# ---- reg_sel_decoder_flat ----
**reg_sel_decoder_flat: close-up of the layout**

Scale bar: 5 um. Region (36, 55) to (56, 75) um. Cells in gray, sequential cells in the stronger gray; small squares are vias.
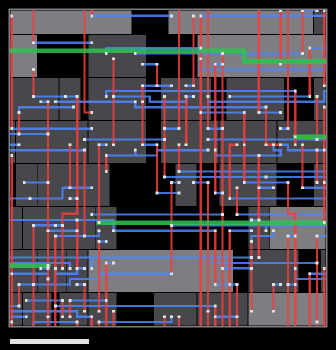

<file path="src/rtl/reg_sel_decoder_if.sv">
// Register-select bus bundle: IR load, field/strobe controls,
// sweep request, and the one-hot register enables coming back.
interface reg_sel_decoder_if #(
    parameter int SEL_W = 5,
    parameter int IR_W  = 32
);
    localparam int NREGS = 2 ** SEL_W;

    logic [IR_W-1:0]  ir_in;
    logic             ir_ld;
    logic             gra;
    logic             grb;
    logic             grc;
    logic             rin;
    logic             rout;
    logic             ba_out;
    logic             sweep_req;
    logic [NREGS-1:0] reg_in;
    logic [NREGS-1:0] reg_out;
    logic             r0_zero;
    logic [SEL_W-1:0] sel_code;
    logic             busy;
    logic             sweep_done;

    modport master (
        output ir_in, ir_ld, gra, grb, grc,
        output rin, rout, ba_out, sweep_req,
        input  reg_in, reg_out, r0_zero,
        input  sel_code, busy, sweep_done
    );

    modport slave (
        input  ir_in, ir_ld, gra, grb, grc,
        input  rin, rout, ba_out, sweep_req,
        output reg_in, reg_out, r0_zero,
        output sel_code, busy, sweep_done
    );
endinterface

</file>
<file path="src/rtl/reg_sel_decoder.sv">
// Decodes IR register fields into registered one-hot register
// enables, with a sweep sequencer that walks r0..rN onto the bus.
module reg_sel_decoder #(
    parameter int SEL_W  = 5,
    parameter int IR_W   = 32,
    parameter int RA_LSB = 22,
    parameter int RB_LSB = 17,
    parameter int RC_LSB = 12
) (
    input logic              clock,
    input logic              clear_n,
    reg_sel_decoder_if.slave bus
);
    localparam int NREGS = 2 ** SEL_W;
    localparam logic [SEL_W-1:0] LAST = SEL_W'(NREGS - 1);
    localparam logic [NREGS-1:0] ONE =
        {{(NREGS-1){1'b0}}, 1'b1};

    typedef enum logic [1:0] {
        IDLE,
        SWEEP,
        DONE
    } state_t;

    state_t           state, state_n;
    logic [IR_W-1:0]  ir;
    logic [SEL_W-1:0] cnt, cnt_n, cnt_inc;
    logic [SEL_W-1:0] code;
    logic             valid;
    logic [NREGS-1:0] code_oh;
    logic [NREGS-1:0] in_n, out_n;
    logic [SEL_W-1:0] sel_n;
    logic             r0_n, busy_n, done_n;

    always_comb begin
        code  = ir[RC_LSB +: SEL_W];
        valid = 1'b1;
        priority case (1'b1)
            bus.gra: code = ir[RA_LSB +: SEL_W];
            bus.grb: code = ir[RB_LSB +: SEL_W];
            bus.grc: code = ir[RC_LSB +: SEL_W];
            default: valid = 1'b0;
        endcase
    end

    assign code_oh = ONE << code;
    assign cnt_inc = cnt + 1'b1;

    always_comb begin
        state_n = state;
        cnt_n   = cnt;
        in_n    = '0;
        out_n   = '0;
        r0_n    = 1'b0;
        sel_n   = bus.sel_code;
        busy_n  = 1'b0;
        done_n  = 1'b0;
        unique case (state)
            IDLE: begin
                // sweep_req pre-empts any decode in the same cycle
                if (bus.sweep_req) begin
                    state_n = SWEEP;
                    cnt_n   = '0;
                    out_n   = ONE;
                    sel_n   = '0;
                    busy_n  = 1'b1;
                end else if (valid) begin
                    sel_n = code;
                    if (bus.rin)
                        in_n = code_oh;
                    if (bus.rout ||
                        (bus.ba_out && code != '0))
                        out_n = code_oh;
                    r0_n = bus.ba_out && !bus.rout &&
                           code == '0;
                end
            end
            SWEEP: begin
                if (cnt == LAST) begin
                    state_n = DONE;
                    done_n  = 1'b1;
                end else begin
                    cnt_n  = cnt_inc;
                    out_n  = ONE << cnt_inc;
                    sel_n  = cnt_inc;
                    busy_n = 1'b1;
                end
            end
            DONE: state_n = IDLE;
            default: state_n = IDLE;
        endcase
    end

    always_ff @(posedge clock or negedge clear_n) begin
        if (!clear_n) begin
            state          <= IDLE;
            cnt            <= '0;
            ir             <= '0;
            bus.reg_in     <= '0;
            bus.reg_out    <= '0;
            bus.r0_zero    <= 1'b0;
            bus.sel_code   <= '0;
            bus.busy       <= 1'b0;
            bus.sweep_done <= 1'b0;
        end else begin
            state          <= state_n;
            cnt            <= cnt_n;
            if (bus.ir_ld)
                ir <= bus.ir_in;
            bus.reg_in     <= in_n;
            bus.reg_out    <= out_n;
            bus.r0_zero    <= r0_n;
            bus.sel_code   <= sel_n;
            bus.busy       <= busy_n;
            bus.sweep_done <= done_n;
        end
    end
endmodule
</file>
<file path="src/flat_wrapper.sv">
// flat-port wrapper written by rule: the top's interface ports become plain ports
module reg_sel_decoder_flat 
#(
    parameter int SEL_W  = 5,
    parameter int IR_W   = 32,
    parameter int RA_LSB = 22,
    parameter int RB_LSB = 17,
    parameter int RC_LSB = 12
)
  (clock, clear_n, bus_ir_in, bus_ir_ld, bus_gra, bus_grb, bus_grc, bus_rin, bus_rout, bus_ba_out, bus_sweep_req, bus_reg_in, bus_reg_out, bus_r0_zero, bus_sel_code, bus_busy, bus_sweep_done);
  reg_sel_decoder_if #(.SEL_W(SEL_W), .IR_W(IR_W)) bus_i ();
  input logic clock;
  input logic clear_n;
  input wire logic [$bits(bus_i.ir_in)-1:0] bus_ir_in;
  input wire logic [$bits(bus_i.ir_ld)-1:0] bus_ir_ld;
  input wire logic [$bits(bus_i.gra)-1:0] bus_gra;
  input wire logic [$bits(bus_i.grb)-1:0] bus_grb;
  input wire logic [$bits(bus_i.grc)-1:0] bus_grc;
  input wire logic [$bits(bus_i.rin)-1:0] bus_rin;
  input wire logic [$bits(bus_i.rout)-1:0] bus_rout;
  input wire logic [$bits(bus_i.ba_out)-1:0] bus_ba_out;
  input wire logic [$bits(bus_i.sweep_req)-1:0] bus_sweep_req;
  output wire logic [$bits(bus_i.reg_in)-1:0] bus_reg_in;
  output wire logic [$bits(bus_i.reg_out)-1:0] bus_reg_out;
  output wire logic [$bits(bus_i.r0_zero)-1:0] bus_r0_zero;
  output wire logic [$bits(bus_i.sel_code)-1:0] bus_sel_code;
  output wire logic [$bits(bus_i.busy)-1:0] bus_busy;
  output wire logic [$bits(bus_i.sweep_done)-1:0] bus_sweep_done;
  assign bus_i.ir_in = bus_ir_in;
  assign bus_i.ir_ld = bus_ir_ld;
  assign bus_i.gra = bus_gra;
  assign bus_i.grb = bus_grb;
  assign bus_i.grc = bus_grc;
  assign bus_i.rin = bus_rin;
  assign bus_i.rout = bus_rout;
  assign bus_i.ba_out = bus_ba_out;
  assign bus_i.sweep_req = bus_sweep_req;
  assign bus_reg_in = bus_i.reg_in;
  assign bus_reg_out = bus_i.reg_out;
  assign bus_r0_zero = bus_i.r0_zero;
  assign bus_sel_code = bus_i.sel_code;
  assign bus_busy = bus_i.busy;
  assign bus_sweep_done = bus_i.sweep_done;
  reg_sel_decoder #(.SEL_W(SEL_W), .IR_W(IR_W), .RA_LSB(RA_LSB), .RB_LSB(RB_LSB), .RC_LSB(RC_LSB)) u_core (.clock(clock), .clear_n(clear_n), .bus(bus_i));
endmodule
</file>
<file path="config.mk">
export PLATFORM = sky130hd
export DESIGN_NAME = reg_sel_decoder_flat
export DESIGN_NICKNAME = d
export VERILOG_FILES = /design/src/rtl/reg_sel_decoder_if.sv /design/src/rtl/reg_sel_decoder.sv /design/src/flat_wrapper.sv
export SDC_FILE = /design/constraint.sdc
export NUM_CORES = 1
export LEC_CHECK = 0
export CORE_MARGIN = 3
export CORE_UTILIZATION = 50
export DETAILED_ROUTE_END_ITERATION = 8
export PLACE_DENSITY = 0.94
export SKIP_CTS_REPAIR_TIMING = 1
export SLEW_MARGIN = 30
export SYNTH_ARGS = -nofsm -noshare
export SYNTH_HDL_FRONTEND = slang
export SYNTH_SLANG_ARGS = --single-unit
</file>
<file path="constraint.sdc">
create_clock -name clock -period 5.7 [get_ports clock]
set_clock_uncertainty 0.2 [all_clocks]
set_input_delay 1.14 -clock clock [delete_from_list [all_inputs] [get_ports clock]]
set_output_delay 1.14 -clock clock [all_outputs]
set_load 0.02 [all_outputs]
</file>
# ---- wb_rr_arbiter2 ----
File: src/rtl/wb_arb_pkg.sv
// wb_arb_pkg: shared types and constants for the two-master Wishbone arbiter.
package wb_arb_pkg;
  typedef enum logic [1:0] {ARB_IDLE, ARB_GNT0, ARB_GNT1} arb_state_t;
  localparam int WB_ARB_TIMEOUT_DEFAULT = 15;
  localparam int WB_ARB_NMST = 2;
endpackage

File: src/rtl/wb_arb_watchdog.sv
// wb_arb_watchdog: counts granted cycles without ack/err and flags expiry on the TIMEOUT-th one.
module wb_arb_watchdog #(
  parameter int TIMEOUT = 15
) (
  input  logic clk_i,
  input  logic rst_n_i,
  input  logic active_i,
  input  logic hit_i,
  output logic expire_o
);
  logic [7:0] cnt_q, cnt_d;
  assign cnt_d = (active_i & ~hit_i) ? cnt_q + 8'd1 : 8'd0;
  assign expire_o = active_i & (cnt_q == 8'(TIMEOUT - 1));
  always_ff @(posedge clk_i or negedge rst_n_i)
    if (!rst_n_i) cnt_q <= '0;
    else cnt_q <= cnt_d;
endmodule

File: src/rtl/wb_rr_arbiter2.sv
// wb_rr_arbiter2: round-robin arbiter sharing one Wishbone slave between two masters, one transfer per grant.
// Optional watchdog terminating unanswered transfers is compiled in with WB_ARB_TIMEOUT_EN.
module wb_rr_arbiter2
  import wb_arb_pkg::*;
#(
  parameter int AW = 2,
  parameter int TIMEOUT = WB_ARB_TIMEOUT_DEFAULT
) (
  input  logic                   clk_i,
  input  logic                   rst_n_i,
  input  logic                   m0_cyc_i,
  input  logic                   m0_stb_i,
  input  logic                   m0_we_i,
  input  logic [AW-1:0]          m0_adr_i,
  input  logic [3:0]             m0_sel_i,
  input  logic [31:0]            m0_dat_i,
  output logic                   m0_ack_o,
  output logic                   m0_err_o,
  output logic                   m0_stall_o,
  output logic [31:0]            m0_dat_o,
  input  logic                   m1_cyc_i,
  input  logic                   m1_stb_i,
  input  logic                   m1_we_i,
  input  logic [AW-1:0]          m1_adr_i,
  input  logic [3:0]             m1_sel_i,
  input  logic [31:0]            m1_dat_i,
  output logic                   m1_ack_o,
  output logic                   m1_err_o,
  output logic                   m1_stall_o,
  output logic [31:0]            m1_dat_o,
  output logic                   s_cyc_o,
  output logic                   s_stb_o,
  output logic                   s_we_o,
  output logic [AW-1:0]          s_adr_o,
  output logic [3:0]             s_sel_o,
  output logic [31:0]            s_dat_o,
  input  logic                   s_ack_i,
  input  logic                   s_err_i,
  input  logic                   s_stall_i,
  input  logic [31:0]            s_dat_i,
  output logic [WB_ARB_NMST-1:0] gnt_o
);
  arb_state_t state_q, state_d;
  logic last_q, last_d;
  logic req0, req1, own0, own1, owner_cyc, hit, wd_exp, wd_err;
  assign req0 = m0_cyc_i & m0_stb_i;
  assign req1 = m1_cyc_i & m1_stb_i;
  assign own0 = state_q == ARB_GNT0;
  assign own1 = state_q == ARB_GNT1;
  assign owner_cyc = own0 ? m0_cyc_i : m1_cyc_i;
  assign hit = s_ack_i | s_err_i;
`ifdef WB_ARB_TIMEOUT_EN
  wb_arb_watchdog #(.TIMEOUT(TIMEOUT)) u_wd (
    .clk_i    (clk_i),
    .rst_n_i  (rst_n_i),
    .active_i (own0 | own1),
    .hit_i    (hit),
    .expire_o (wd_exp)
  );
`else
  logic [7:0] unused_timeout;
  assign unused_timeout = 8'(TIMEOUT);
  assign wd_exp = 1'b0;
`endif
  // A slave ack landing in the expiry cycle wins over the watchdog error.
  assign wd_err = wd_exp & ~s_ack_i;
  // last_q = 1 means m1 was served last, so m0 wins the next tie.
  always_comb begin
    state_d = state_q;
    last_d = last_q;
    if (state_q == ARB_IDLE) begin
      if (req0 & (~req1 | last_q)) begin
        state_d = ARB_GNT0;
        last_d = 1'b0;
      end else if (req1) begin
        state_d = ARB_GNT1;
        last_d = 1'b1;
      end
    end else if (hit | ~owner_cyc | wd_exp) begin
      state_d = ARB_IDLE;
    end
  end
  always_ff @(posedge clk_i or negedge rst_n_i)
    if (!rst_n_i) begin
      state_q <= ARB_IDLE;
      last_q <= 1'b1;
    end else begin
      state_q <= state_d;
      last_q <= last_d;
    end
  assign s_cyc_o = (own0 ? m0_cyc_i : own1 ? m1_cyc_i : 1'b0) & ~wd_err;
  assign s_stb_o = (own0 ? m0_stb_i : own1 ? m1_stb_i : 1'b0) & ~wd_err;
  assign s_we_o = own0 ? m0_we_i : own1 ? m1_we_i : 1'b0;
  assign s_adr_o = own0 ? m0_adr_i : own1 ? m1_adr_i : '0;
  assign s_sel_o = own0 ? m0_sel_i : own1 ? m1_sel_i : '0;
  assign s_dat_o = own0 ? m0_dat_i : own1 ? m1_dat_i : '0;
  assign m0_ack_o = own0 & s_ack_i;
  assign m0_err_o = own0 & (s_err_i | wd_err);
  assign m0_stall_o = own0 ? s_stall_i : req0;
  assign m0_dat_o = own0 ? s_dat_i : '0;
  assign m1_ack_o = own1 & s_ack_i;
  assign m1_err_o = own1 & (s_err_i | wd_err);
  assign m1_stall_o = own1 ? s_stall_i : req1;
  assign m1_dat_o = own1 ? s_dat_i : '0;
  assign gnt_o = {own1, own0};
endmodule
File: config.mk
export PLATFORM = sky130hd
export DESIGN_NAME = wb_rr_arbiter2
export DESIGN_NICKNAME = d
export VERILOG_FILES = /design/src/rtl/wb_arb_pkg.sv /design/src/rtl/wb_arb_watchdog.sv /design/src/rtl/wb_rr_arbiter2.sv
export SDC_FILE = /design/constraint.sdc
export NUM_CORES = 1
export LEC_CHECK = 0
export CORE_AREA = 2 2 89 91
export CTS_BUF_LIST = sky130_fd_sc_hd__clkbuf_2 sky130_fd_sc_hd__clkbuf_4 sky130_fd_sc_hd__clkbuf_8
export DETAILED_ROUTE_END_ITERATION = 8
export DIE_AREA = 0 0 91 93
export GPL_TIMING_DRIVEN = 0
export PLACE_DENSITY = 0.68
export SLEW_MARGIN = 20
export SYNTH_ARGS = -nofsm -noshare
export SYNTH_HDL_FRONTEND = slang
export SYNTH_HIERARCHICAL = 1
export SYNTH_SLANG_ARGS = --single-unit
File: constraint.sdc
create_clock -name clk_i -period 1.8 [get_ports clk_i]
set_input_delay 0.27 -clock clk_i [delete_from_list [all_inputs] [get_ports clk_i]]
set_output_delay 0.27 -clock clk_i [all_outputs]
set_load 0.1 [all_outputs]
# ---- imem_ldr ----
### src/rtl/imem_ldr_pkg.sv
// imem_ldr_pkg
// Shared definitions for the instruction-memory program loader:
//   - loader FSM state encoding
//   - default address / data widths
//   - word count implied by a LEN byte of zero
package imem_ldr_pkg;

    localparam int AW_DEF         = 6;
    localparam int DW_DEF         = 16;
    localparam int LEN_ZERO_WORDS = 64;

    typedef enum logic [2:0] {
        IDLE,
        LEN,
        HI,
        LO,
        SUM,
        RUN,
        ERR
    } state_e;

endpackage

### src/rtl/imem_ldr.sv
// imem_ldr
// Instruction-memory program loader. Consumes a framed byte stream
// (LEN, N big-endian 16-bit words, XOR checksum), writes the words to
// instruction memory from address 0 and keeps the processor in reset until
// a frame finishes with a matching checksum.
//
// Ports
//   clk       system clock, rising edge
//   rst       asynchronous active-low reset
//   start     one-cycle pulse, begins a (re)load from IDLE/RUN/ERR
//   in_valid  byte present on in_data
//   in_data   stream byte
//   in_ready  loader accepts in_data this cycle (state-only decode)
//   imem_we   instruction-memory write strobe
//   imem_wa   write address
//   imem_wd   write data
//   cpu_hold  1 = processor held in reset
//   done      last load completed with good checksum
//   err       last load completed with bad checksum
//
// state | meaning
// IDLE  | after reset, waiting for start
// LEN   | expecting the length byte
// HI    | expecting high byte of next word
// LO    | expecting low byte; word written on transfer
// SUM   | expecting checksum byte
// RUN   | program loaded, processor released
// ERR   | checksum mismatch, processor held
module imem_ldr
    import imem_ldr_pkg::*;
#(
    parameter int AW = AW_DEF,
    parameter int DW = DW_DEF
) (
    input  logic          clk,
    input  logic          rst,
    input  logic          start,
    input  logic          in_valid,
    input  logic [7:0]    in_data,
    output logic          in_ready,
    output logic          imem_we,
    output logic [AW-1:0] imem_wa,
    output logic [DW-1:0] imem_wd,
    output logic          cpu_hold,
    output logic          done,
    output logic          err
);

    // Word counter is one bit wider than the address so a full 64-word
    // frame can be represented.
    localparam int CW = AW + 1;

    state_e        r_state;
    state_e        w_next;
    logic [CW-1:0] r_cnt;
    logic [AW-1:0] r_addr;
    logic [7:0]    r_sum;
    logic [7:0]    r_hi;
    logic          r_we;
    logic [AW-1:0] r_wa;
    logic [DW-1:0] r_wd;
    logic          r_done;
    logic          r_err;

    logic          w_ready;
    logic          w_xfer;
    logic          w_last;

    assign w_xfer = in_valid & w_ready;
    assign w_last = ({1'b0, r_addr} == (r_cnt - CW'(1)));

    always_comb begin
        w_next  = r_state;
        w_ready = 1'b0;
        case (r_state)
            IDLE: if (start) w_next = LEN;
            LEN: begin
                w_ready = 1'b1;
                if (in_valid) w_next = HI;
            end
            HI: begin
                w_ready = 1'b1;
                if (in_valid) w_next = LO;
            end
            LO: begin
                w_ready = 1'b1;
                if (in_valid) w_next = w_last ? SUM : HI;
            end
            SUM: begin
                w_ready = 1'b1;
                if (in_valid) w_next = (in_data == r_sum) ? RUN : ERR;
            end
            RUN:     if (start) w_next = LEN;
            ERR:     if (start) w_next = LEN;
            default: w_next = IDLE;
        endcase
    end

    always_ff @(posedge clk or negedge rst) begin
        if (!rst) begin
            r_state <= IDLE;
        end else begin
            r_state <= w_next;
        end
    end

    always_ff @(posedge clk or negedge rst) begin
        if (!rst) begin
            r_cnt  <= '0;
            r_addr <= '0;
            r_sum  <= '0;
            r_hi   <= '0;
            r_we   <= 1'b0;
            r_wa   <= '0;
            r_wd   <= '0;
            r_done <= 1'b0;
            r_err  <= 1'b0;
        end else begin
            r_we <= 1'b0;
            if (w_xfer) begin
                case (r_state)
                    LEN: begin
                        r_cnt  <= (in_data == 8'd0) ? CW'(LEN_ZERO_WORDS) : CW'(in_data);
                        r_addr <= '0;
                        r_sum  <= '0;
                        r_done <= 1'b0;
                        r_err  <= 1'b0;
                    end
                    HI: begin
                        r_hi  <= in_data;
                        r_sum <= r_sum ^ in_data;
                    end
                    LO: begin
                        r_wa   <= r_addr;
                        r_wd   <= DW'({r_hi, in_data});
                        r_we   <= 1'b1;
                        r_sum  <= r_sum ^ in_data;
                        r_addr <= r_addr + AW'(1);
                    end
                    SUM: begin
                        r_done <= (in_data == r_sum);
                        r_err  <= (in_data != r_sum);
                    end
                    default: ;
                endcase
            end
        end
    end

    // Hold follows the state register directly: it drops on entry to RUN
    // and rises again the cycle a restart moves the FSM into LEN.
    assign in_ready = w_ready;
    assign imem_we  = r_we;
    assign imem_wa  = r_wa;
    assign imem_wd  = r_wd;
    assign cpu_hold = (r_state != RUN);
    assign done     = r_done;
    assign err      = r_err;

endmodule

### config.mk
export PLATFORM = sky130hd
export DESIGN_NAME = imem_ldr
export DESIGN_NICKNAME = d
export VERILOG_FILES = /design/src/rtl/imem_ldr_pkg.sv /design/src/rtl/imem_ldr.sv
export SDC_FILE = /design/constraint.sdc
export NUM_CORES = 1
export LEC_CHECK = 0
export CAP_MARGIN = 20
export CORE_ASPECT_RATIO = 0.75
export CORE_UTILIZATION = 54
export CTS_CLUSTER_DIAMETER = 60
export DETAILED_ROUTE_END_ITERATION = 8
export GPL_ROUTABILITY_DRIVEN = 0
export PLACE_DENSITY_LB_ADDON = 0.08
export RECOVER_POWER = 100
export SYNTH_ARGS = -nofsm -noshare
export SYNTH_HDL_FRONTEND = slang
export SYNTH_SLANG_ARGS = --single-unit
### constraint.sdc
create_clock -name clk -period 2.2 [get_ports clk]
set_input_delay 0.44 -clock clk [delete_from_list [all_inputs] [get_ports clk]]
set_output_delay 0.44 -clock clk [all_outputs]
set_load 0.02 [all_outputs]
# ---- alu_seq ----
===== config.mk =====
export PLATFORM = sky130hd
export DESIGN_NAME = alu_seq
export DESIGN_NICKNAME = d
export VERILOG_FILES = /design/src/rtl/alu_pkg.sv /design/src/rtl/alu_iter_core.sv /design/src/rtl/alu_seq.sv
export SDC_FILE = /design/constraint.sdc
export NUM_CORES = 1
export LEC_CHECK = 0
export CAP_MARGIN = 25
export CORE_MARGIN = 2
export CORE_UTILIZATION = 55
export CTS_BUF_LIST = sky130_fd_sc_hd__clkbuf_8
export CTS_CLUSTER_SIZE = 14
export DETAILED_ROUTE_END_ITERATION = 6
export PLACE_DENSITY_LB_ADDON = 0.15
export SYNTH_ARGS = -nofsm -noshare
export SYNTH_HDL_FRONTEND = slang
export SYNTH_SLANG_ARGS = --single-unit

===== constraint.sdc =====
create_clock -name clk -period 8.3 [get_ports clk]
set_clock_uncertainty 0.05 [all_clocks]
set_input_delay 1.66 -clock clk [delete_from_list [all_inputs] [get_ports clk]]
set_output_delay 1.66 -clock clk [all_outputs]
set_load 0.02 [all_outputs]

===== src/rtl/alu_pkg.sv =====
// Shared opcode/state types and opcode classification masks for the sequential ALU.
package alu_pkg;

   localparam int ALU_CTRL_W = 4;

   typedef enum logic [ALU_CTRL_W-1:0] {
      OP_ADD   = 4'b0000,
      OP_SUB   = 4'b0001,
      OP_AND   = 4'b0010,
      OP_OR    = 4'b0011,
      OP_XOR   = 4'b0100,
      OP_SLT   = 4'b0101,
      OP_SLTU  = 4'b0110,
      OP_MUL   = 4'b1000,
      OP_MULHU = 4'b1001,
      OP_DIV   = 4'b1100,
      OP_DIVU  = 4'b1101,
      OP_REM   = 4'b1110,
      OP_REMU  = 4'b1111
   } alu_op_e;

   typedef enum logic [1:0] {
      IDLE,
      RUN,
      FIN
   } alu_state_e;

   // One bit per opcode value, indexed directly by ALUControl.
   localparam logic [15:0] OP_IS_ITER   = 16'hF300;
   localparam logic [15:0] OP_IS_DIV    = 16'hF000;
   localparam logic [15:0] OP_IS_SIGNED = 16'h5000;

endpackage


===== src/rtl/alu_iter_core.sv =====
// Iterative engine: shift-add multiplier and restoring divider on one shared adder.
// Operands for divide are magnitudes; sign correction is done by the caller.
module alu_iter_core
   import alu_pkg::*;
#(
   parameter int WIDTH = 32
) (
   input  logic             clk,
   input  logic             rst,
   input  logic             load_i,
   input  alu_op_e          op_i,
   input  logic [WIDTH-1:0] a_i,
   input  logic [WIDTH-1:0] b_i,
   input  logic             step_i,
   output logic [WIDTH-1:0] hi_o,
   output logic [WIDTH-1:0] lo_o,
   output logic             last_o
);

   localparam int               CNT_W   = $clog2(WIDTH);
   localparam logic [CNT_W-1:0] CNT_TOP = CNT_W'(WIDTH - 1);

   logic [WIDTH-1:0] hi_q, hi_d, lo_q, lo_d, m_q, m_d;
   logic             div_q, div_d;
   logic [CNT_W-1:0] cnt_q, cnt_d;
   logic [WIDTH:0]   add_x, add_y;
   logic [WIDTH+1:0] add_s;

   // Multiply: hi + m. Divide: {hi, lo msb} - m, top bit set means no borrow.
   assign add_x = div_q ? {hi_q, lo_q[WIDTH-1]} : {1'b0, hi_q};
   assign add_y = div_q ? ~{1'b0, m_q} : (lo_q[0] ? {1'b0, m_q} : '0);
   assign add_s = {1'b0, add_x} + {1'b0, add_y} + {{(WIDTH + 1){1'b0}}, div_q};

   always_comb begin
      hi_d  = hi_q;
      lo_d  = lo_q;
      m_d   = m_q;
      div_d = div_q;
      cnt_d = cnt_q;
      if (load_i) begin
         div_d = OP_IS_DIV[op_i];
         hi_d  = '0;
         lo_d  = OP_IS_DIV[op_i] ? a_i : b_i;
         m_d   = OP_IS_DIV[op_i] ? b_i : a_i;
         cnt_d = CNT_TOP;
      end else if (step_i) begin
         cnt_d = cnt_q - 1'b1;
         if (!div_q) begin
            hi_d = add_s[WIDTH:1];
            lo_d = {add_s[0], lo_q[WIDTH-1:1]};
         end else if (add_s[WIDTH+1]) begin
            hi_d = add_s[WIDTH-1:0];
            lo_d = {lo_q[WIDTH-2:0], 1'b1};
         end else begin
            hi_d = add_x[WIDTH-1:0];
            lo_d = {lo_q[WIDTH-2:0], 1'b0};
         end
      end
   end

   always_ff @(posedge clk or posedge rst) begin
      if (rst) begin
         hi_q  <= '0;
         lo_q  <= '0;
         m_q   <= '0;
         div_q <= 1'b0;
         cnt_q <= '0;
      end else begin
         hi_q  <= hi_d;
         lo_q  <= lo_d;
         m_q   <= m_d;
         div_q <= div_d;
         cnt_q <= cnt_d;
      end
   end

   assign hi_o   = hi_q;
   assign lo_o   = lo_q;
   assign last_o = (cnt_q == '0);

endmodule


===== src/rtl/alu_seq.sv =====
// Multi-cycle ALU with Start/Busy/Done handshake. Simple and illegal ops finish
// at the accepting edge; MUL*/DIV* run WIDTH steps on alu_iter_core then a FIN cycle.
module alu_seq
   import alu_pkg::*;
#(
   parameter int WIDTH  = 32,
   parameter int CTRL_W = 4
) (
   input  logic              clk,
   input  logic              reset,
   input  logic              Start,
   input  logic [WIDTH-1:0]  SrcA,
   input  logic [WIDTH-1:0]  SrcB,
   input  logic [CTRL_W-1:0] ALUControl,
   output logic              Busy,
   output logic              Done,
   output logic [WIDTH-1:0]  ALUResult,
   output logic              Zero,
   output logic              CarryOut,
   output logic              Overflow,
   output logic              Sign
);

   alu_state_e       state_q, state_d;
   alu_op_e          op_in, op_q, op_d;
   logic             neg_q, neg_d;
   logic [WIDTH-1:0] res_q, res_d;
   logic             zero_q, zero_d, carry_q, carry_d, ovf_q, ovf_d, done_q, done_d;

   logic             sub, add_ovf;
   logic [WIDTH:0]   sum;
   logic [WIDTH-1:0] simple_res;
   logic             simple_c, simple_v;
   logic             is_iter, div_zero, is_signed, sign_a, sign_b;
   logic [WIDTH-1:0] core_a, core_b, core_hi, core_lo, iter_raw, iter_res;
   logic             core_load, core_step, core_last;

   assign op_in = alu_op_e'(ALUControl);

   // SUB, SLT and SLTU all share the A + ~B + 1 path.
   assign sub     = (op_in != OP_ADD);
   assign sum     = {1'b0, SrcA} + {1'b0, sub ? ~SrcB : SrcB} + {{WIDTH{1'b0}}, sub};
   assign add_ovf = (SrcA[WIDTH-1] == (SrcB[WIDTH-1] ^ sub)) && (sum[WIDTH-1] != SrcA[WIDTH-1]);

   always_comb begin
      simple_res = '0;
      simple_c   = 1'b0;
      simple_v   = 1'b0;
      case (op_in)
         OP_ADD, OP_SUB: begin
            simple_res = sum[WIDTH-1:0];
            simple_c   = sum[WIDTH];
            simple_v   = add_ovf;
         end
         OP_AND:           simple_res = SrcA & SrcB;
         OP_OR:            simple_res = SrcA | SrcB;
         OP_XOR:           simple_res = SrcA ^ SrcB;
         OP_SLT:           simple_res[0] = sum[WIDTH-1] ^ add_ovf;
         OP_SLTU:          simple_res[0] = ~sum[WIDTH];
         OP_DIV, OP_DIVU:  simple_res = '1;
         OP_REM, OP_REMU:  simple_res = SrcA;
         default:          simple_res = '0;
      endcase
   end

   assign is_iter   = OP_IS_ITER[ALUControl];
   assign div_zero  = OP_IS_DIV[ALUControl] && (SrcB == '0);
   assign is_signed = OP_IS_SIGNED[ALUControl];
   assign sign_a    = is_signed & SrcA[WIDTH-1];
   assign sign_b    = is_signed & SrcB[WIDTH-1];
   assign core_a    = sign_a ? -SrcA : SrcA;
   assign core_b    = sign_b ? -SrcB : SrcB;

   alu_iter_core #(.WIDTH(WIDTH)) u_core (
      .clk    (clk),
      .rst    (reset),
      .load_i (core_load),
      .op_i   (op_in),
      .a_i    (core_a),
      .b_i    (core_b),
      .step_i (core_step),
      .hi_o   (core_hi),
      .lo_o   (core_lo),
      .last_o (core_last)
   );

   always_comb begin
      case (op_q)
         OP_MULHU, OP_REM, OP_REMU: iter_raw = core_hi;
         default:                   iter_raw = core_lo;
      endcase
   end

   assign iter_res = neg_q ? -iter_raw : iter_raw;

   always_comb begin
      state_d   = state_q;
      op_d      = op_q;
      neg_d     = neg_q;
      res_d     = res_q;
      zero_d    = zero_q;
      carry_d   = carry_q;
      ovf_d     = ovf_q;
      done_d    = 1'b0;
      core_load = 1'b0;
      core_step = 1'b0;
      case (state_q)
         IDLE: begin
            if (Start) begin
               op_d = op_in;
               if (is_iter && !div_zero) begin
                  core_load = 1'b1;
                  neg_d     = (op_in == OP_DIV) ? (sign_a ^ sign_b) : sign_a;
                  state_d   = RUN;
               end else begin
                  done_d  = 1'b1;
                  res_d   = simple_res;
                  zero_d  = (simple_res == '0);
                  carry_d = simple_c;
                  ovf_d   = simple_v;
               end
            end
         end
         RUN: begin
            core_step = 1'b1;
            if (core_last) state_d = FIN;
         end
         FIN: begin
            done_d  = 1'b1;
            res_d   = iter_res;
            zero_d  = (iter_res == '0);
            carry_d = 1'b0;
            ovf_d   = 1'b0;
            state_d = IDLE;
         end
         default: state_d = IDLE;
      endcase
   end

   always_ff @(posedge clk or posedge reset) begin
      if (reset) begin
         state_q <= IDLE;
         op_q    <= OP_ADD;
         neg_q   <= 1'b0;
         res_q   <= '0;
         zero_q  <= 1'b0;
         carry_q <= 1'b0;
         ovf_q   <= 1'b0;
         done_q  <= 1'b0;
      end else begin
         state_q <= state_d;
         op_q    <= op_d;
         neg_q   <= neg_d;
         res_q   <= res_d;
         zero_q  <= zero_d;
         carry_q <= carry_d;
         ovf_q   <= ovf_d;
         done_q  <= done_d;
      end
   end

   assign Busy      = (state_q != IDLE);
   assign Done      = done_q;
   assign ALUResult = res_q;
   assign Zero      = zero_q;
   assign CarryOut  = carry_q;
   assign Overflow  = ovf_q;
   assign Sign      = res_q[WIDTH-1];

endmodule


## Gallery

Signal metal coverage by tile.
picture 1
The die is cut into 36 by 36 equal tiles; white is low, dark blue is high, scaled to the fullest tile. Values are wire area over tile area, all layers added.
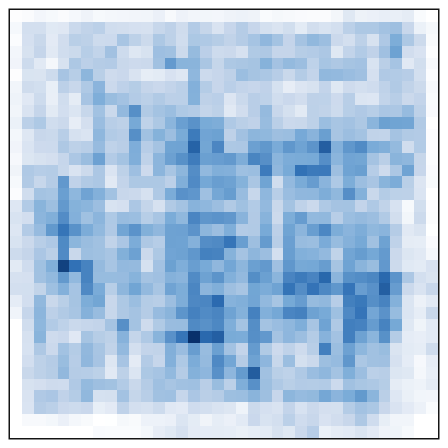
picture 2
The die is cut into 18 by 18 equal tiles; white is low, dark blue is high, scaled to the fullest tile. Values are wire area over tile area, all layers added.
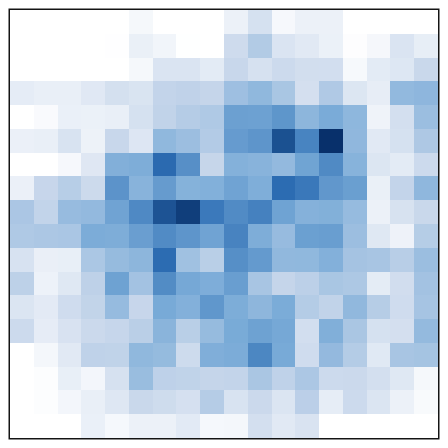
picture 3
The die is cut into 18 by 19 equal tiles; white is low, dark blue is high, scaled to the fullest tile. Values are wire area over tile area, all layers added.
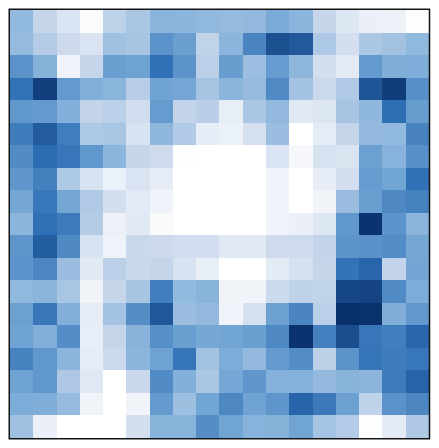
picture 4
The die is cut into 17 by 13 equal tiles; white is low, dark blue is high, scaled to the fullest tile. Values are wire area over tile area, all layers added.
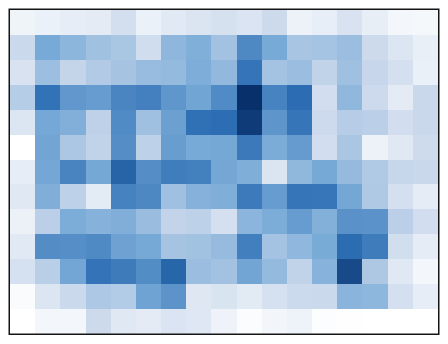
- wb_rr_arbiter2 = picture 3
- alu_seq = picture 1
- reg_sel_decoder_flat = picture 2
- imem_ldr = picture 4

Key to picture 3:
- mean over tiles: 0.16
- tiles over half the peak: 36%
- nearly empty tiles: 8.2%
- emptiest ninth of the die: center
- fullest tile: 0.41
- densest ninth of the die: south-east

**reg_sel_decoder_flat: clock nets**

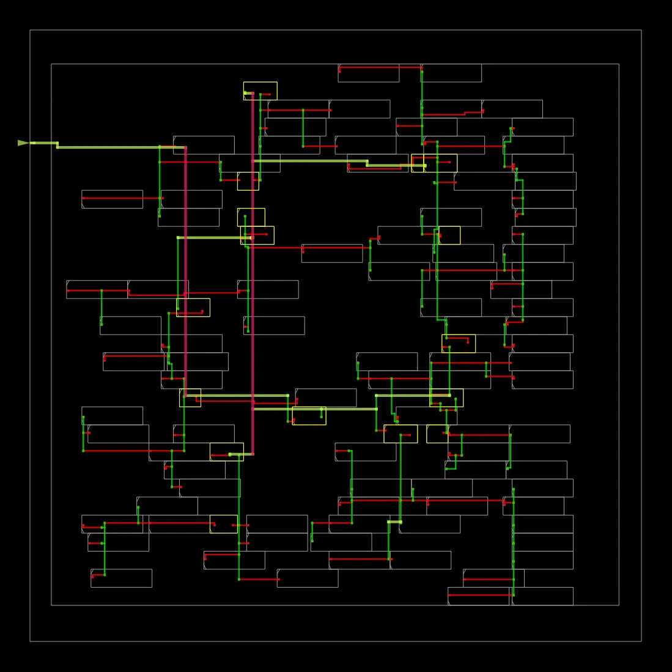
clk ins delay skew pair: 360 ps
Num CTS Buffers: 9
CTS Sinks: 94

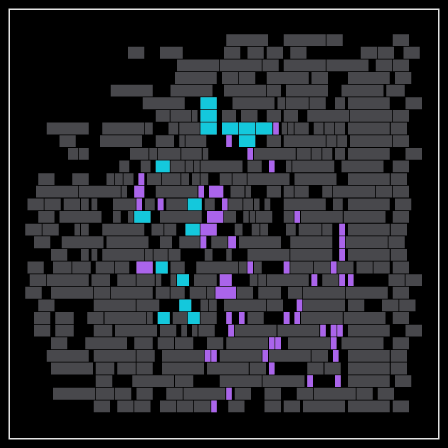
**Above:** reg_sel_decoder_flat (logic cells by family).
- NOR gates: purple (cells 49)
- AND-OR and OR-AND gates: cyan (cells 16)
dominant logic cell type in the layout: clkdlybuf4s50_1
fraction of area in multi-input gates: 26.45%
non-filler instance count after layout: 497

## Picture notes: 'close-up of the layout' of reg_sel_decoder_flat
- met2: red
- met3: green
- met1: blue
- sequential cells in the window: 5
- netlist names of flops here include: `u_core.bus.reg_out` (4), `u_core.cnt` (1)
- cells with their middle in the window: 32
- most frequent: a2bb2o_1 (7), dfrtp_1 (5), ha_1 (4)

==> flow_summary.json, reg_sel_decoder_flat <==
{
  "status": "complete, no violations",
  "whs_ps": 304.0,
  "grt_use_met1_pct": 26.85,
  "seq_area_mm2": 0.002352,
  "initCoreUtil_pct": 53.17,
  "critPathMaxStageDelay_ps": 690,
  "dp.cells": 481,
  "core_mm2": 0.006982,
  "grt_pass1_vias": 2740,
  "grt_overflow": 0,
  "io_buffers": 96,
  "ys_sh_xor_pct": 0.7078,
  "largest_class": "sequential cells",
  "logic_area_mm2": 0.001305,
  "cts_tree": "yes",
  "critPathLaunch": "bus_grb",
  "final-clk-cell-share_pct": 3.779,
  "endpoint": "u_core.bus.reg_in[1]$_DFF_PN0_",
  "peakVddDrop_uv": 267.5
}
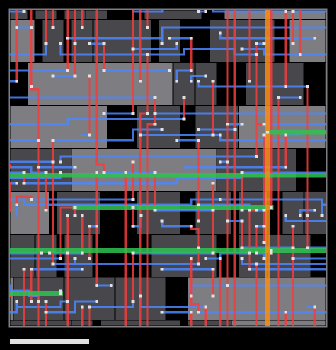
**Above:** imem_ldr (close-up of the layout).
Scale bar: 5 um. Region (32, 35) to (52, 55) um. Cells in gray, sequential cells in the stronger gray; small squares are vias.
- met2: red
- met3: green
- met1: blue
- met4: orange
- sequential cells in the window: 5
- most frequent: nand2_1 (7), dfrtp_1 (5)
- cells with their middle in the window: 31
- netlist names of flops here include: `imem_wd` (2), `r_cnt` (2)

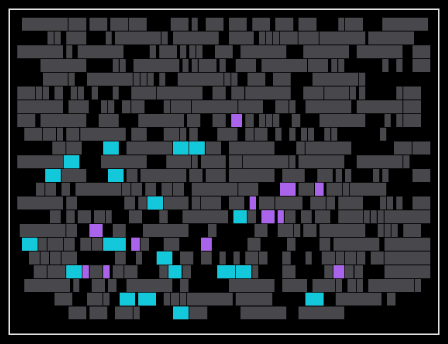
**Above:** imem_ldr (logic cells by family).
- NOR gates: purple (cells 12)
- AND-OR and OR-AND gates: cyan (cells 19)
dominant logic cell type in the layout: nand2_1
non-filler instance count after layout: 404
fraction of area in multi-input gates: 34.58%

==> flow_summary.json, imem_ldr <==
{
  "status": "finished with violations",
  "violations": "design-rule violations",
  "num-nets-final": 354,
  "ant_nets": 0,
  "fin_util_pct": 71.04,
  "finalWorstPathRequiredPeriod_ps": 2020,
  "clockBufferDepth": 2,
  "p_int_uw": 2912,
  "area_leaders": "dfrtp_1 (51%), nand2_1 (10%), mux2_2 (4.9%)",
  "die_y_um": 64.03,
  "mux_share_pct": 5.239,
  "critPathLaunch": "in_valid",
  "fin_area_mm2": 0.003481,
  "use_met3_pct": 7.881,
  "grt_pass1_vias": 2199,
  "p_total_uw": 4674,
  "arrival_ps": 2230,
  "ys_cells": 280,
  "wl_per_cell_um": 15.11,
  "synthAoiAreaFrac_pct": 12.83,
  "row_count": 22,
  "layout_top_cells": "nand2_1 (76), dfrtp_1 (57), dlygate4sd3_1 (28)",
  "diodes": 0,
  "grt_usage_pct": 26.35,
  "drt_wl_total_um": 6105,
  "grt_use_met1_pct": 34.67,
  "yosys_warnings": 0,
  "final-clk-cell-share_pct": 5.176,
  "drc_errors": 2,
  "cts_tree": "yes",
  "cts.clk_slew.worst_paths_ps": 60,
  "crit_cells": 6,
  "h-tree-depth": 3,
  "cts.sinks": 57,
  "area_growth_syn_to_layout_pct": 25.65,
  "r2r_cells": 5,
  "worst-slew-pin-transition_ps": 1416,
  "wl_met2_um": 2798,
  "tns_ps": 0,
  "synth_area_per_cell_um2": 9.893,
  "antenna_found_initial": 0,
  "wl_met3_um": 270,
  "ys_sh_adder_pct": 0.9033,
  "dp_slack_ps": 78.74,
  "vias": 2236,
  "max_freq_mhz": 495.0,
  "seq_area_mm2": 0.001426,
  "largest_register_ff_count": 16,
  "ys_top_logic_family": "simple AND/OR/NAND/NOR gates",
  "skew_ps": 4.770
}
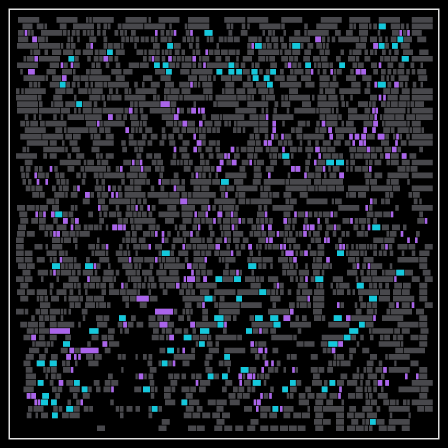
**Above:** alu_seq (logic cells by family).
- NOR gates: purple (cells 267; where widely spread)
- AND-OR and OR-AND gates: cyan (cells 91; where widely spread)
non-filler instance count after layout: 2643
fraction of area in multi-input gates: 66.54%
dominant logic cell type in the layout: a21oi_1

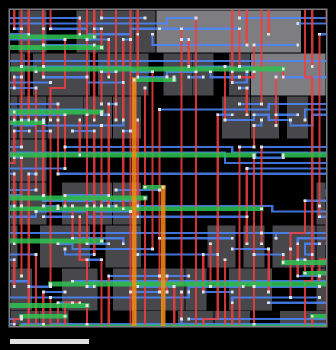
**Above:** alu_seq (close-up of the layout).
Scale bar: 5 um. Region (80, 116) to (100, 136) um. Cells in gray, sequential cells in the stronger gray; small squares are vias.
- met2: red
- met3: green
- met4: orange
- met1: blue
- sequential cells in the window: 2
- most frequent: o21ai_0 (6), nand2_1 (5)
- cells with their middle in the window: 33
- netlist names of flops here include: `u_core.m_q` (2)

==> flow_summary.json, alu_seq <==
{
  "antenna_found_initial": 0,
  "flops": 145,
  "dieArea_mm2": 0.03225,
  "core_mm2": 0.03051,
  "fin_area_mm2": 0.01865,
  "mux_share_pct": 8.405,
  "seq_area_share_pct": 19.47,
  "fillers": 2806,
  "power.switching_uw": 2765,
  "hold_violations": 0,
  "h-tree-depth": 4,
  "dp.cells": 2609,
  "cts_resized": 0,
  "status": "complete, no violations",
  "warnings": 65,
  "whs_endpoint": "ALUResult[9]$_DFFE_PP0P_",
  "slew_violations": 0,
  "ys_sh_xor_pct": 8.265,
  "cts_made_buffers": 17,
  "place_area_mm2": 0.01824,
  "synth_area_mm2": 0.01696,
  "grt_overflow": 0,
  "clockBufferDepth": 2,
  "synth.distinct_cells": 76,
  "crit_type": "primary input to flop",
  "slowest_stage": "clkdlybuf4s50_1",
  "yosys_area_mm2": 0.01696,
  "nonClkBufAreaFrac_pct": 7.110,
  "n_all_buffers": 136,
  "die_w_um": 179.6,
  "start_kind": "primary input",
  "sw_frac_of_total_pct": 50.84,
  "use_met2_pct": 59.07
}
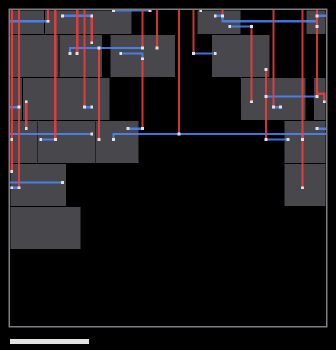
**Above:** wb_rr_arbiter2 (close-up of the layout).
Scale bar: 5 um. Region (36, 55) to (56, 75) um. Cells in gray, sequential cells in the stronger gray; small squares are vias.
- met2: red
- met1: blue
- most frequent: and2_2 (5), clkdlybuf4s50_1 (3)
- sequential cells in the window: 0
- cells with their middle in the window: 14

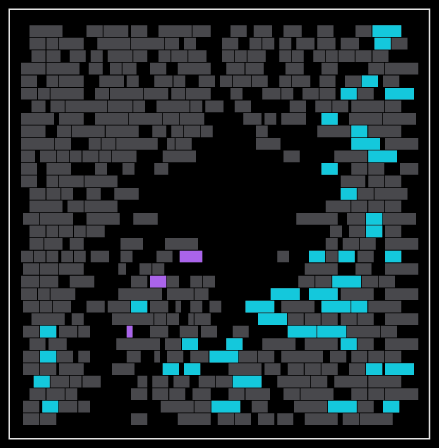
**Above:** wb_rr_arbiter2 (logic cells by family).
- NOR gates: purple (cells 3)
- AND-OR and OR-AND gates: cyan (cells 42)
fraction of area in multi-input gates: 25.58%
non-filler instance count after layout: 492
dominant logic cell type in the layout: clkdlybuf4s50_1

==> flow_summary.json, wb_rr_arbiter2 <==
{
  "status": "finished with violations",
  "violations": "negative setup slack",
  "tns_ps": -19.80,
  "drt-initial-drc-count": 29,
  "crit_type": "flop to primary output",
  "yosysTopAreaCell": "and2_1",
  "yosys_area_mm2": 0.001150,
  "ys_sh_simple_pct": 44.07,
  "synthArstFlopShare_pct": 100.0,
  "area_growth_syn_to_layout_pct": 317.3,
  "synthesis.nets": 268,
  "yosysTopAreaCellShare_pct": 37.00,
  "num-nets-final": 510,
  "sw_frac_of_total_pct": 57.47,
  "hold_buffers": 0,
  "arrival_ps": 1540,
  "vias": 2171,
  "drt_wl_total_um": 8254,
  "ys_ff": 3,
  "relSlewSlack_pct": 75.19,
  "clk_latency_ps": 210,
  "drive_gt1_share_pct": 66.15,
  "ys_top_logic_family": "simple AND/OR/NAND/NOR gates",
  "n_all_buffers": 256,
  "largest_class": "buffers",
  "crit_cells": 5,
  "place_congestion": 0.7893,
  "core_mm2": 0.007527,
  "synth_area_per_cell_um2": 7.717,
  "top_usage_layer": "met2",
  "seq_power_uw": 91.9,
  "layout_top_cells": "clkdlybuf4s50_1 (118), buf_12 (56), and2_2 (48)",
  "flops": 3,
  "row_count": 32,
  "reg2reg_to": "state_q[0]$_DFFE_PN0P_",
  "post_cts_buffers": 3,
  "endpoint": "s_dat_o[13]",
  "cts_resized": 873,
  "required_ps": 1530,
  "diodes": 0,
  "die_y_um": 93,
  "final-clk-cell-share_pct": 1.017,
  "inverters": 0,
  "use_met3_pct": 5.641,
  "finalCritPeriodShare_pct": 100.7,
  "cts_tree": "yes",
  "hp-class": "primary input to async pin",
  "ioPinCount": 232,
  "cap_violations": 0,
  "p_comb_uw": 2880,
  "dp.cells": 482,
  "worst_slack_ps": -11.83,
  "fin_area_mm2": 0.004798,
  "clockBufferDepth": 2,
  "grt_pass1_wl_um": 11780,
  "hold_violations": 0,
  "crit_chain": "and2b_4 > buf_12 > buf_8 > a22o_2 > buf_12",
  "rsz0062_at_grt": "true",
  "largest_register": "state_q",
  "finalWorstPathRequiredPeriod_ps": 1812,
  "fillers": 601,
  "max_freq_mhz": 551.9,
  "setup_viol": 2,
  "slowest_stage": "dfrtp_2",
  "wl_met2_um": 4591,
  "p_total_uw": 3180
}

# ---- addsub_seq_unit ----
**addsub_seq_unit: clock nets**

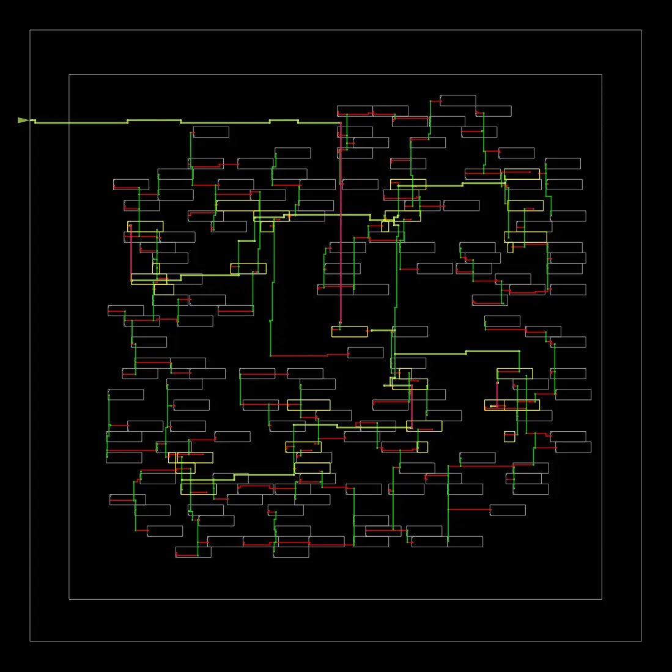

<file path="src/rtl/addsub_seq_unit.sv">
// Multi-cycle SIMD add/subtract unit, CHUNK bits per cycle.
// Lane modes: word, halfword, byte; optional signed saturation.
module addsub_seq_unit #(
  parameter int WIDTH  = 32,
  parameter int CHUNK  = 8,
  parameter int NCHUNK = WIDTH / CHUNK
) (
  input  logic               clk,
  input  logic               rst,
  input  logic               valid_i,
  output logic               ready_o,
  input  logic               op_i,
  input  logic [1:0]         vector_mode_i,
  input  logic               sat_i,
  input  logic               kill_i,
  input  logic [WIDTH-1:0]   operand_a_i,
  input  logic [WIDTH-1:0]   operand_b_i,
  output logic               valid_o,
  input  logic               ready_i,
  output logic [WIDTH-1:0]   result_o,
  output logic [WIDTH/8-1:0] ovf_o
);

  localparam int NB = WIDTH / 8;
  localparam int CW = (NCHUNK > 1) ? $clog2(NCHUNK) : 1;

  typedef enum logic [1:0] {
    IDLE,
    BUSY,
    DONE
  } state_t;

  state_t state, state_d;

  logic [CW-1:0]    cnt;
  logic             carry;
  logic [WIDTH-1:0] a_q, b_q, sum_q;
  logic [WIDTH-1:0] sum_full, res_d;
  logic             op_q, sat_q;
  logic [1:0]       mode_q;
  logic             m8, m16;
  logic [CHUNK-1:0] ach, bch, sch;
  logic             cin, cout, lane_start;
  logic             last;
  logic [NB-1:0]    ovf_b, ovf_d;

  assign ready_o = (state == IDLE);
  assign last    = (cnt == CW'(NCHUNK - 1));
  assign m8      = (mode_q == 2'b10);
  assign m16     = (mode_q == 2'b01);

  // State register.
  always_ff @(posedge clk or posedge rst) begin
    if (rst) state <= IDLE;
    else     state <= state_d;
  end

  // Next-state logic; kill beats the output handshake.
  always_comb begin
    state_d = state;
    unique case (state)
      IDLE: if (valid_i) state_d = BUSY;
      BUSY: begin
        if (kill_i)    state_d = IDLE;
        else if (last) state_d = DONE;
      end
      DONE: if (kill_i || ready_i) state_d = IDLE;
      default: state_d = IDLE;
    endcase
  end

  // Select the current chunk and decide whether it opens a lane.
  always_comb begin
    ach        = '0;
    bch        = '0;
    lane_start = 1'b0;
    for (int k = 0; k < NCHUNK; k++) begin
      if (cnt == CW'(k)) begin
        ach = a_q[k*CHUNK +: CHUNK];
        bch = b_q[k*CHUNK +: CHUNK];
        lane_start = m8  ? ((k * CHUNK) % 8 == 0)
                   : m16 ? ((k * CHUNK) % 16 == 0)
                   :       (k == 0);
      end
    end
  end

  assign cin = lane_start ? op_q : carry;
  assign {cout, sch} = {1'b0, ach} + {1'b0, bch}
                     + {{CHUNK{1'b0}}, cin};

  // Partial sum with the chunk being computed this cycle merged in.
  always_comb begin
    sum_full = sum_q;
    for (int k = 0; k < NCHUNK; k++) begin
      if (cnt == CW'(k)) sum_full[k*CHUNK +: CHUNK] = sch;
    end
  end

  for (genvar i = 0; i < NB; i++) begin : g_byte
    localparam int T16 = i | 1;
    localparam int TW  = NB - 1;
    logic       is_top, lo, neg;
    logic [7:0] rb;

    assign ovf_b[i] = (a_q[8*i+7] == b_q[8*i+7])
                   && (sum_full[8*i+7] != a_q[8*i+7]);

    // Locate this byte's lane top and derive saturation value.
    always_comb begin
      is_top = 1'b0;
      lo     = 1'b0;
      neg    = 1'b0;
      unique case (1'b1)
        m8: begin
          is_top = 1'b1;
          lo     = ovf_b[i];
          neg    = a_q[8*i+7];
        end
        m16: begin
          is_top = (i == T16);
          lo     = ovf_b[T16];
          neg    = a_q[8*T16+7];
        end
        default: begin
          is_top = (i == TW);
          lo     = ovf_b[TW];
          neg    = a_q[8*TW+7];
        end
      endcase
      rb = sum_full[8*i +: 8];
      if (sat_q && lo) begin
        if (is_top) rb = {neg, {7{~neg}}};
        else        rb = {8{~neg}};
      end
    end

    assign ovf_d[i]          = is_top & lo;
    assign res_d[8*i +: 8]   = rb;
  end

  // Operand capture, chunked carry chain and result registers.
  always_ff @(posedge clk or posedge rst) begin
    if (rst) begin
      cnt      <= '0;
      carry    <= 1'b0;
      a_q      <= '0;
      b_q      <= '0;
      sum_q    <= '0;
      op_q     <= 1'b0;
      sat_q    <= 1'b0;
      mode_q   <= 2'b00;
      result_o <= '0;
      ovf_o    <= '0;
      valid_o  <= 1'b0;
    end else begin
      unique case (state)
        IDLE: begin
          if (valid_i) begin
            a_q    <= operand_a_i;
            b_q    <= op_i ? ~operand_b_i : operand_b_i;
            op_q   <= op_i;
            sat_q  <= sat_i;
            mode_q <= vector_mode_i;
            cnt    <= '0;
            carry  <= 1'b0;
            sum_q  <= '0;
          end
        end
        BUSY: begin
          if (kill_i) begin
            cnt <= '0;
          end else begin
            sum_q <= sum_full;
            carry <= cout;
            cnt   <= last ? '0 : cnt + 1'b1;
            if (last) begin
              result_o <= res_d;
              ovf_o    <= ovf_d;
              valid_o  <= 1'b1;
            end
          end
        end
        DONE: begin
          if (kill_i || ready_i) valid_o <= 1'b0;
          if (kill_i) cnt <= '0;
        end
        default: valid_o <= 1'b0;
      endcase
    end
  end

endmodule

</file>
<file path="config.mk">
export PLATFORM = sky130hd
export DESIGN_NAME = addsub_seq_unit
export DESIGN_NICKNAME = d
export VERILOG_FILES = /design/src/rtl/addsub_seq_unit.sv
export SDC_FILE = /design/constraint.sdc
export NUM_CORES = 1
export LEC_CHECK = 0
export CAP_MARGIN = 20
export CORE_MARGIN = 10
export CORE_UTILIZATION = 38
export DETAILED_ROUTE_END_ITERATION = 10
export GPL_ROUTABILITY_DRIVEN = 0
export MAX_ROUTING_LAYER = met4
export SKIP_LAST_GASP = 1
export SLEW_MARGIN = 20
export SYNTH_ARGS = -nofsm -noshare
export SYNTH_HDL_FRONTEND = slang
export SYNTH_SLANG_ARGS = --single-unit
export TNS_END_PERCENT = 5
</file>
<file path="constraint.sdc">
create_clock -name clk -period 6.4 [get_ports clk]
set_input_delay 0.96 -clock clk [delete_from_list [all_inputs] [get_ports clk]]
set_output_delay 0.96 -clock clk [all_outputs]
set_load 0.1 [all_outputs]
</file>
# ---- plic_claim_ctrl ----
==> src/rtl/plic_claim_ctrl.sv <==
// PLIC claim/complete sequencer for hart 0: claims over the PLIC config bus,
// hands the ID to the core, then writes the complete and pulses irq_complete.
module plic_claim_ctrl #(
  parameter logic [31:0] CLAIM_ADDR = 32'h0020_0004,
  parameter int          TIMEOUT    = 16,
  parameter int          CNT_W      = 8
) (
  input  logic             clk,
  input  logic             rst,
  input  logic             plic_irq_i,
  output logic             plic_complete_o,
  output logic             cfg_en_o,
  output logic             cfg_we_o,
  output logic [31:0]      cfg_addr_o,
  output logic [31:0]      cfg_wdata_o,
  input  logic [31:0]      cfg_rdata_i,
  input  logic             cfg_ready_i,
  output logic             ext_irq_o,
  output logic             claim_valid_o,
  output logic [31:0]      claim_id_o,
  input  logic             claim_ready_i,
  input  logic             done_i,
  input  logic [31:0]      done_id_i,
  output logic             busy_o,
  output logic             bus_err_o,
  output logic [CNT_W-1:0] spurious_cnt_o,
  output logic [CNT_W-1:0] mismatch_cnt_o
);
  localparam int TW = $clog2(TIMEOUT + 1);

  typedef enum logic [2:0] {
    IDLE, CLAIM_REQ, CLAIM_WAIT, DELIVER, SERVICE, COMPLETE_REQ, COMPLETE_WAIT, PULSE
  } state_e;

  state_e            state_q, state_d;
  logic              holdoff_q, holdoff_d;
  logic [TW-1:0]     timer_q, timer_d;
  logic [31:0]       id_q, id_d;
  logic              cfg_en_q, cfg_en_d, cfg_we_q, cfg_we_d;
  logic [31:0]       cfg_addr_q, cfg_addr_d, cfg_wdata_q, cfg_wdata_d;
  logic              bus_err_q, bus_err_d;
  logic [CNT_W-1:0]  spur_q, spur_d, mis_q, mis_d;
  logic              valid_q, valid_d, cpl_q, cpl_d, busy_q, busy_d;
  logic              timeout;

  // A ready arriving in the last allowed cycle beats the timeout.
  assign timeout = (timer_q == TW'(TIMEOUT - 1)) && !cfg_ready_i;

  always_comb begin
    state_d     = state_q;
    timer_d     = timer_q;
    id_d        = id_q;
    cfg_we_d    = cfg_we_q;
    cfg_addr_d  = cfg_addr_q;
    cfg_wdata_d = cfg_wdata_q;
    bus_err_d   = bus_err_q;
    spur_d      = spur_q;
    mis_d       = mis_q;
    case (state_q)
      IDLE: if (plic_irq_i && !holdoff_q) begin
        state_d     = CLAIM_REQ;
        timer_d     = '0;
        cfg_we_d    = 1'b0;
        cfg_addr_d  = CLAIM_ADDR;
        cfg_wdata_d = '0;
      end
      CLAIM_REQ: state_d = CLAIM_WAIT;
      CLAIM_WAIT: begin
        timer_d = timer_q + 1'b1;
        if (cfg_ready_i) begin
          if (cfg_rdata_i == '0) begin
            if (spur_q != '1) spur_d = spur_q + 1'b1;
            state_d = IDLE;
          end else begin
            id_d    = cfg_rdata_i;
            state_d = DELIVER;
          end
        end else if (timeout) begin
          bus_err_d = 1'b1;
          state_d   = IDLE;
        end
      end
      DELIVER: if (claim_ready_i) state_d = SERVICE;
      SERVICE: if (done_i) begin
        if (done_id_i == id_q) begin
          state_d     = COMPLETE_REQ;
          timer_d     = '0;
          cfg_we_d    = 1'b1;
          cfg_addr_d  = CLAIM_ADDR;
          cfg_wdata_d = id_q;
        end else if (mis_q != '1) begin
          mis_d = mis_q + 1'b1;
        end
      end
      COMPLETE_REQ: state_d = COMPLETE_WAIT;
      COMPLETE_WAIT: begin
        timer_d = timer_q + 1'b1;
        if (cfg_ready_i) state_d = PULSE;
        else if (timeout) begin
          bus_err_d = 1'b1;
          state_d   = PULSE;
        end
      end
      PULSE:   state_d = IDLE;
      default: state_d = IDLE;
    endcase
    holdoff_d = (state_q != IDLE) && (state_d == IDLE);
    cfg_en_d  = (state_d == CLAIM_REQ) || (state_d == COMPLETE_REQ);
    valid_d   = (state_d == DELIVER);
    cpl_d     = (state_d == PULSE);
    busy_d    = (state_d != IDLE);
  end

  always_ff @(posedge clk) begin
    if (rst) begin
      state_q     <= IDLE;
      holdoff_q   <= 1'b0;
      timer_q     <= '0;
      id_q        <= '0;
      cfg_en_q    <= 1'b0;
      cfg_we_q    <= 1'b0;
      cfg_addr_q  <= '0;
      cfg_wdata_q <= '0;
      bus_err_q   <= 1'b0;
      spur_q      <= '0;
      mis_q       <= '0;
      valid_q     <= 1'b0;
      cpl_q       <= 1'b0;
      busy_q      <= 1'b0;
    end else begin
      state_q     <= state_d;
      holdoff_q   <= holdoff_d;
      timer_q     <= timer_d;
      id_q        <= id_d;
      cfg_en_q    <= cfg_en_d;
      cfg_we_q    <= cfg_we_d;
      cfg_addr_q  <= cfg_addr_d;
      cfg_wdata_q <= cfg_wdata_d;
      bus_err_q   <= bus_err_d;
      spur_q      <= spur_d;
      mis_q       <= mis_d;
      valid_q     <= valid_d;
      cpl_q       <= cpl_d;
      busy_q      <= busy_d;
    end
  end

  // Pass-through while idle; the holdoff cycle masks a stale level from the PLIC.
  assign ext_irq_o       = (state_q == IDLE && !holdoff_q) ? plic_irq_i : (state_q == DELIVER);
  assign plic_complete_o = cpl_q;
  assign cfg_en_o        = cfg_en_q;
  assign cfg_we_o        = cfg_we_q;
  assign cfg_addr_o      = cfg_addr_q;
  assign cfg_wdata_o     = cfg_wdata_q;
  assign claim_valid_o   = valid_q;
  assign claim_id_o      = id_q;
  assign busy_o          = busy_q;
  assign bus_err_o       = bus_err_q;
  assign spurious_cnt_o  = spur_q;
  assign mismatch_cnt_o  = mis_q;
endmodule

==> config.mk <==
export PLATFORM = sky130hd
export DESIGN_NAME = plic_claim_ctrl
export DESIGN_NICKNAME = d
export VERILOG_FILES = /design/src/rtl/plic_claim_ctrl.sv
export SDC_FILE = /design/constraint.sdc
export NUM_CORES = 1
export LEC_CHECK = 0
export CORE_ASPECT_RATIO = 2
export CORE_MARGIN = 10
export CORE_UTILIZATION = 45
export CTS_BUF_LIST = sky130_fd_sc_hd__clkbuf_8
export DETAILED_ROUTE_END_ITERATION = 7
export HOLD_SLACK_MARGIN = 0.15
export PLACE_DENSITY = 0.95
export SLEW_MARGIN = 20
export SYNTH_ARGS = -nofsm -noshare
export SYNTH_HDL_FRONTEND = slang
export SYNTH_SLANG_ARGS = --single-unit
==> constraint.sdc <==
create_clock -name clk -period 3.5 [get_ports clk]
set_input_delay 0.7 -clock clk [delete_from_list [all_inputs] [get_ports clk]]
set_output_delay 0.7 -clock clk [all_outputs]
set_load 0.005 [all_outputs]
# ---- conv_window_gen ----
===== config.mk =====
export PLATFORM = sky130hd
export DESIGN_NAME = conv_window_gen
export DESIGN_NICKNAME = d
export VERILOG_FILES = /design/src/rtl/conv_window_gen.sv
export SDC_FILE = /design/constraint.sdc
export NUM_CORES = 1
export LEC_CHECK = 0
export CAP_MARGIN = 20
export CORE_AREA = 5 5 281 283
export CTS_BUF_LIST = sky130_fd_sc_hd__clkbuf_4
export DETAILED_ROUTE_END_ITERATION = 10
export DIE_AREA = 0 0 286 288
export SLEW_MARGIN = 20
export SYNTH_ARGS = -nofsm -noshare
export SYNTH_HDL_FRONTEND = slang
export SYNTH_SLANG_ARGS = --single-unit

===== constraint.sdc =====
create_clock -name clk -period 9.7 [get_ports clk]
set_input_delay 1.455 -clock clk [delete_from_list [all_inputs] [get_ports clk]]
set_output_delay 1.455 -clock clk [all_outputs]
set_load 0.02 [all_outputs]

===== src/rtl/conv_window_gen.sv =====
// conv_window_gen: streaming KxK sliding-window generator.
// Raster-order pixels (CH channels packed per beat) feed K-1 chained line
// buffers; a KxK window register is emitted at the configured stride with
// valid/ready backpressure, a last-window flag and an end-of-frame pulse.
module conv_window_gen #(
  parameter int unsigned DATA_BITS = 8,
  parameter int unsigned IMG_W     = 28,
  parameter int unsigned IMG_H     = 28,
  parameter int unsigned K         = 5,
  parameter int unsigned CH        = 1,
  parameter int unsigned STRIDE    = 1
) (
  input  logic                        clk,
  input  logic                        rst,
  input  logic                        soft_clr,
  input  logic                        in_valid,
  output logic                        in_ready,
  input  logic [CH*DATA_BITS-1:0]     data_in,
  output logic                        out_valid,
  input  logic                        out_ready,
  output logic [K*K*CH*DATA_BITS-1:0] window,
  output logic                        out_last,
  output logic                        frame_done
);

  localparam int unsigned PIX_W = CH * DATA_BITS;
  localparam int unsigned COL_W = (IMG_W > 1) ? $clog2(IMG_W) : 1;
  localparam int unsigned ROW_W = (IMG_H > 1) ? $clog2(IMG_H) : 1;
  localparam int unsigned KM1   = K - 1;
  // Parity of K-1: with stride 2, valid columns/rows share this parity.
  localparam logic        K_PAR = 1'(KM1 % 2);

  logic [COL_W-1:0] col_q, col_d;
  logic [ROW_W-1:0] row_q, row_d;
  logic             out_valid_q, out_valid_d;
  logic             out_last_q, out_last_d;
  logic             frame_done_q, frame_done_d;
  logic             accept, shift_en;
  logic             col_end, row_end, frame_end, win_pos;

  logic [PIX_W-1:0] lb_q  [KM1][IMG_W];
  logic [PIX_W-1:0] win_q [K][K];
  logic [PIX_W-1:0] tap   [K];

  // Handshake: a stalled window blocks input; soft_clr discards the beat.
  assign in_ready  = !out_valid_q || out_ready;
  assign accept    = in_valid && in_ready;
  assign shift_en  = accept && !soft_clr;
  assign col_end   = (col_q == COL_W'(IMG_W - 1));
  assign row_end   = (row_q == ROW_W'(IMG_H - 1));
  assign frame_end = col_end && row_end;

  // Window-complete position of the pixel being accepted (compare only).
  always_comb begin
    win_pos = (row_q >= ROW_W'(KM1)) && (col_q >= COL_W'(KM1));
    if (STRIDE == 2) begin
      win_pos = win_pos && (row_q[0] == K_PAR) && (col_q[0] == K_PAR);
    end
  end

  // Raster position counters.
  always_comb begin
    col_d = col_q;
    row_d = row_q;
    if (soft_clr) begin
      col_d = '0;
      row_d = '0;
    end else if (accept) begin
      if (col_end) begin
        col_d = '0;
        row_d = row_end ? '0 : row_q + ROW_W'(1);
      end else begin
        col_d = col_q + COL_W'(1);
      end
    end
  end

  // Output flag next-state: load on accept, drain when the consumer takes it.
  always_comb begin
    out_valid_d  = out_valid_q;
    out_last_d   = out_last_q;
    frame_done_d = 1'b0;
    if (soft_clr) begin
      out_valid_d = 1'b0;
      out_last_d  = 1'b0;
    end else if (accept) begin
      out_valid_d  = win_pos;
      out_last_d   = frame_end;
      frame_done_d = frame_end;
    end else if (out_ready) begin
      out_valid_d = 1'b0;
      out_last_d  = 1'b0;
    end
  end

  // Control state registers.
  always_ff @(posedge clk or posedge rst) begin
    if (rst) begin
      col_q        <= '0;
      row_q        <= '0;
      out_valid_q  <= 1'b0;
      out_last_q   <= 1'b0;
      frame_done_q <= 1'b0;
    end else begin
      col_q        <= col_d;
      row_q        <= row_d;
      out_valid_q  <= out_valid_d;
      out_last_q   <= out_last_d;
      frame_done_q <= frame_done_d;
    end
  end

  // Column taps: line-buffer outputs (oldest row first), newest row is data_in.
  always_comb begin
    tap[KM1] = data_in;
    for (int r = 0; r < int'(KM1); r++) begin
      tap[r] = lb_q[r][IMG_W-1];
    end
  end

  // Chained line buffers; stale contents are masked by the position check.
  always_ff @(posedge clk) begin
    if (shift_en) begin
      for (int r = 0; r < int'(KM1); r++) begin
        lb_q[r][0] <= tap[r+1];
        for (int j = 1; j < int'(IMG_W); j++) begin
          lb_q[r][j] <= lb_q[r][j-1];
        end
      end
    end
  end

  // Window register: shift toward column 0, load the new column at K-1.
  always_ff @(posedge clk or posedge rst) begin
    if (rst) begin
      for (int r = 0; r < int'(K); r++) begin
        for (int c = 0; c < int'(K); c++) begin
          win_q[r][c] <= '0;
        end
      end
    end else if (shift_en) begin
      for (int r = 0; r < int'(K); r++) begin
        for (int c = 0; c < int'(KM1); c++) begin
          win_q[r][c] <= win_q[r][c+1];
        end
        win_q[r][KM1] <= tap[r];
      end
    end
  end

  // Flatten the window: element (r,c) pixel at (r*K+c)*PIX_W.
  always_comb begin
    window = '0;
    for (int r = 0; r < int'(K); r++) begin
      for (int c = 0; c < int'(K); c++) begin
        window[(r*int'(K)+c)*int'(PIX_W) +: PIX_W] = win_q[r][c];
      end
    end
  end

  assign out_valid  = out_valid_q;
  assign out_last   = out_last_q;
  assign frame_done = frame_done_q;

endmodule

# ---- mult8_shift_add_seq_flat ----
[config.mk]
export PLATFORM = sky130hd
export DESIGN_NAME = mult8_shift_add_seq_flat
export DESIGN_NICKNAME = d
export VERILOG_FILES = /design/src/rtl/mult8_shift_add_seq_if.sv /design/src/rtl/mult8_shift_add_seq.sv /design/src/flat_wrapper.sv
export SDC_FILE = /design/constraint.sdc
export NUM_CORES = 1
export LEC_CHECK = 0
export CAP_MARGIN = 20
export CORE_ASPECT_RATIO = 1.2
export CORE_MARGIN = 3
export CORE_UTILIZATION = 52
export CTS_CLUSTER_DIAMETER = 120
export DETAILED_ROUTE_END_ITERATION = 10
export PLACE_DENSITY_LB_ADDON = 0.05
export SLEW_MARGIN = 20
export SYNTH_ARGS = -nofsm -noshare
export SYNTH_HDL_FRONTEND = slang
export SYNTH_SLANG_ARGS = --single-unit
[constraint.sdc]
create_clock -name clk -period 2.3 [get_ports clk]
set_input_delay 0.69 -clock clk [delete_from_list [all_inputs] [get_ports clk]]
set_output_delay 0.69 -clock clk [all_outputs]
set_load 0.01 [all_outputs]
[src/rtl/mult8_shift_add_seq_if.sv]
// Operand/product handshake bundle for the sequential shift-add multiplier.
// master: operand producer and product consumer. slave: the multiplier.
interface mult8_shift_add_seq_if #(
  parameter int unsigned WIDTH = 8
);
  logic                   in_valid;
  logic                   in_ready;
  logic [WIDTH-1:0]       a;
  logic [WIDTH-1:0]       b;
  logic                   out_valid;
  logic                   out_ready;
  logic [2*WIDTH-1:0]     product;
  logic                   busy;

  modport master (
    output in_valid,
    output a,
    output b,
    output out_ready,
    input  in_ready,
    input  out_valid,
    input  product,
    input  busy
  );

  modport slave (
    input  in_valid,
    input  a,
    input  b,
    input  out_ready,
    output in_ready,
    output out_valid,
    output product,
    output busy
  );
endinterface

[src/rtl/mult8_shift_add_seq.sv]
// Sequential shift-add unsigned multiplier. One partial-product row per cycle is added into
// the upper half of a 2*WIDTH accumulator (carry kept) and the accumulator shifts right;
// the multiplier bits occupy the low half and are consumed LSB first.
// Optional build macro: MULT_ZERO_SKIP_EN -- a zero operand at accept bypasses the row
// cycles and presents a zero product directly.
module mult8_shift_add_seq #(
  parameter int unsigned WIDTH = 8
) (
  input  logic                  clk,
  input  logic                  rst_n,
  mult8_shift_add_seq_if.slave  bus
);

  localparam int unsigned CntW = (WIDTH > 1) ? $clog2(WIDTH) : 1;

  if (WIDTH < 2 || WIDTH > 16) begin : g_width_check
    $error("mult8_shift_add_seq: WIDTH must be in 2..16");
  end

  typedef enum logic [1:0] {StIdle, StRun, StDone} state_e;

  state_e               state_q;
  logic [2*WIDTH-1:0]   p_q;
  logic [WIDTH-1:0]     a_r_q;
  logic [CntW-1:0]      cnt_q;
  logic [2*WIDTH-1:0]   product_q;
  logic                 out_valid_q;

  logic [WIDTH-1:0]     row;
  logic [WIDTH:0]       sum;
  logic [2*WIDTH-1:0]   p_next;
  logic                 last_row;

  // Row datapath: gate the multiplicand by the current multiplier bit and add with carry.
  always_comb begin
    row    = p_q[0] ? a_r_q : '0;
    sum    = {1'b0, p_q[2*WIDTH-1:WIDTH]} + {1'b0, row};
    p_next = {sum, p_q[WIDTH-1:1]};
  end

  assign last_row = (cnt_q == CntW'(WIDTH - 1));

`ifdef MULT_ZERO_SKIP_EN
  logic zero_op;
  assign zero_op = (bus.a == '0) || (bus.b == '0);
`endif

  // Control FSM plus accumulator, latched multiplicand, row counter and registered outputs.
  always_ff @(posedge clk or negedge rst_n) begin
    if (!rst_n) begin
      state_q     <= StIdle;
      p_q         <= '0;
      a_r_q       <= '0;
      cnt_q       <= '0;
      product_q   <= '0;
      out_valid_q <= 1'b0;
    end else begin
      unique case (state_q)
        StIdle: begin
          if (bus.in_valid) begin
            a_r_q <= bus.a;
            cnt_q <= '0;
`ifdef MULT_ZERO_SKIP_EN
            if (zero_op) begin
              p_q         <= '0;
              product_q   <= '0;
              out_valid_q <= 1'b1;
              state_q     <= StDone;
            end else begin
              p_q     <= {{WIDTH{1'b0}}, bus.b};
              state_q <= StRun;
            end
`else
            p_q     <= {{WIDTH{1'b0}}, bus.b};
            state_q <= StRun;
`endif
          end
        end
        StRun: begin
          p_q   <= p_next;
          cnt_q <= cnt_q + 1'b1;
          if (last_row) begin
            // Final row: the product is the accumulator after this shift.
            product_q   <= p_next;
            out_valid_q <= 1'b1;
            state_q     <= StDone;
          end
        end
        StDone: begin
          if (bus.out_ready) begin
            out_valid_q <= 1'b0;
            state_q     <= StIdle;
          end
        end
        default: begin
          out_valid_q <= 1'b0;
          state_q     <= StIdle;
        end
      endcase
    end
  end

  // Handshake flags decode straight from state; product and out_valid come from registers.
  assign bus.in_ready  = (state_q == StIdle);
  assign bus.busy      = (state_q != StIdle);
  assign bus.out_valid = out_valid_q;
  assign bus.product   = product_q;

endmodule

[src/flat_wrapper.sv]
// flat-port wrapper written by rule: the top's interface ports become plain ports
module mult8_shift_add_seq_flat 
#(
  parameter int unsigned WIDTH = 8
)
  (clk, rst_n, bus_in_valid, bus_a, bus_b, bus_out_ready, bus_in_ready, bus_out_valid, bus_product, bus_busy);
  mult8_shift_add_seq_if #(.WIDTH(WIDTH)) bus_i ();
  input  logic clk;
  input  logic rst_n;
  input wire logic [$bits(bus_i.in_valid)-1:0] bus_in_valid;
  input wire logic [$bits(bus_i.a)-1:0] bus_a;
  input wire logic [$bits(bus_i.b)-1:0] bus_b;
  input wire logic [$bits(bus_i.out_ready)-1:0] bus_out_ready;
  output wire logic [$bits(bus_i.in_ready)-1:0] bus_in_ready;
  output wire logic [$bits(bus_i.out_valid)-1:0] bus_out_valid;
  output wire logic [$bits(bus_i.product)-1:0] bus_product;
  output wire logic [$bits(bus_i.busy)-1:0] bus_busy;
  assign bus_i.in_valid = bus_in_valid;
  assign bus_i.a = bus_a;
  assign bus_i.b = bus_b;
  assign bus_i.out_ready = bus_out_ready;
  assign bus_in_ready = bus_i.in_ready;
  assign bus_out_valid = bus_i.out_valid;
  assign bus_product = bus_i.product;
  assign bus_busy = bus_i.busy;
  mult8_shift_add_seq #(.WIDTH(WIDTH)) u_core (.clk(clk), .rst_n(rst_n), .bus(bus_i));
endmodule
**mult8_shift_add_seq_flat: logic cells by family**

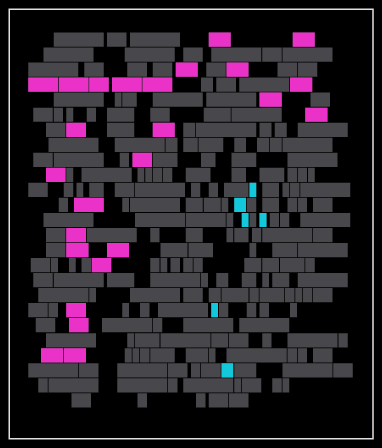
- NOR gates: cyan (cells 6)
- multiplexers: magenta (cells 25)
dominant logic cell type in the layout: dfrtp_1
fraction of area in multi-input gates: 36.22%
non-filler instance count after layout: 291

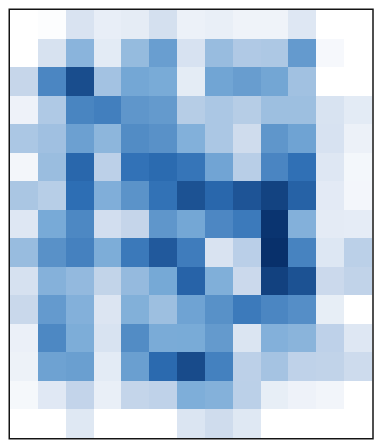
**Above:** mult8_shift_add_seq_flat (signal metal coverage by tile).
The die is cut into 13 by 15 equal tiles; white is low, dark blue is high, scaled to the fullest tile. Values are wire area over tile area, all layers added.
- densest ninth of the die: center
- nearly empty tiles: 9.7%
- tiles over half the peak: 33%
Total Wirelength: 4343 um
drt wl/cell: 14.92 um
gr usage total: 19.06%

==> flow_summary.json, mult8_shift_add_seq_flat <==
{
  "status": "complete, no violations",
  "cts.sinks": 46,
  "dr.max_layer_used": "met4",
  "synth.most_common_cell": "dfrtp_1",
  "p_clk_uw": 737,
  "seq_area_share_pct": 41.55,
  "first_pass_iters": 4,
  "clockRootBuffer": "clkbuf_8",
  "clockBufferDepth": 2,
  "inverters": 2,
  "logic_area_mm2": 0.001003,
  "row_count": 25,
  "initCoreUtil_pct": 55.22,
  "cts_resized": 0,
  "power.leakage_uw": 0.001299,
  "p_comb_share_pct": 43.1,
  "fin_area_mm2": 0.002770,
  "nonClkBufAreaFrac_pct": 14.36,
  "power.group.top": "combinational cells",
  "synth_area_per_cell_um2": 11.28,
  "critPathMaxStageDelay_ps": 580,
  "final-clk-cell-share_pct": 5.149,
  "slew_violations": 0,
  "ant_nets": 0,
  "dieArea_mm2": 0.005074,
  "timing.rr.start": "u_core.a_r_q[0]$_DFFE_PN0P_",
  "diodes": 0,
  "peakVddDrop_uv": 671.3,
  "dp_hpwl_um": 3221,
  "seq_area_mm2": 0.001151,
  "r2r_cells": 8,
  "arrival_ps": 1520,
  "fin_util_pct": 69.19,
  "yosysTopAreaCell": "dfrtp_1",
  "ys.flop_type": "dfrtp_1",
  "drt-initial-drc-count": 62,
  "ys_ff": 46,
  "seq_power_uw": 1380,
  "skew_ps": 2.878,
  "hold_buffers": 0,
  "post_cts_buffers": 0,
  "crit_family": "buffers and inverters",
  "cp_max_fo": 6,
  "wl_met2_um": 2374,
  "slowest_stage": "clkdlybuf4s50_1",
  "grt_overflow": 0,
  "grt_pass1_vias": 1649,
  "p_total_uw": 3710,
  "rsz0062_at_grt": "false",
  "die_y_um": 77.43,
  "place_congestion": 0.8714,
  "ys_seq_share_pct": 52.07,
  "grt_use_met1_pct": 21.77
}
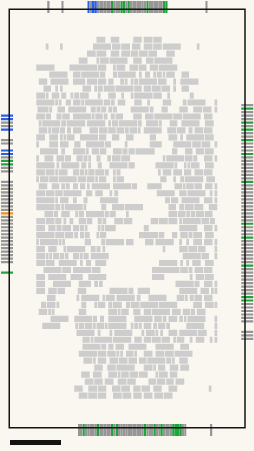
**Above:** plic_claim_ctrl (pin placement).
Scale bar: 20 um. Pins as bars across the die edge, other pins in gray.
- `plic_complete_o`: orange (pins 1; direction output; edge west)
- `spurious_cnt_o`: blue (pins 8; direction output; edge 5 west, 3 north)
- `cfg_wdata_o`: green (pins 32; direction output; edge 11 south, 11 east, 7 north, 3 west)
- all pins by edge: 66 east, 47 south, 39 west, 37 north
Die X: 91.28 um
IO buf count: 158
DIE HEIGHT: 162.5 um

==> flow_summary.json, plic_claim_ctrl <==
{
  "status": "complete, no violations",
  "core_mm2": 0.01002,
  "dp_slack_ps": 336.2,
  "critPathCaptureType": "flop",
  "seq_area_share_pct": 30.21,
  "synthCells": 503,
  "fillers": 799,
  "crit_type": "primary input to flop",
  "pwr-share-seq_pct": 47.0,
  "p_comb_uw": 578,
  "area_leaders": "dfxtp_1 (42%), mux2i_1 (7.9%), xnor2_1 (7.1%)",
  "ys_sh_adder_pct": 1.095,
  "hold_buffers": 0,
  "layout_top_cells": "clkdlybuf4s50_1 (157), dfxtp_1 (96), nor2_1 (57)",
  "setup_viol": 0,
  "tns_ps": 0,
  "vias": 4121,
  "ys_cells": 503,
  "wl_met3_um": 975,
  "drive_gt1_share_pct": 9.893,
  "cts_resized": 0,
  "logic_area_mm2": 0.002375,
  "whs_ps": 470.9,
  "n_all_buffers": 167,
  "drc_errors": 0,
  "ys_seq_share_pct": 42.04,
  "grt_max_degree": 98,
  "flops": 96,
  "synth.distinct_cells": 42,
  "finalWorstPathRequiredPeriod_ps": 2797,
  "fin_area_mm2": 0.006362,
  "grt_pass1_vias": 4418,
  "worst_slack_ps": 703.2,
  "stdcell_count": 792,
  "wl_per_cell_um": 19.53,
  "cp_max_fo": 7,
  "yosysTopAreaCellShare_pct": 42.04,
  "ys.flop_type": "dfxtp_1",
  "synth.most_common_cell": "dfxtp_1",
  "cts_made_buffers": 9,
  "required_ps": 3790,
  "cts_tree": "yes",
  "cts.sinks": 96,
  "clkbuf_count": 9,
  "arrival_ps": 3080,
  "worstHoldStart": "cfg_wdata_o[1]$_SDFFE_PP0P_",
  "h-tree-depth": 3,
  "power.switching_uw": 748.2,
  "layout_top_cell": "clkdlybuf4s50_1",
  "reg2reg_to": "timer_q[2]$_SDFFE_PP0P_",
  "ys_top_logic_family": "simple AND/OR/NAND/NOR gates",
  "first_pass_iters": 4,
  "finalCritPeriodShare_pct": 79.91,
  "yosys_area_mm2": 0.004572,
  "cts.clk_slew.worst_paths_ps": 90,
  "clockRootBuffer": "clkbuf_8",
  "synth-edff-count": 0,
  "grt_usage_pct": 20.62,
  "ys_sh_simple_pct": 21.32,
  "num-nets-final": 726,
  "initCoreUtil_pct": 45.63
}
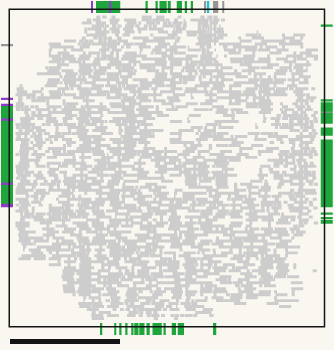
**Above:** conv_window_gen (pin placement).
Scale bar: 100 um. Pins as bars across the die edge, other pins in gray.
- `window`: green (pins 200; direction output; edge 69 east, 64 west, 35 north, 32 south)
- `in_valid`: cyan (pins 1; direction input; edge north)
- `data_in`: purple (pins 8; direction input; edge 6 west, 2 north)
- all pins by edge: 71 west, 70 east, 44 north, 32 south
IO buf count: 216
DIE HEIGHT: 288 um
Die X: 286 um

==> flow_summary.json, conv_window_gen <==
{
  "antenna_found_initial": 2,
  "layout_top_cell": "edfxtp_1",
  "finalCritPeriodShare_pct": 45.44,
  "n_tap_cell": 988,
  "crit_cells": 3,
  "power.group.top": "sequential cells",
  "fin_util_pct": 55.41,
  "p_comb_share_pct": 12.2,
  "skew_ps": 63.72,
  "largest_register": "lb_q",
  "crit_top_cell": "clkdlybuf4s50_1",
  "first_pass_iters": 4,
  "wl_met3_um": 3463,
  "ys.flop_type": "edfxtp_1",
  "place_congestion": 0.7135,
  "cts_tree": "yes",
  "ys_sh_xor_pct": 0,
  "p_clk_uw": 3950,
  "hp-class": "flop to flop",
  "grt_max_degree": 264,
  "ys_sh_adder_pct": 0.1418,
  "critPathCaptureType": "primary output",
  "clockBufferDepth": 4,
  "rsz0062_at_grt": "false",
  "whs_endpoint": "lb_q[3][51]$_DFFE_PP_",
  "drt-initial-drc-count": 963,
  "clkbuf_count": 463,
  "synth.distinct_cells": 33,
  "met1_length_um": 25150,
  "yosysTopAreaCell": "edfxtp_1",
  "mux_share_pct": 7.063,
  "synthesis.nets": 1411,
  "arrival_ps": 2950,
  "pwr-share-clk_pct": 35.5,
  "ioPinCount": 217,
  "setup_viol": 0,
  "synthCells": 1394,
  "reg2reg_to": "window[159]$_DFFE_PP0P_",
  "r2r_cells": 7,
  "pwr-share-seq_pct": 52.4,
  "nonClkBufAreaFrac_pct": 5.435,
  "p_int_uw": 8492,
  "synth_area_mm2": 0.03531,
  "critPathMaxStageDelay_ps": 690,
  "wl_met2_um": 22050,
  "layout_top_cells": "edfxtp_1 (896), clkbuf_4 (463), clkdlybuf4s50_1 (216)",
  "dp_hpwl_um": 25460,
  "grt_pass1_wl_um": 82560,
  "dr.max_layer_used": "met4",
  "status": "complete, no violations",
  "power.switching_uw": 2649,
  "area_growth_syn_to_layout_pct": 19.98
}
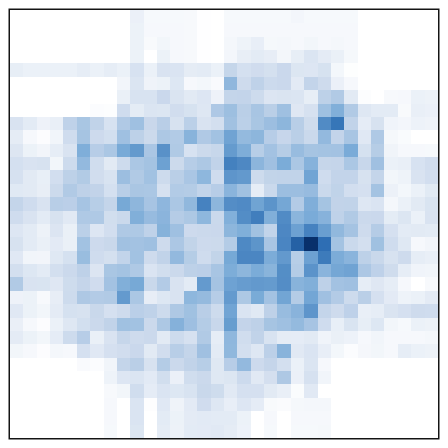
**Above:** addsub_seq_unit (signal metal coverage by tile).
The die is cut into 32 by 32 equal tiles; white is low, dark blue is high, scaled to the fullest tile. Values are wire area over tile area, all layers added.
- densest ninth of the die: center
- mean over tiles: 0.12
- tiles over half the peak: 5.6%
- nearly empty tiles: 21%
drt wl/cell: 17.04 um
total number of vias: 5932

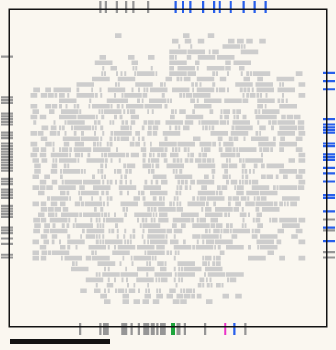
**Above:** addsub_seq_unit (pin placement).
Scale bar: 50 um. Pins as bars across the die edge, other pins in gray.
- `result_o`: blue (pins 32; direction output; edge 21 east, 10 north, 1 south)
- `valid_o`: magenta (pins 1; direction output; edge south)
- `vector_mode_i`: green (pins 2; direction input; edge south)
- all pins by edge: 42 west, 28 south, 25 east, 16 north
IO buf count: 110
DIE HEIGHT: 158.4 um
Die X: 158.4 um

About 'clock nets' of addsub_seq_unit:
CTS Sinks: 141
sequential cell count: 141
clk ins delay skew pair: 430 ps
clock-net power: 1020 uW
clkbuf count: 21

==> flow_summary.json, addsub_seq_unit <==
{
  "yosys_area_mm2": 0.007276,
  "pwr-share-clk_pct": 23.5,
  "crit_family": "AND-OR/OR-AND gates",
  "whs_ps": 478.8,
  "p_int_uw": 2357,
  "critPathLaunch": "cnt[0]$_DFFE_PP0P_",
  "clockRootBuffer": "clkbuf_16",
  "first_pass_iters": 5,
  "synthArstFlopShare_pct": 100.0,
  "row_count": 50,
  "p_total_uw": 4340,
  "drt-initial-drc-count": 503,
  "sw_frac_of_total_pct": 45.70,
  "final-clk-cell-share_pct": 6.651,
  "p_comb_share_pct": 46.5,
  "ys_ff": 141,
  "status": "complete, no violations",
  "reg2reg_to": "result_o[2]$_DFFE_PP0P_",
  "ys_top_logic_family": "AND-OR/OR-AND gates",
  "critPathMaxStageDelay_ps": 760,
  "grt_usage_pct": 16.71,
  "layout_top_cell": "nand2_1",
  "fin_area_mm2": 0.009143,
  "arrival_ps": 5240,
  "crit_type": "flop to flop",
  "antenna_found_initial": 0,
  "finalWorstPathRequiredPeriod_ps": 4926,
  "required_ps": 6710,
  "hold_violations": 0,
  "fillers": 1813,
  "worstHoldPathCells": 2,
  "reg_top3": "a_q (32), b_q (32), result_o (32)",
  "wl_met2_um": 9363,
  "nonClkBufAreaFrac_pct": 12.85,
  "critPathCaptureType": "flop",
  "r2r_cells": 15,
  "cp_max_fo": 24,
  "rsz0062_at_grt": "false",
  "seq_area_share_pct": 38.59,
  "ys_sh_adder_pct": 2.958,
  "fin_util_pct": 48.71,
  "crit_chain": "inv_1 > ha_1 > buf_4 > nor2_1 > a21oi_1 > o21ai_0 > ha_1 > a21oi_1 > o21ai_1 > or3_1 > a31oi_1 > mux2i_1 > o21bai_4 > o31a_2 > a22o_1",
  "grt_max_degree": 101,
  "ff2ff_setup_slack_ps": 1470,
  "use_met3_pct": 3.670,
  "dieArea_mm2": 0.02508,
  "slowest_stage": "ha_1",
  "layout_top_cells": "nand2_1 (220), dfrtp_1 (141), clkdlybuf4s50_1 (109)",
  "met1_length_um": 9228,
  "drt_wl_total_um": 19880,
  "use_met2_pct": 26.35,
  "synth_area_mm2": 0.007276,
  "area_leaders": "dfrtp_1 (48%), nand2_1 (11%), o21ai_0 (6.0%)",
  "slew_violations": 0,
  "largest_class": "sequential cells",
  "worstHoldStart": "a_q[11]$_DFFE_PP0P_",
  "dp.cells": 1135,
  "area_growth_syn_to_layout_pct": 25.66,
  "dp_hpwl_um": 14360,
  "finalCritPeriodShare_pct": 76.96,
  "layout.comb_gates.multi_input": 626,
  "worst_slack_ps": 1474,
  "max_freq_mhz": 203.0,
  "h-tree-depth": 4,
  "power.switching_uw": 1984,
  "seq_area_mm2": 0.003528,
  "dr.max_layer_used": "met4",
  "post_cts_buffers": 0,
  "hp-class": "flop to flop"
}

==> gallery <==
Close-up of the layout.
(a)
Scale bar: 5 um. Region (133, 192) to (153, 212) um. Cells in gray, sequential cells in the stronger gray; small squares are vias.
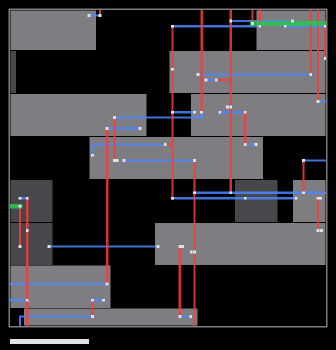
(b)
Scale bar: 5 um. Region (69, 101) to (89, 121) um. Cells in gray, sequential cells in the stronger gray; small squares are vias.
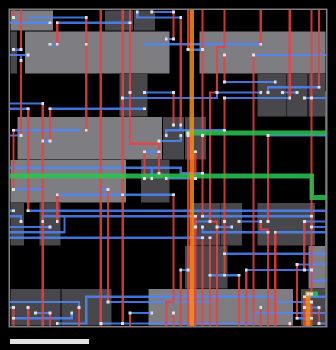
(c)
Scale bar: 5 um. Region (36, 104) to (56, 124) um. Cells in gray, sequential cells in the stronger gray; small squares are vias.
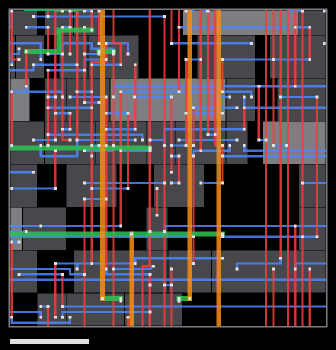
(d)
Scale bar: 5 um. Region (23, 44) to (43, 64) um. Cells in gray, sequential cells in the stronger gray; small squares are vias.
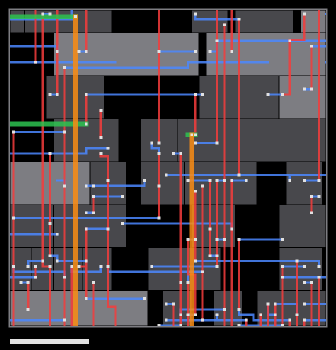
| picture | from |
|---|---|
| (d) | mult8_shift_add_seq_flat |
| (a) | conv_window_gen |
| (b) | addsub_seq_unit |
| (c) | plic_claim_ctrl |
The one with the largest die is (a).
The one with the smallest die is (d).


# ---- mult_div_unit_flat ----
**mult_div_unit_flat: logic cells by family**

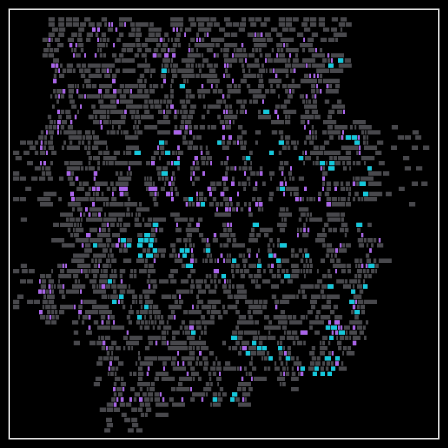

## src/rtl/mult_div_unit_pkg.sv

```systemverilog
// Shared constants for the multiply/divide unit: data width, op encodings,
// FSM state encoding and small op-decoding helpers.
package mult_div_unit_pkg;

  localparam int SIZE = 32;

  localparam logic [1:0] OP_MULT  = 2'b00;
  localparam logic [1:0] OP_MULTU = 2'b01;
  localparam logic [1:0] OP_DIV   = 2'b10;
  localparam logic [1:0] OP_DIVU  = 2'b11;

  typedef enum logic [1:0] {
    S_IDLE = 2'b00,
    S_CALC = 2'b01,
    S_FIX  = 2'b10,
    S_DONE = 2'b11
  } stateType;

  function automatic logic isSignedOp(input logic [1:0] op);
    return (op == OP_MULT) || (op == OP_DIV);
  endfunction

  function automatic logic isDivOp(input logic [1:0] op);
    return op[1];
  endfunction

endpackage

```

## src/rtl/mult_div_unit_if.sv

```systemverilog
// Execute-stage handshake and HI/LO access bundle between control and the
// multiply/divide unit.
interface mult_div_unit_if
  import mult_div_unit_pkg::*;
#(
  parameter int DATA_WIDTH = SIZE
);
  logic                  start;
  logic [1:0]            op;
  logic [DATA_WIDTH-1:0] operandA;
  logic [DATA_WIDTH-1:0] operandB;
  logic                  hiWrite;
  logic                  loWrite;
  logic [DATA_WIDTH-1:0] writeData;
  logic                  busy;
  logic                  done;
  logic                  divByZero;
  logic [DATA_WIDTH-1:0] hi;
  logic [DATA_WIDTH-1:0] lo;

  modport master (
    output start, op, operandA, operandB, hiWrite, loWrite, writeData,
    input  busy, done, divByZero, hi, lo
  );

  modport slave (
    input  start, op, operandA, operandB, hiWrite, loWrite, writeData,
    output busy, done, divByZero, hi, lo
  );
endinterface

```

## src/rtl/mult_div_unit_div_step.sv

```systemverilog
// One restoring-division iteration: shift in the next dividend bit, trial
// subtract the divisor, keep the difference only when it did not borrow.
module div_step #(
  parameter int DATA_WIDTH = 32
) (
  input  logic [DATA_WIDTH-1:0] remIn,
  input  logic                  dividendBit,
  input  logic [DATA_WIDTH-1:0] divisor,
  output logic [DATA_WIDTH-1:0] remOut,
  output logic                  quotientBit
);
  logic [DATA_WIDTH:0] shifted;
  logic [DATA_WIDTH:0] trial;

  assign shifted     = {remIn, dividendBit};
  assign trial       = shifted - {1'b0, divisor};
  // remIn < divisor keeps trial within DATA_WIDTH bits, so the top bit is the borrow
  assign quotientBit = ~trial[DATA_WIDTH];
  assign remOut      = quotientBit ? trial[DATA_WIDTH-1:0] : shifted[DATA_WIDTH-1:0];
endmodule

```

## src/rtl/mult_div_unit.sv

```systemverilog
// Multi-cycle MULT/MULTU/DIV/DIVU unit holding the HI/LO registers; works on
// operand magnitudes one bit per cycle and fixes signs in a final cycle.
module mult_div_unit
  import mult_div_unit_pkg::*;
#(
  parameter int DATA_WIDTH = SIZE,
  parameter int CNT_WIDTH  = 6
) (
  input logic           clk,
  input logic           reset,
  mult_div_unit_if.slave bus
);
  stateType stateR, stateNext;

  logic [CNT_WIDTH-1:0]    countR;
  logic                    isDivR, negResR, negRemR, divZeroR;
  logic [DATA_WIDTH-1:0]   magBR, accHiR, accLoR, hiR, loR;
  logic                    busyR, doneR, divByZeroR;

  logic                    negA, negB;
  logic [DATA_WIDTH-1:0]   magA, magB;
  logic [DATA_WIDTH:0]     mulSum;
  logic [DATA_WIDTH-1:0]   divRem;
  logic                    qBit;
  logic [2*DATA_WIDTH-1:0] prodFix;
  logic [DATA_WIDTH-1:0]   fixHi, fixLo;

  // Operand sign flags and magnitudes for the op presented at start
  always_comb begin
    negA = isSignedOp(bus.op) & bus.operandA[DATA_WIDTH-1];
    negB = isSignedOp(bus.op) & bus.operandB[DATA_WIDTH-1];
    magA = negA ? -bus.operandA : bus.operandA;
    magB = negB ? -bus.operandB : bus.operandB;
  end

  assign mulSum = {1'b0, accHiR} + {1'b0, (accLoR[0] ? magBR : {DATA_WIDTH{1'b0}})};

  div_step #(.DATA_WIDTH(DATA_WIDTH)) uDivStep (
    .remIn      (accHiR),
    .dividendBit(accLoR[DATA_WIDTH-1]),
    .divisor    (magBR),
    .remOut     (divRem),
    .quotientBit(qBit)
  );

  // Sign correction of the unsigned result held in the accumulators
  always_comb begin
    prodFix = negResR ? -{accHiR, accLoR} : {accHiR, accLoR};
    if (isDivR) begin
      fixHi = negRemR ? -accHiR : accHiR;
      fixLo = negResR ? -accLoR : accLoR;
    end else begin
      fixHi = prodFix[2*DATA_WIDTH-1:DATA_WIDTH];
      fixLo = prodFix[DATA_WIDTH-1:0];
    end
  end

  // State register
  always_ff @(posedge clk) begin
    if (reset) begin
      stateR <= S_IDLE;
    end else begin
      stateR <= stateNext;
    end
  end

  // Next-state logic
  always_comb begin
    stateNext = stateR;
    case (stateR)
      S_IDLE:  stateNext = bus.start ? S_CALC : S_IDLE;
      S_CALC:  stateNext = (countR == {CNT_WIDTH{1'b0}}) ? S_FIX : S_CALC;
      S_FIX:   stateNext = S_DONE;
      S_DONE:  stateNext = S_IDLE;
      default: stateNext = S_IDLE;
    endcase
  end

  // Operand capture, iteration datapath and architectural HI/LO
  always_ff @(posedge clk) begin
    if (reset) begin
      countR   <= {CNT_WIDTH{1'b0}};
      isDivR   <= 1'b0;
      negResR  <= 1'b0;
      negRemR  <= 1'b0;
      divZeroR <= 1'b0;
      magBR    <= {DATA_WIDTH{1'b0}};
      accHiR   <= {DATA_WIDTH{1'b0}};
      accLoR   <= {DATA_WIDTH{1'b0}};
      hiR      <= {DATA_WIDTH{1'b0}};
      loR      <= {DATA_WIDTH{1'b0}};
    end else begin
      case (stateR)
        S_IDLE: begin
          if (bus.start) begin
            countR   <= CNT_WIDTH'(DATA_WIDTH - 1);
            isDivR   <= isDivOp(bus.op);
            negResR  <= negA ^ negB;
            negRemR  <= negA;
            divZeroR <= isDivOp(bus.op) && (bus.operandB == {DATA_WIDTH{1'b0}});
            magBR    <= magB;
            accHiR   <= {DATA_WIDTH{1'b0}};
            accLoR   <= magA;
          end else begin
            if (bus.hiWrite) hiR <= bus.writeData;
            if (bus.loWrite) loR <= bus.writeData;
          end
        end
        S_CALC: begin
          countR <= countR - CNT_WIDTH'(1);
          if (isDivR) begin
            accHiR <= divRem;
            accLoR <= {accLoR[DATA_WIDTH-2:0], qBit};
          end else begin
            accHiR <= mulSum[DATA_WIDTH:1];
            accLoR <= {mulSum[0], accLoR[DATA_WIDTH-1:1]};
          end
        end
        S_FIX: begin
          if (!divZeroR) begin
            hiR <= fixHi;
            loR <= fixLo;
          end
        end
        default: ;
      endcase
    end
  end

  // Registered status outputs decoded from the upcoming state
  always_ff @(posedge clk) begin
    if (reset) begin
      busyR      <= 1'b0;
      doneR      <= 1'b0;
      divByZeroR <= 1'b0;
    end else begin
      busyR      <= (stateNext == S_CALC) || (stateNext == S_FIX);
      doneR      <= (stateNext == S_DONE);
      divByZeroR <= (stateNext == S_DONE) && divZeroR;
    end
  end

  assign bus.busy      = busyR;
  assign bus.done      = doneR;
  assign bus.divByZero = divByZeroR;
  assign bus.hi        = hiR;
  assign bus.lo        = loR;
endmodule

```

## src/flat_wrapper.sv

```systemverilog
// flat-port wrapper written by rule: the top's interface ports become plain ports
module mult_div_unit_flat import mult_div_unit_pkg::*;
#(
  parameter int DATA_WIDTH = SIZE,
  parameter int CNT_WIDTH  = 6
)
  (clk, reset, bus_start, bus_op, bus_operandA, bus_operandB, bus_hiWrite, bus_loWrite, bus_writeData, bus_busy, bus_done, bus_divByZero, bus_hi, bus_lo);
  mult_div_unit_if #(.DATA_WIDTH(DATA_WIDTH)) bus_i ();
  input logic clk;
  input logic reset;
  input wire logic [$bits(bus_i.start)-1:0] bus_start;
  input wire logic [$bits(bus_i.op)-1:0] bus_op;
  input wire logic [$bits(bus_i.operandA)-1:0] bus_operandA;
  input wire logic [$bits(bus_i.operandB)-1:0] bus_operandB;
  input wire logic [$bits(bus_i.hiWrite)-1:0] bus_hiWrite;
  input wire logic [$bits(bus_i.loWrite)-1:0] bus_loWrite;
  input wire logic [$bits(bus_i.writeData)-1:0] bus_writeData;
  output wire logic [$bits(bus_i.busy)-1:0] bus_busy;
  output wire logic [$bits(bus_i.done)-1:0] bus_done;
  output wire logic [$bits(bus_i.divByZero)-1:0] bus_divByZero;
  output wire logic [$bits(bus_i.hi)-1:0] bus_hi;
  output wire logic [$bits(bus_i.lo)-1:0] bus_lo;
  assign bus_i.start = bus_start;
  assign bus_i.op = bus_op;
  assign bus_i.operandA = bus_operandA;
  assign bus_i.operandB = bus_operandB;
  assign bus_i.hiWrite = bus_hiWrite;
  assign bus_i.loWrite = bus_loWrite;
  assign bus_i.writeData = bus_writeData;
  assign bus_busy = bus_i.busy;
  assign bus_done = bus_i.done;
  assign bus_divByZero = bus_i.divByZero;
  assign bus_hi = bus_i.hi;
  assign bus_lo = bus_i.lo;
  mult_div_unit #(.DATA_WIDTH(DATA_WIDTH), .CNT_WIDTH(CNT_WIDTH)) u_core (.clk(clk), .reset(reset), .bus(bus_i));
endmodule
```

## config.mk

```make
export PLATFORM = sky130hd
export DESIGN_NAME = mult_div_unit_flat
export DESIGN_NICKNAME = d
export VERILOG_FILES = /design/src/rtl/mult_div_unit_pkg.sv /design/src/rtl/mult_div_unit_if.sv /design/src/rtl/mult_div_unit_div_step.sv /design/src/rtl/mult_div_unit.sv /design/src/flat_wrapper.sv
export SDC_FILE = /design/constraint.sdc
export NUM_CORES = 1
export LEC_CHECK = 0
export CORE_UTILIZATION = 30
export DETAILED_ROUTE_END_ITERATION = 8
export HOLD_SLACK_MARGIN = 0.12
export MAX_ROUTING_LAYER = met4
export SLEW_MARGIN = 5
export SYNTH_ARGS = -nofsm -noshare
export SYNTH_HDL_FRONTEND = slang
export SYNTH_HIERARCHICAL = 1
export SYNTH_SLANG_ARGS = --single-unit
```

## constraint.sdc

```tcl
create_clock -name clk -period 4.2 [get_ports clk]
set_input_delay 0.42 -clock clk [delete_from_list [all_inputs] [get_ports clk]]
set_output_delay 0.42 -clock clk [all_outputs]
set_load 0.02 [all_outputs]
```

# ---- fa_vector_driver ----
===== src/rtl/fa_drv_pkg.sv =====
// Shared types and constants for the PMOD full-adder vector driver.
// Vector layout is {a, b, cin} with a in the MSB.
package fa_drv_pkg;

  typedef enum logic [2:0] {
    ST_IDLE,
    ST_DRIVE,
    ST_SETTLE,
    ST_CHECK,
    ST_DONE
  } state_e;

  localparam logic [2:0] VEC_LAST = 3'd7;
  localparam int A_BIT   = 2;
  localparam int B_BIT   = 1;
  localparam int CIN_BIT = 0;

  function automatic logic maj3(input logic x, input logic y,
                                input logic z);
    return (x & y) | (y & z) | (x & z);
  endfunction

endpackage


===== src/rtl/fa_ref_model.sv =====
// Combinational golden full adder used as the comparison reference.
// Produces {cout, sum} for one {a, b, cin} vector.
module fa_ref_model
  import fa_drv_pkg::*;
(
  input  logic [2:0] vec_i,
  output logic       sum_o,
  output logic       cout_o
);

  logic a, b, c;

  assign a = vec_i[A_BIT];
  assign b = vec_i[B_BIT];
  assign c = vec_i[CIN_BIT];

  assign sum_o  = a ^ b ^ c;
  assign cout_o = maj3(a, b, c);

endmodule


===== src/rtl/fa_vector_driver.sv =====
// Drives all 8 full-adder vectors to a PMOD target and checks its replies.
// Define FA_DRV_SYNC_EN to route sense pins through 2-flop synchronizers.
module fa_vector_driver
  import fa_drv_pkg::*;
#(
  parameter int SETTLE_CYCLES = 4,
  parameter int ERR_W         = 4
) (
  input  logic             clk,
  input  logic             rst,
  input  logic             start,
  output logic             drv_a,
  output logic             drv_b,
  output logic             drv_cin,
  input  logic             sense_sum,
  input  logic             sense_cout,
  output logic             busy,
  output logic             done,
  output logic             pass,
  output logic [ERR_W-1:0] err_count,
  output logic [2:0]       first_fail,
  output logic [2:0]       vec_idx,
  output logic [3:0]       led
);

  localparam int TW =
    (SETTLE_CYCLES > 1) ? $clog2(SETTLE_CYCLES) : 1;
  localparam logic [TW-1:0] TIMER_LOAD = TW'(SETTLE_CYCLES - 1);

  state_e           state_q, state_d;
  logic [TW-1:0]    timer_q, timer_d;
  logic [2:0]       vec_q, vec_d;
  logic [2:0]       drv_q, drv_d;
  logic             busy_q, busy_d;
  logic             done_q, done_d;
  logic             pass_q, pass_d;
  logic [ERR_W-1:0] err_q, err_d;
  logic [2:0]       ff_q, ff_d;

  logic             sum_cmp, cout_cmp;
  logic             gold_sum, gold_cout;
  logic             mism;
  logic [ERR_W-1:0] err_nxt;

`ifdef FA_DRV_SYNC_EN
  if (SETTLE_CYCLES < 3) begin : g_settle_chk
    $error("SETTLE_CYCLES must be >= 3 with FA_DRV_SYNC_EN");
  end

  logic [1:0] sum_sync_q, cout_sync_q;

  always_ff @(posedge clk or posedge rst) begin
    if (rst) begin
      sum_sync_q  <= '0;
      cout_sync_q <= '0;
    end else begin
      sum_sync_q  <= {sum_sync_q[0], sense_sum};
      cout_sync_q <= {cout_sync_q[0], sense_cout};
    end
  end

  assign sum_cmp  = sum_sync_q[1];
  assign cout_cmp = cout_sync_q[1];
`else
  if (SETTLE_CYCLES < 1) begin : g_settle_chk
    $error("SETTLE_CYCLES must be >= 1");
  end

  assign sum_cmp  = sense_sum;
  assign cout_cmp = sense_cout;
`endif

  fa_ref_model u_ref (
    .vec_i  (drv_q),
    .sum_o  (gold_sum),
    .cout_o (gold_cout)
  );

  assign mism = (sum_cmp != gold_sum) | (cout_cmp != gold_cout);
  assign err_nxt =
    (mism && (err_q != '1)) ? err_q + 1'b1 : err_q;

  always_ff @(posedge clk or posedge rst) begin
    if (rst) begin
      state_q <= ST_IDLE;
      timer_q <= '0;
      vec_q   <= '0;
      drv_q   <= '0;
      busy_q  <= 1'b0;
      done_q  <= 1'b0;
      pass_q  <= 1'b0;
      err_q   <= '0;
      ff_q    <= '0;
    end else begin
      state_q <= state_d;
      timer_q <= timer_d;
      vec_q   <= vec_d;
      drv_q   <= drv_d;
      busy_q  <= busy_d;
      done_q  <= done_d;
      pass_q  <= pass_d;
      err_q   <= err_d;
      ff_q    <= ff_d;
    end
  end

  always_comb begin
    state_d = state_q;
    unique case (state_q)
      ST_IDLE:   if (start) state_d = ST_DRIVE;
      ST_DRIVE:  state_d = ST_SETTLE;
      ST_SETTLE: if (timer_q == '0) state_d = ST_CHECK;
      ST_CHECK:
        state_d = (vec_q == VEC_LAST) ? ST_DONE : ST_DRIVE;
      ST_DONE:   if (!start) state_d = ST_IDLE;
      default:   state_d = ST_IDLE;
    endcase
  end

  always_comb begin
    timer_d = timer_q;
    vec_d   = vec_q;
    drv_d   = drv_q;
    busy_d  = busy_q;
    done_d  = done_q;
    pass_d  = pass_q;
    err_d   = err_q;
    ff_d    = ff_q;
    unique case (state_q)
      ST_IDLE: begin
        if (start) begin
          vec_d  = '0;
          drv_d  = '0;
          err_d  = '0;
          ff_d   = '0;
          done_d = 1'b0;
          pass_d = 1'b0;
          busy_d = 1'b1;
        end
      end
      ST_DRIVE:  timer_d = TIMER_LOAD;
      ST_SETTLE: if (timer_q != '0) timer_d = timer_q - 1'b1;
      ST_CHECK: begin
        err_d = err_nxt;
        // first_fail latches only on the run's first mismatch
        if (mism && (err_q == '0)) ff_d = vec_q;
        if (vec_q == VEC_LAST) begin
          done_d = 1'b1;
          busy_d = 1'b0;
          pass_d = (err_nxt == '0);
          drv_d  = '0;
        end else begin
          vec_d = vec_q + 3'd1;
          drv_d = vec_q + 3'd1;
        end
      end
      default: ;
    endcase
  end

  assign drv_a      = drv_q[A_BIT];
  assign drv_b      = drv_q[B_BIT];
  assign drv_cin    = drv_q[CIN_BIT];
  assign busy       = busy_q;
  assign done       = done_q;
  assign pass       = pass_q;
  assign err_count  = err_q;
  assign first_fail = ff_q;
  assign vec_idx    = vec_q;
  assign led        = {|err_q, busy_q, done_q, pass_q};

endmodule


===== config.mk =====
export PLATFORM = sky130hd
export DESIGN_NAME = fa_vector_driver
export DESIGN_NICKNAME = d
export VERILOG_FILES = /design/src/rtl/fa_drv_pkg.sv /design/src/rtl/fa_ref_model.sv /design/src/rtl/fa_vector_driver.sv
export SDC_FILE = /design/constraint.sdc
export NUM_CORES = 1
export LEC_CHECK = 0
export CAP_MARGIN = 20
export CORE_MARGIN = 5
export CORE_UTILIZATION = 45
export DETAILED_ROUTE_END_ITERATION = 8
export PLACE_DENSITY_LB_ADDON = 0.1
export SETUP_SLACK_MARGIN = 0.1
export SLEW_MARGIN = 20
export SYNTH_ARGS = -nofsm -noshare
export SYNTH_HDL_FRONTEND = slang
export SYNTH_SLANG_ARGS = --single-unit

===== constraint.sdc =====
create_clock -name clk -period 2 [get_ports clk]
set_clock_uncertainty 0.1 [all_clocks]
set_input_delay 0.2 -clock clk [delete_from_list [all_inputs] [get_ports clk]]
set_output_delay 0.2 -clock clk [all_outputs]
set_load 0.02 [all_outputs]

# ---- fetch_queue_ss ----
--- config.mk ---
export PLATFORM = sky130hd
export DESIGN_NAME = fetch_queue_ss
export DESIGN_NICKNAME = d
export VERILOG_FILES = /design/src/rtl/fetch_queue_ss.sv
export SDC_FILE = /design/constraint.sdc
export NUM_CORES = 1
export LEC_CHECK = 0
export CAP_MARGIN = 20
export CORE_MARGIN = 1
export CORE_UTILIZATION = 30
export CTS_BUF_LIST = sky130_fd_sc_hd__clkbuf_2 sky130_fd_sc_hd__clkbuf_4 sky130_fd_sc_hd__clkbuf_8
export CTS_CLUSTER_DIAMETER = 200
export DETAILED_ROUTE_END_ITERATION = 7
export GPL_TIMING_DRIVEN = 0
export HOLD_SLACK_MARGIN = 0.12
export PLACE_DENSITY = 0.54
export SLEW_MARGIN = 20
export SYNTH_ARGS = -nofsm -noshare
export SYNTH_HDL_FRONTEND = slang
export SYNTH_SLANG_ARGS = --single-unit
--- constraint.sdc ---
create_clock -name clk -period 18.6 [get_ports clk]
set_input_delay 3.72 -clock clk [delete_from_list [all_inputs] [get_ports clk]]
set_output_delay 3.72 -clock clk [all_outputs]
set_load 0.01 [all_outputs]
--- src/rtl/fetch_queue_ss.sv ---
`default_nettype none
// ============================================================================
//  Module   : fetch_queue_ss
//  Purpose  : Dual-issue fetch stage. Owns the fetch PC, captures up to two
//             instruction words per cycle into a circular queue and presents
//             the two oldest entries to the decode pipes as slot 0 / slot 1.
//             Redirects flush the queue and reload the PC.
//  Options  : FETCHQ_STATS_EN adds stat_fetched / stat_flushes counters.
//  Revision : 1.0  initial release
// ============================================================================
module fetch_queue_ss #(
  parameter int          DEPTH    = 8,
  parameter int          PTR_W    = 3,
  parameter logic [31:0] RESET_PC = 32'h0
) (
  input  logic        clk,
  input  logic        reset,
  output logic [31:0] imem_addr,
  input  logic [31:0] imem_rdata0,
  input  logic [31:0] imem_rdata1,
  input  logic        imem_ready,
  input  logic [1:0]  deq_req,
  input  logic        HZStall,
  input  logic        redirect_valid,
  input  logic [31:0] redirect_pc,
  output logic        issue0_valid,
  output logic [31:0] issue0_instr,
  output logic [31:0] issue0_pc,
  output logic        issue1_valid,
  output logic [31:0] issue1_instr,
  output logic [31:0] issue1_pc,
`ifdef FETCHQ_STATS_EN
  output logic [31:0] stat_fetched,
  output logic [31:0] stat_flushes,
`endif
  output logic        full,
  output logic        empty
);

  localparam logic [PTR_W:0] c_DEPTH = (PTR_W+1)'(DEPTH);

  // Queue storage: each entry holds {instr, pc}; contents need no reset.
  logic [31:0] r_instrMem [DEPTH];
  logic [31:0] r_pcMem    [DEPTH];

  logic [31:0]    r_pc;
  logic [PTR_W-1:0] r_head;
  logic [PTR_W-1:0] r_tail;
  logic [PTR_W:0]   r_count;

  logic [1:0]       w_deqSat;
  logic [1:0]       w_nDeq;
  logic [1:0]       w_nPush;
  logic [PTR_W:0]   w_space;
  logic [PTR_W-1:0] w_head1;
  logic [PTR_W-1:0] w_tail1;

  assign w_head1   = r_head + PTR_W'(1);
  assign w_tail1   = r_tail + PTR_W'(1);
  assign w_space   = c_DEPTH - r_count;
  assign imem_addr = r_pc;
  assign full      = (r_count == c_DEPTH);
  assign empty     = (r_count == '0);

  // Effective dequeue: saturate the request at 2, clip to occupancy, and
  // suppress entirely on a hazard stall or a redirect.
  always_comb begin
    w_deqSat = (deq_req == 2'd3) ? 2'd2 : deq_req;
    w_nDeq   = 2'd0;
    if (!HZStall && !redirect_valid) begin
      if ((PTR_W+1)'(w_deqSat) > r_count) begin
        w_nDeq = r_count[1:0];
      end else begin
        w_nDeq = w_deqSat;
      end
    end
  end

  // Push count uses occupancy before this cycle's dequeue, so space freed
  // by a same-cycle dequeue is never reused. An odd-word PC pushes only one
  // word so the PC realigns to an even word for later dual fetches.
  always_comb begin
    w_nPush = 2'd2;
    if (reset || redirect_valid || !imem_ready || (w_space == '0)) begin
      w_nPush = 2'd0;
    end else if (r_pc[2] || (w_space == (PTR_W+1)'(1))) begin
      w_nPush = 2'd1;
    end
  end

  // Issue slots are combinational views of the two oldest entries.
  always_comb begin
    issue0_valid = (r_count >= (PTR_W+1)'(1));
    issue1_valid = (r_count >= (PTR_W+1)'(2));
    issue0_instr = issue0_valid ? r_instrMem[r_head]  : 32'h0;
    issue0_pc    = issue0_valid ? r_pcMem[r_head]     : 32'h0;
    issue1_instr = issue1_valid ? r_instrMem[w_head1] : 32'h0;
    issue1_pc    = issue1_valid ? r_pcMem[w_head1]    : 32'h0;
  end

  // Storage write: word at pc to tail, word at pc+4 to tail+1.
  always_ff @(posedge clk) begin
    if (w_nPush != 2'd0) begin
      r_instrMem[r_tail] <= imem_rdata0;
      r_pcMem[r_tail]    <= r_pc;
    end
    if (w_nPush == 2'd2) begin
      r_instrMem[w_tail1] <= imem_rdata1;
      r_pcMem[w_tail1]    <= r_pc + 32'd4;
    end
  end

  // Pointer, occupancy and fetch PC update; reset beats redirect.
  always_ff @(posedge clk) begin
    if (reset) begin
      r_pc    <= {RESET_PC[31:2], 2'b00};
      r_head  <= '0;
      r_tail  <= '0;
      r_count <= '0;
    end else if (redirect_valid) begin
      r_pc    <= {redirect_pc[31:2], 2'b00};
      r_head  <= '0;
      r_tail  <= '0;
      r_count <= '0;
    end else begin
      r_pc    <= r_pc + 32'({w_nPush, 2'b00});
      r_head  <= r_head + PTR_W'(w_nDeq);
      r_tail  <= r_tail + PTR_W'(w_nPush);
      r_count <= r_count + (PTR_W+1)'(w_nPush) - (PTR_W+1)'(w_nDeq);
    end
  end

`ifdef FETCHQ_STATS_EN
  logic [31:0] r_statFetched;
  logic [31:0] r_statFlushes;

  // Statistics: words pushed and redirect cycles, both wrapping.
  always_ff @(posedge clk) begin
    if (reset) begin
      r_statFetched <= 32'h0;
      r_statFlushes <= 32'h0;
    end else begin
      r_statFetched <= r_statFetched + 32'(w_nPush);
      if (redirect_valid) begin
        r_statFlushes <= r_statFlushes + 32'd1;
      end
    end
  end

  assign stat_fetched = r_statFetched;
  assign stat_flushes = r_statFlushes;
`endif

endmodule
`default_nettype wire

**fetch_queue_ss: clock nets**

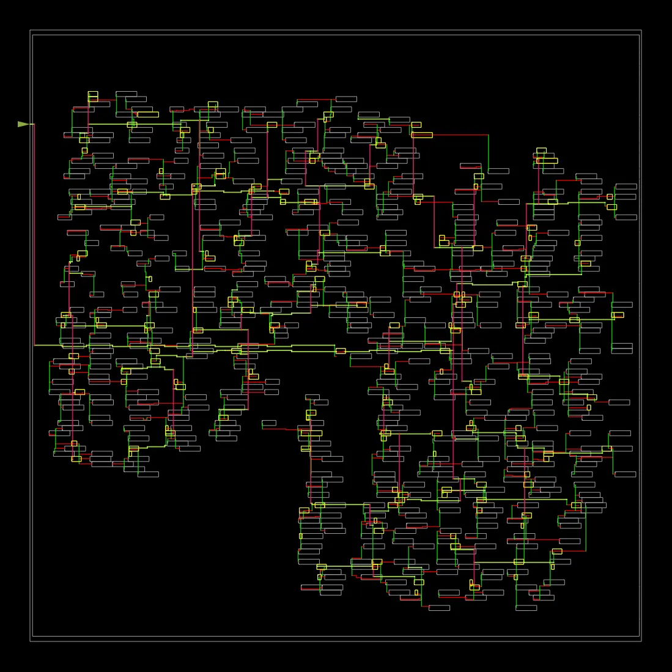
CTS Sinks: 536
Fin Clk Skew: 31.46 ps

==> flow_summary.json, fetch_queue_ss <==
{
  "area_leaders": "edfxtp_1 (48%), mux4_2 (18%), mux2_2 (8.5%)",
  "critPathLaunch": "r_head[0]$_SDFF_PP0_",
  "viasPerCell": 5.421,
  "die_y_um": 323.6,
  "ioPinCount": 267,
  "wl_per_cell_um": 27.22,
  "layout.comb_gates.multi_input": 1340,
  "dp_hpwl_um": 79180,
  "largest_class": "sequential cells",
  "ys_seq_share_pct": 50.59,
  "status": "complete, no violations",
  "hold_buffers": 0,
  "clkbuf_count": 129,
  "worst_slack_ps": 9807,
  "ys_sh_adder_pct": 0.9680,
  "worstHoldStart": "imem_addr[26]$_SDFF_PP0_",
  "arrival_ps": 5070,
  "vias": 22090,
  "n_tap_cell": 1368,
  "n_all_buffers": 623,
  "cap_violations": 0,
  "grt_use_met1_pct": 26.97,
  "required_ps": 14880,
  "slew_violations": 0,
  "largest_register_ff_count": 256,
  "clockRootBuffer": "clkbuf_8",
  "num-nets-final": 2749,
  "r2r_cells": 10,
  "start_kind": "flop",
  "hold_violations": 0,
  "grt_pass1_wl_um": 158100,
  "ys_sh_simple_pct": 7.700,
  "grt_usage_pct": 20.96,
  "drc_errors": 0,
  "timing.rr.start": "imem_addr[2]$_SDFF_PP0_",
  "io_buffers": 257,
  "power.switching_uw": 822.3,
  "pwr-share-clk_pct": 38.1,
  "p_int_uw": 2184,
  "dr.max_layer_used": "met5",
  "synthArstFlopShare_pct": 0,
  "drive_gt1_share_pct": 29.26,
  "layout_top_cells": "edfxtp_1 (496), clkdlybuf4s50_1 (257), mux4_2 (248)",
  "use_met3_pct": 3.933,
  "place_congestion": 0.8697,
  "setup_viol": 0,
  "largest_register": "r_instrMem",
  "met1_length_um": 44680,
  "dp.cells": 3891,
  "clockBufferDepth": 3,
  "critPathMaxStageDelay_ps": 880,
  "p_total_uw": 3006,
  "peakVddDrop_uv": 50.12,
  "power.group.top": "sequential cells",
  "ys_cells": 2215
}
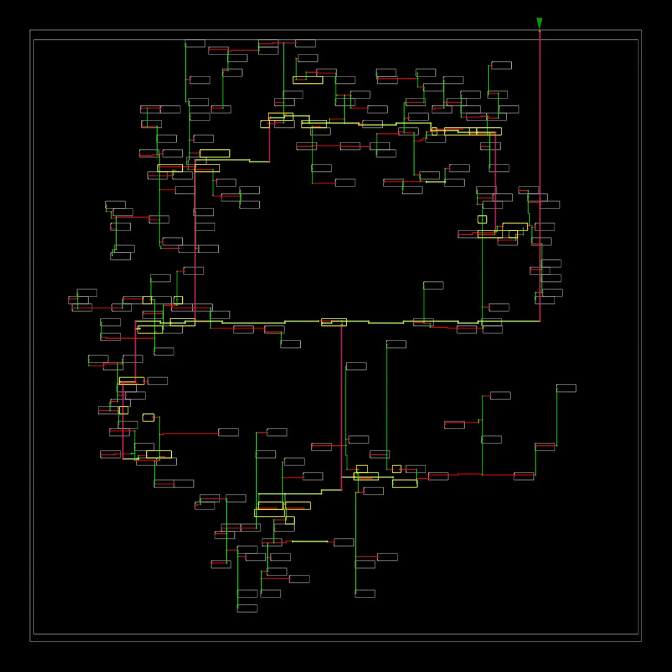
**Above:** mult_div_unit_flat (clock nets).
Fin Clk Skew: 17.73 ps
clkbuf count: 17

## Picture notes: 'logic cells by family' of mult_div_unit_flat
- NOR gates: purple (cells 309)
- AND-OR and OR-AND gates: cyan (cells 90)
fraction of area in multi-input gates: 59.17%
dominant logic cell type in the layout: nor2_1
non-filler instance count after layout: 2813

==> flow_summary.json, mult_div_unit_flat <==
{
  "status": "complete, no violations",
  "seq_area_share_pct": 19.23,
  "ys_cells": 2022,
  "grt_usage_pct": 23.69,
  "drc_errors": 0,
  "dr.max_layer_used": "met4",
  "ys_ff": 175,
  "layout_top_cells": "nor2_1 (202), a21oi_1 (188), dfxtp_1 (174)",
  "finalCritPeriodShare_pct": 96.33,
  "start_kind": "flop",
  "met1_length_um": 27230,
  "h-tree-depth": 4,
  "inverters": 58,
  "grt_overflow": 0,
  "tns_ps": 0,
  "row_count": 81,
  "place_area_mm2": 0.01761,
  "area_leaders": "dfxtp_1 (23%), a21oi_1 (6.2%), ha_1 (5.8%)",
  "fin_util_pct": 36.93,
  "clockRootBuffer": "clkbuf_16",
  "drt-initial-drc-count": 1653,
  "ys_top_logic_family": "AND-OR/OR-AND gates",
  "wl_per_cell_um": 21.07,
  "die_w_um": 226.6,
  "hold_buffers": 0,
  "synth_area_per_cell_um2": 7.487,
  "mux_share_pct": 4.190,
  "arrival_ps": 4390,
  "cap_violations": 0,
  "p_total_uw": 5857,
  "clockBufferDepth": 2,
  "cts_tree": "yes",
  "io_buffers": 169,
  "drt_wl_total_um": 59270,
  "cp_num_buf_inv": 2,
  "synth_area_mm2": 0.01514,
  "seq_power_uw": 2010,
  "power.leakage_uw": 0.007011,
  "critPathMaxStageDelay_ps": 530,
  "yosysTopAreaCellShare_pct": 23.14,
  "worst_slack_ps": 154.2,
  "num-nets-final": 2311,
  "yosysTopAreaCell": "dfxtp_1",
  "setup_viol": 0,
  "whs_ps": 451.9,
  "fin_area_mm2": 0.01823,
  "ys_seq_share_pct": 23.14,
  "top_usage_layer": "met2",
  "n_tap_cell": 664,
  "first_pass_iters": 6,
  "crit_cells": 16,
  "cts_resized": 0,
  "ys.flop_type": "dfxtp_1",
  "largest_class": "logic gates",
  "endpoint": "u_core/accHiR[21]$_SDFFE_PP0P_",
  "relSlewSlack_pct": 21.78,
  "worstHoldPathCells": 2,
  "p_int_uw": 3604,
  "power.switching_uw": 2252,
  "final-clk-cell-share_pct": 3.404,
  "crit_type": "flop to flop",
  "whs_endpoint": "u_core/accHiR[8]$_SDFFE_PP0P_",
  "seq_area_mm2": 0.003505,
  "post_cts_buffers": 0,
  "area_growth_syn_to_layout_pct": 20.40,
  "warnings": 26,
  "crit_chain": "inv_1 > ha_1 > fa_1 > and2b_1 > o2111ai_2 > a21oi_2 > o2111ai_1 > a211oi_2 > nor2_4 > mux2i_4 > and2_4 > inv_8 > mux2_4 > a22oi_1 > nor2_1 > or4_1"
}
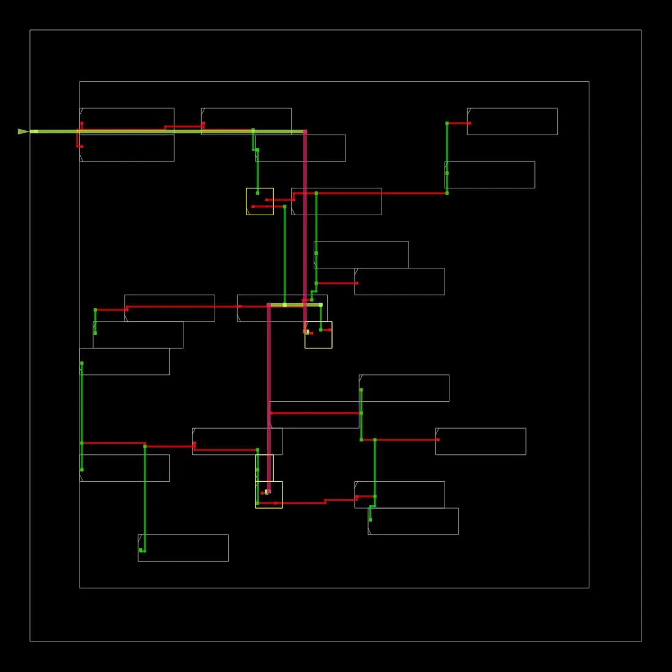
**Above:** fa_vector_driver (clock nets).
clock-net power: 209 uW
clkbuf count: 3
sequential cell count: 21

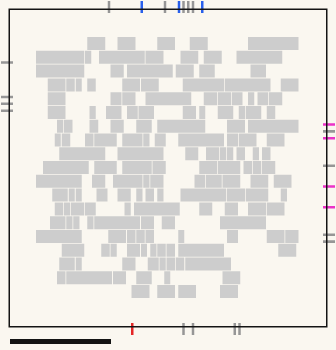
**Above:** fa_vector_driver (pin placement).
Scale bar: 20 um. Pins as bars across the die edge, other pins in gray.
- `start`: red (pins 1; direction input; edge south)
- `err_count`: magenta (pins 4; direction output; edge east)
- `first_fail`: blue (pins 3; direction output; edge north)
- all pins by edge: 8 north, 8 east, 5 south, 4 west
IO buf count: 24
DIE HEIGHT: 62.39 um
Die X: 62.39 um

==> flow_summary.json, fa_vector_driver <==
{
  "area_leaders": "dfrtp_1 (43%), ha_1 (5.1%), inv_1 (4.0%)",
  "p_int_uw": 1172,
  "cts_tree": "yes",
  "power.switching_uw": 873.9,
  "synthArstFlopShare_pct": 100.0,
  "cp_num_buf_inv": 1,
  "critPathCaptureType": "flop",
  "p_comb_uw": 1250,
  "ys_sh_adder_pct": 6.687,
  "start_kind": "flop",
  "largest_class": "logic gates",
  "max_freq_mhz": 493.8,
  "crit_cells": 6,
  "slowest_stage": "fa_2",
  "seq_area_um2": 529.3,
  "reg2reg_to": "pass$_DFFE_PP0P_",
  "synthesis.nets": 139,
  "grt_pass1_vias": 1056,
  "met1_length_um": 1187,
  "ioPinCount": 25,
  "ys_ff": 21,
  "mux_share_pct": 3.343,
  "cp_max_fo": 6,
  "status": "finished with violations",
  "clockRootBuffer": "clkbuf_4",
  "pwr-share-clk_pct": 10.2,
  "ff2ff_setup_slack_ps": -30,
  "rsz0062_at_grt": "true",
  "worst_slack_ps": -25.12,
  "largest_register_ff_count": 4,
  "cts_made_buffers": 3,
  "yosysTopAreaCell": "dfrtp_1",
  "layout.comb_gates.multi_input": 86,
  "drt-initial-drc-count": 53,
  "ys.flop_type": "dfrtp_1",
  "synthCells": 128,
  "ys_top_logic_family": "AND-OR/OR-AND gates",
  "hold_buffers": 0,
  "yosys_warnings": 0,
  "dp_hpwl_um": 1987,
  "logic_area_um2": 656.9,
  "use_met2_pct": 23.06,
  "ys_cells": 128,
  "core_mm2": 0.002686,
  "grt_overflow": 0,
  "final-clk-cell-share_pct": 1.677,
  "cts.clk_slew.worst_paths_ps": 120,
  "power.group.top": "combinational cells",
  "crit_chain": "inv_2 > fa_2 > xor2_4 > a21oi_1 > a32o_1 > a41o_1",
  "critPathLaunch": "drv_q[0]$_DFFE_PP0P_",
  "finalWorstPathRequiredPeriod_ps": 2025,
  "cts.sinks": 21,
  "peakVddDrop_uv": 714.7,
  "dr.max_layer_used": "met4",
  "wl_met2_um": 1281,
  "inverters": 13,
  "first_pass_iters": 4,
  "place_area_mm2": 0.001568,
  "crit_type": "flop to flop",
  "dieArea_mm2": 0.003892,
  "slew_violations": 0,
  "setup_viol": 1,
  "seq_power_uw": 588,
  "violations": "negative setup slack",
  "fin_area_mm2": 0.001642
}


==> gallery <==
Signal metal coverage by tile.
image #1
The die is cut into 12 by 12 equal tiles; white is low, dark blue is high, scaled to the fullest tile. Values are wire area over tile area, all layers added.
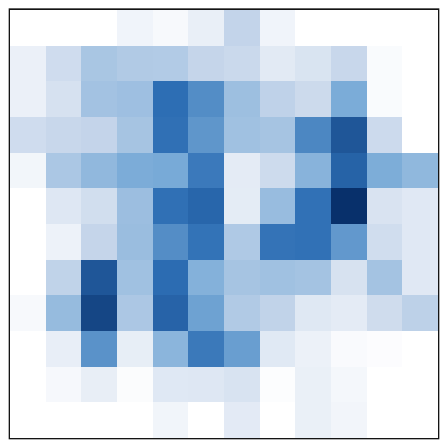
image #2
The die is cut into 18 by 33 equal tiles; white is low, dark blue is high, scaled to the fullest tile. Values are wire area over tile area, all layers added.
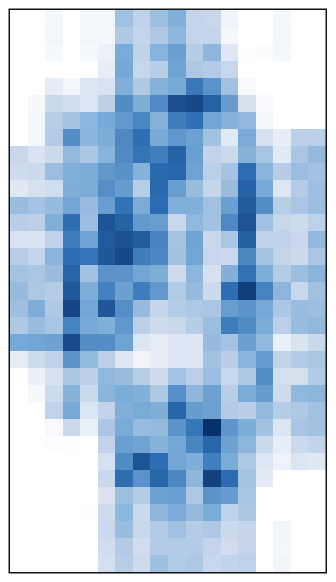
image #3
The die is cut into 23 by 23 equal tiles; white is low, dark blue is high, scaled to the fullest tile. Values are wire area over tile area, all layers added.
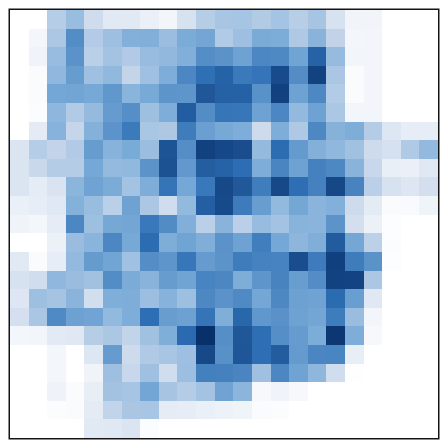
image #4
The die is cut into 32 by 32 equal tiles; white is low, dark blue is high, scaled to the fullest tile. Values are wire area over tile area, all layers added.
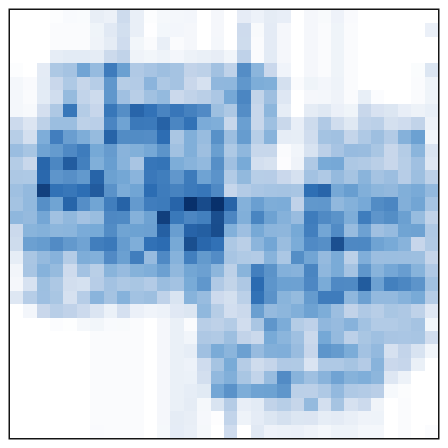
image #5
The die is cut into 29 by 29 equal tiles; white is low, dark blue is high, scaled to the fullest tile. Values are wire area over tile area, all layers added.
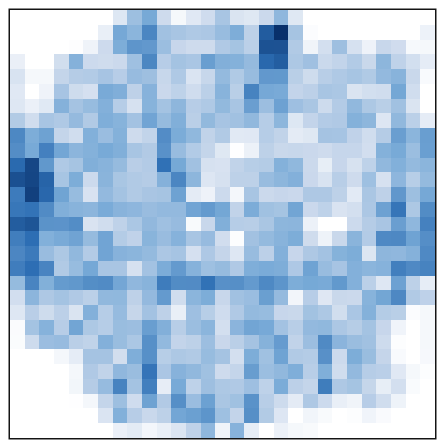
| picture | from |
|---|---|
| image #5 | conv_window_gen |
| image #4 | fetch_queue_ss |
| image #2 | plic_claim_ctrl |
| image #3 | mult_div_unit_flat |
| image #1 | fa_vector_driver |


==> screenshots <==
Pin placement.
Plate I
Scale bar: 20 um. Pins as bars across the die edge, other pins in gray.
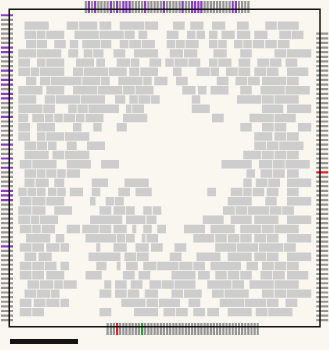
Plate II
Scale bar: 50 um. Pins as bars across the die edge, other pins in gray.
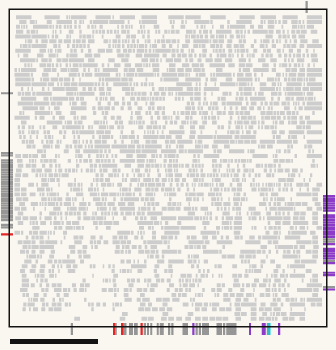
Plate III
Scale bar: 50 um. Pins as bars across the die edge, other pins in gray.
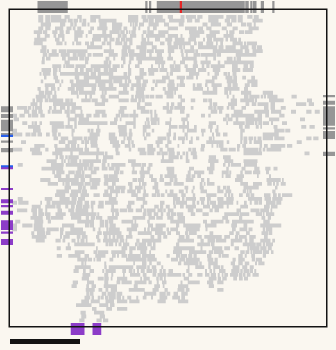
Plate IV
Scale bar: 100 um. Pins as bars across the die edge, other pins in gray.
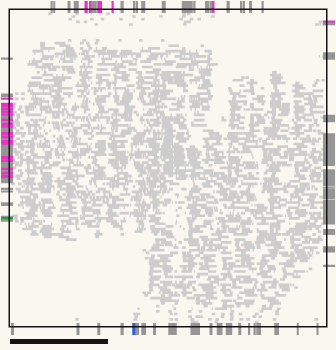
Plate V
Scale bar: 20 um. Pins as bars across the die edge, other pins in gray.
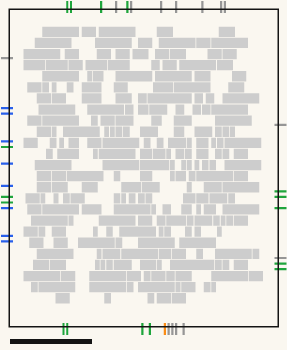
Plate VI
Scale bar: 20 um. Pins as bars across the die edge, other pins in gray.
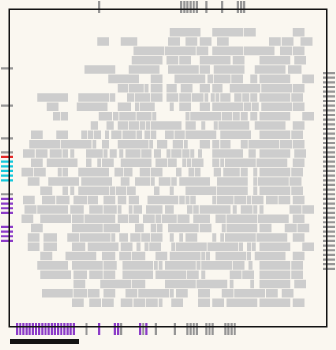
alu_seq -> Plate II
mult8_shift_add_seq_flat -> Plate V
fetch_queue_ss -> Plate IV
mult_div_unit_flat -> Plate III
reg_sel_decoder_flat -> Plate VI
wb_rr_arbiter2 -> Plate I

Power and IR drop assume default switching activity.
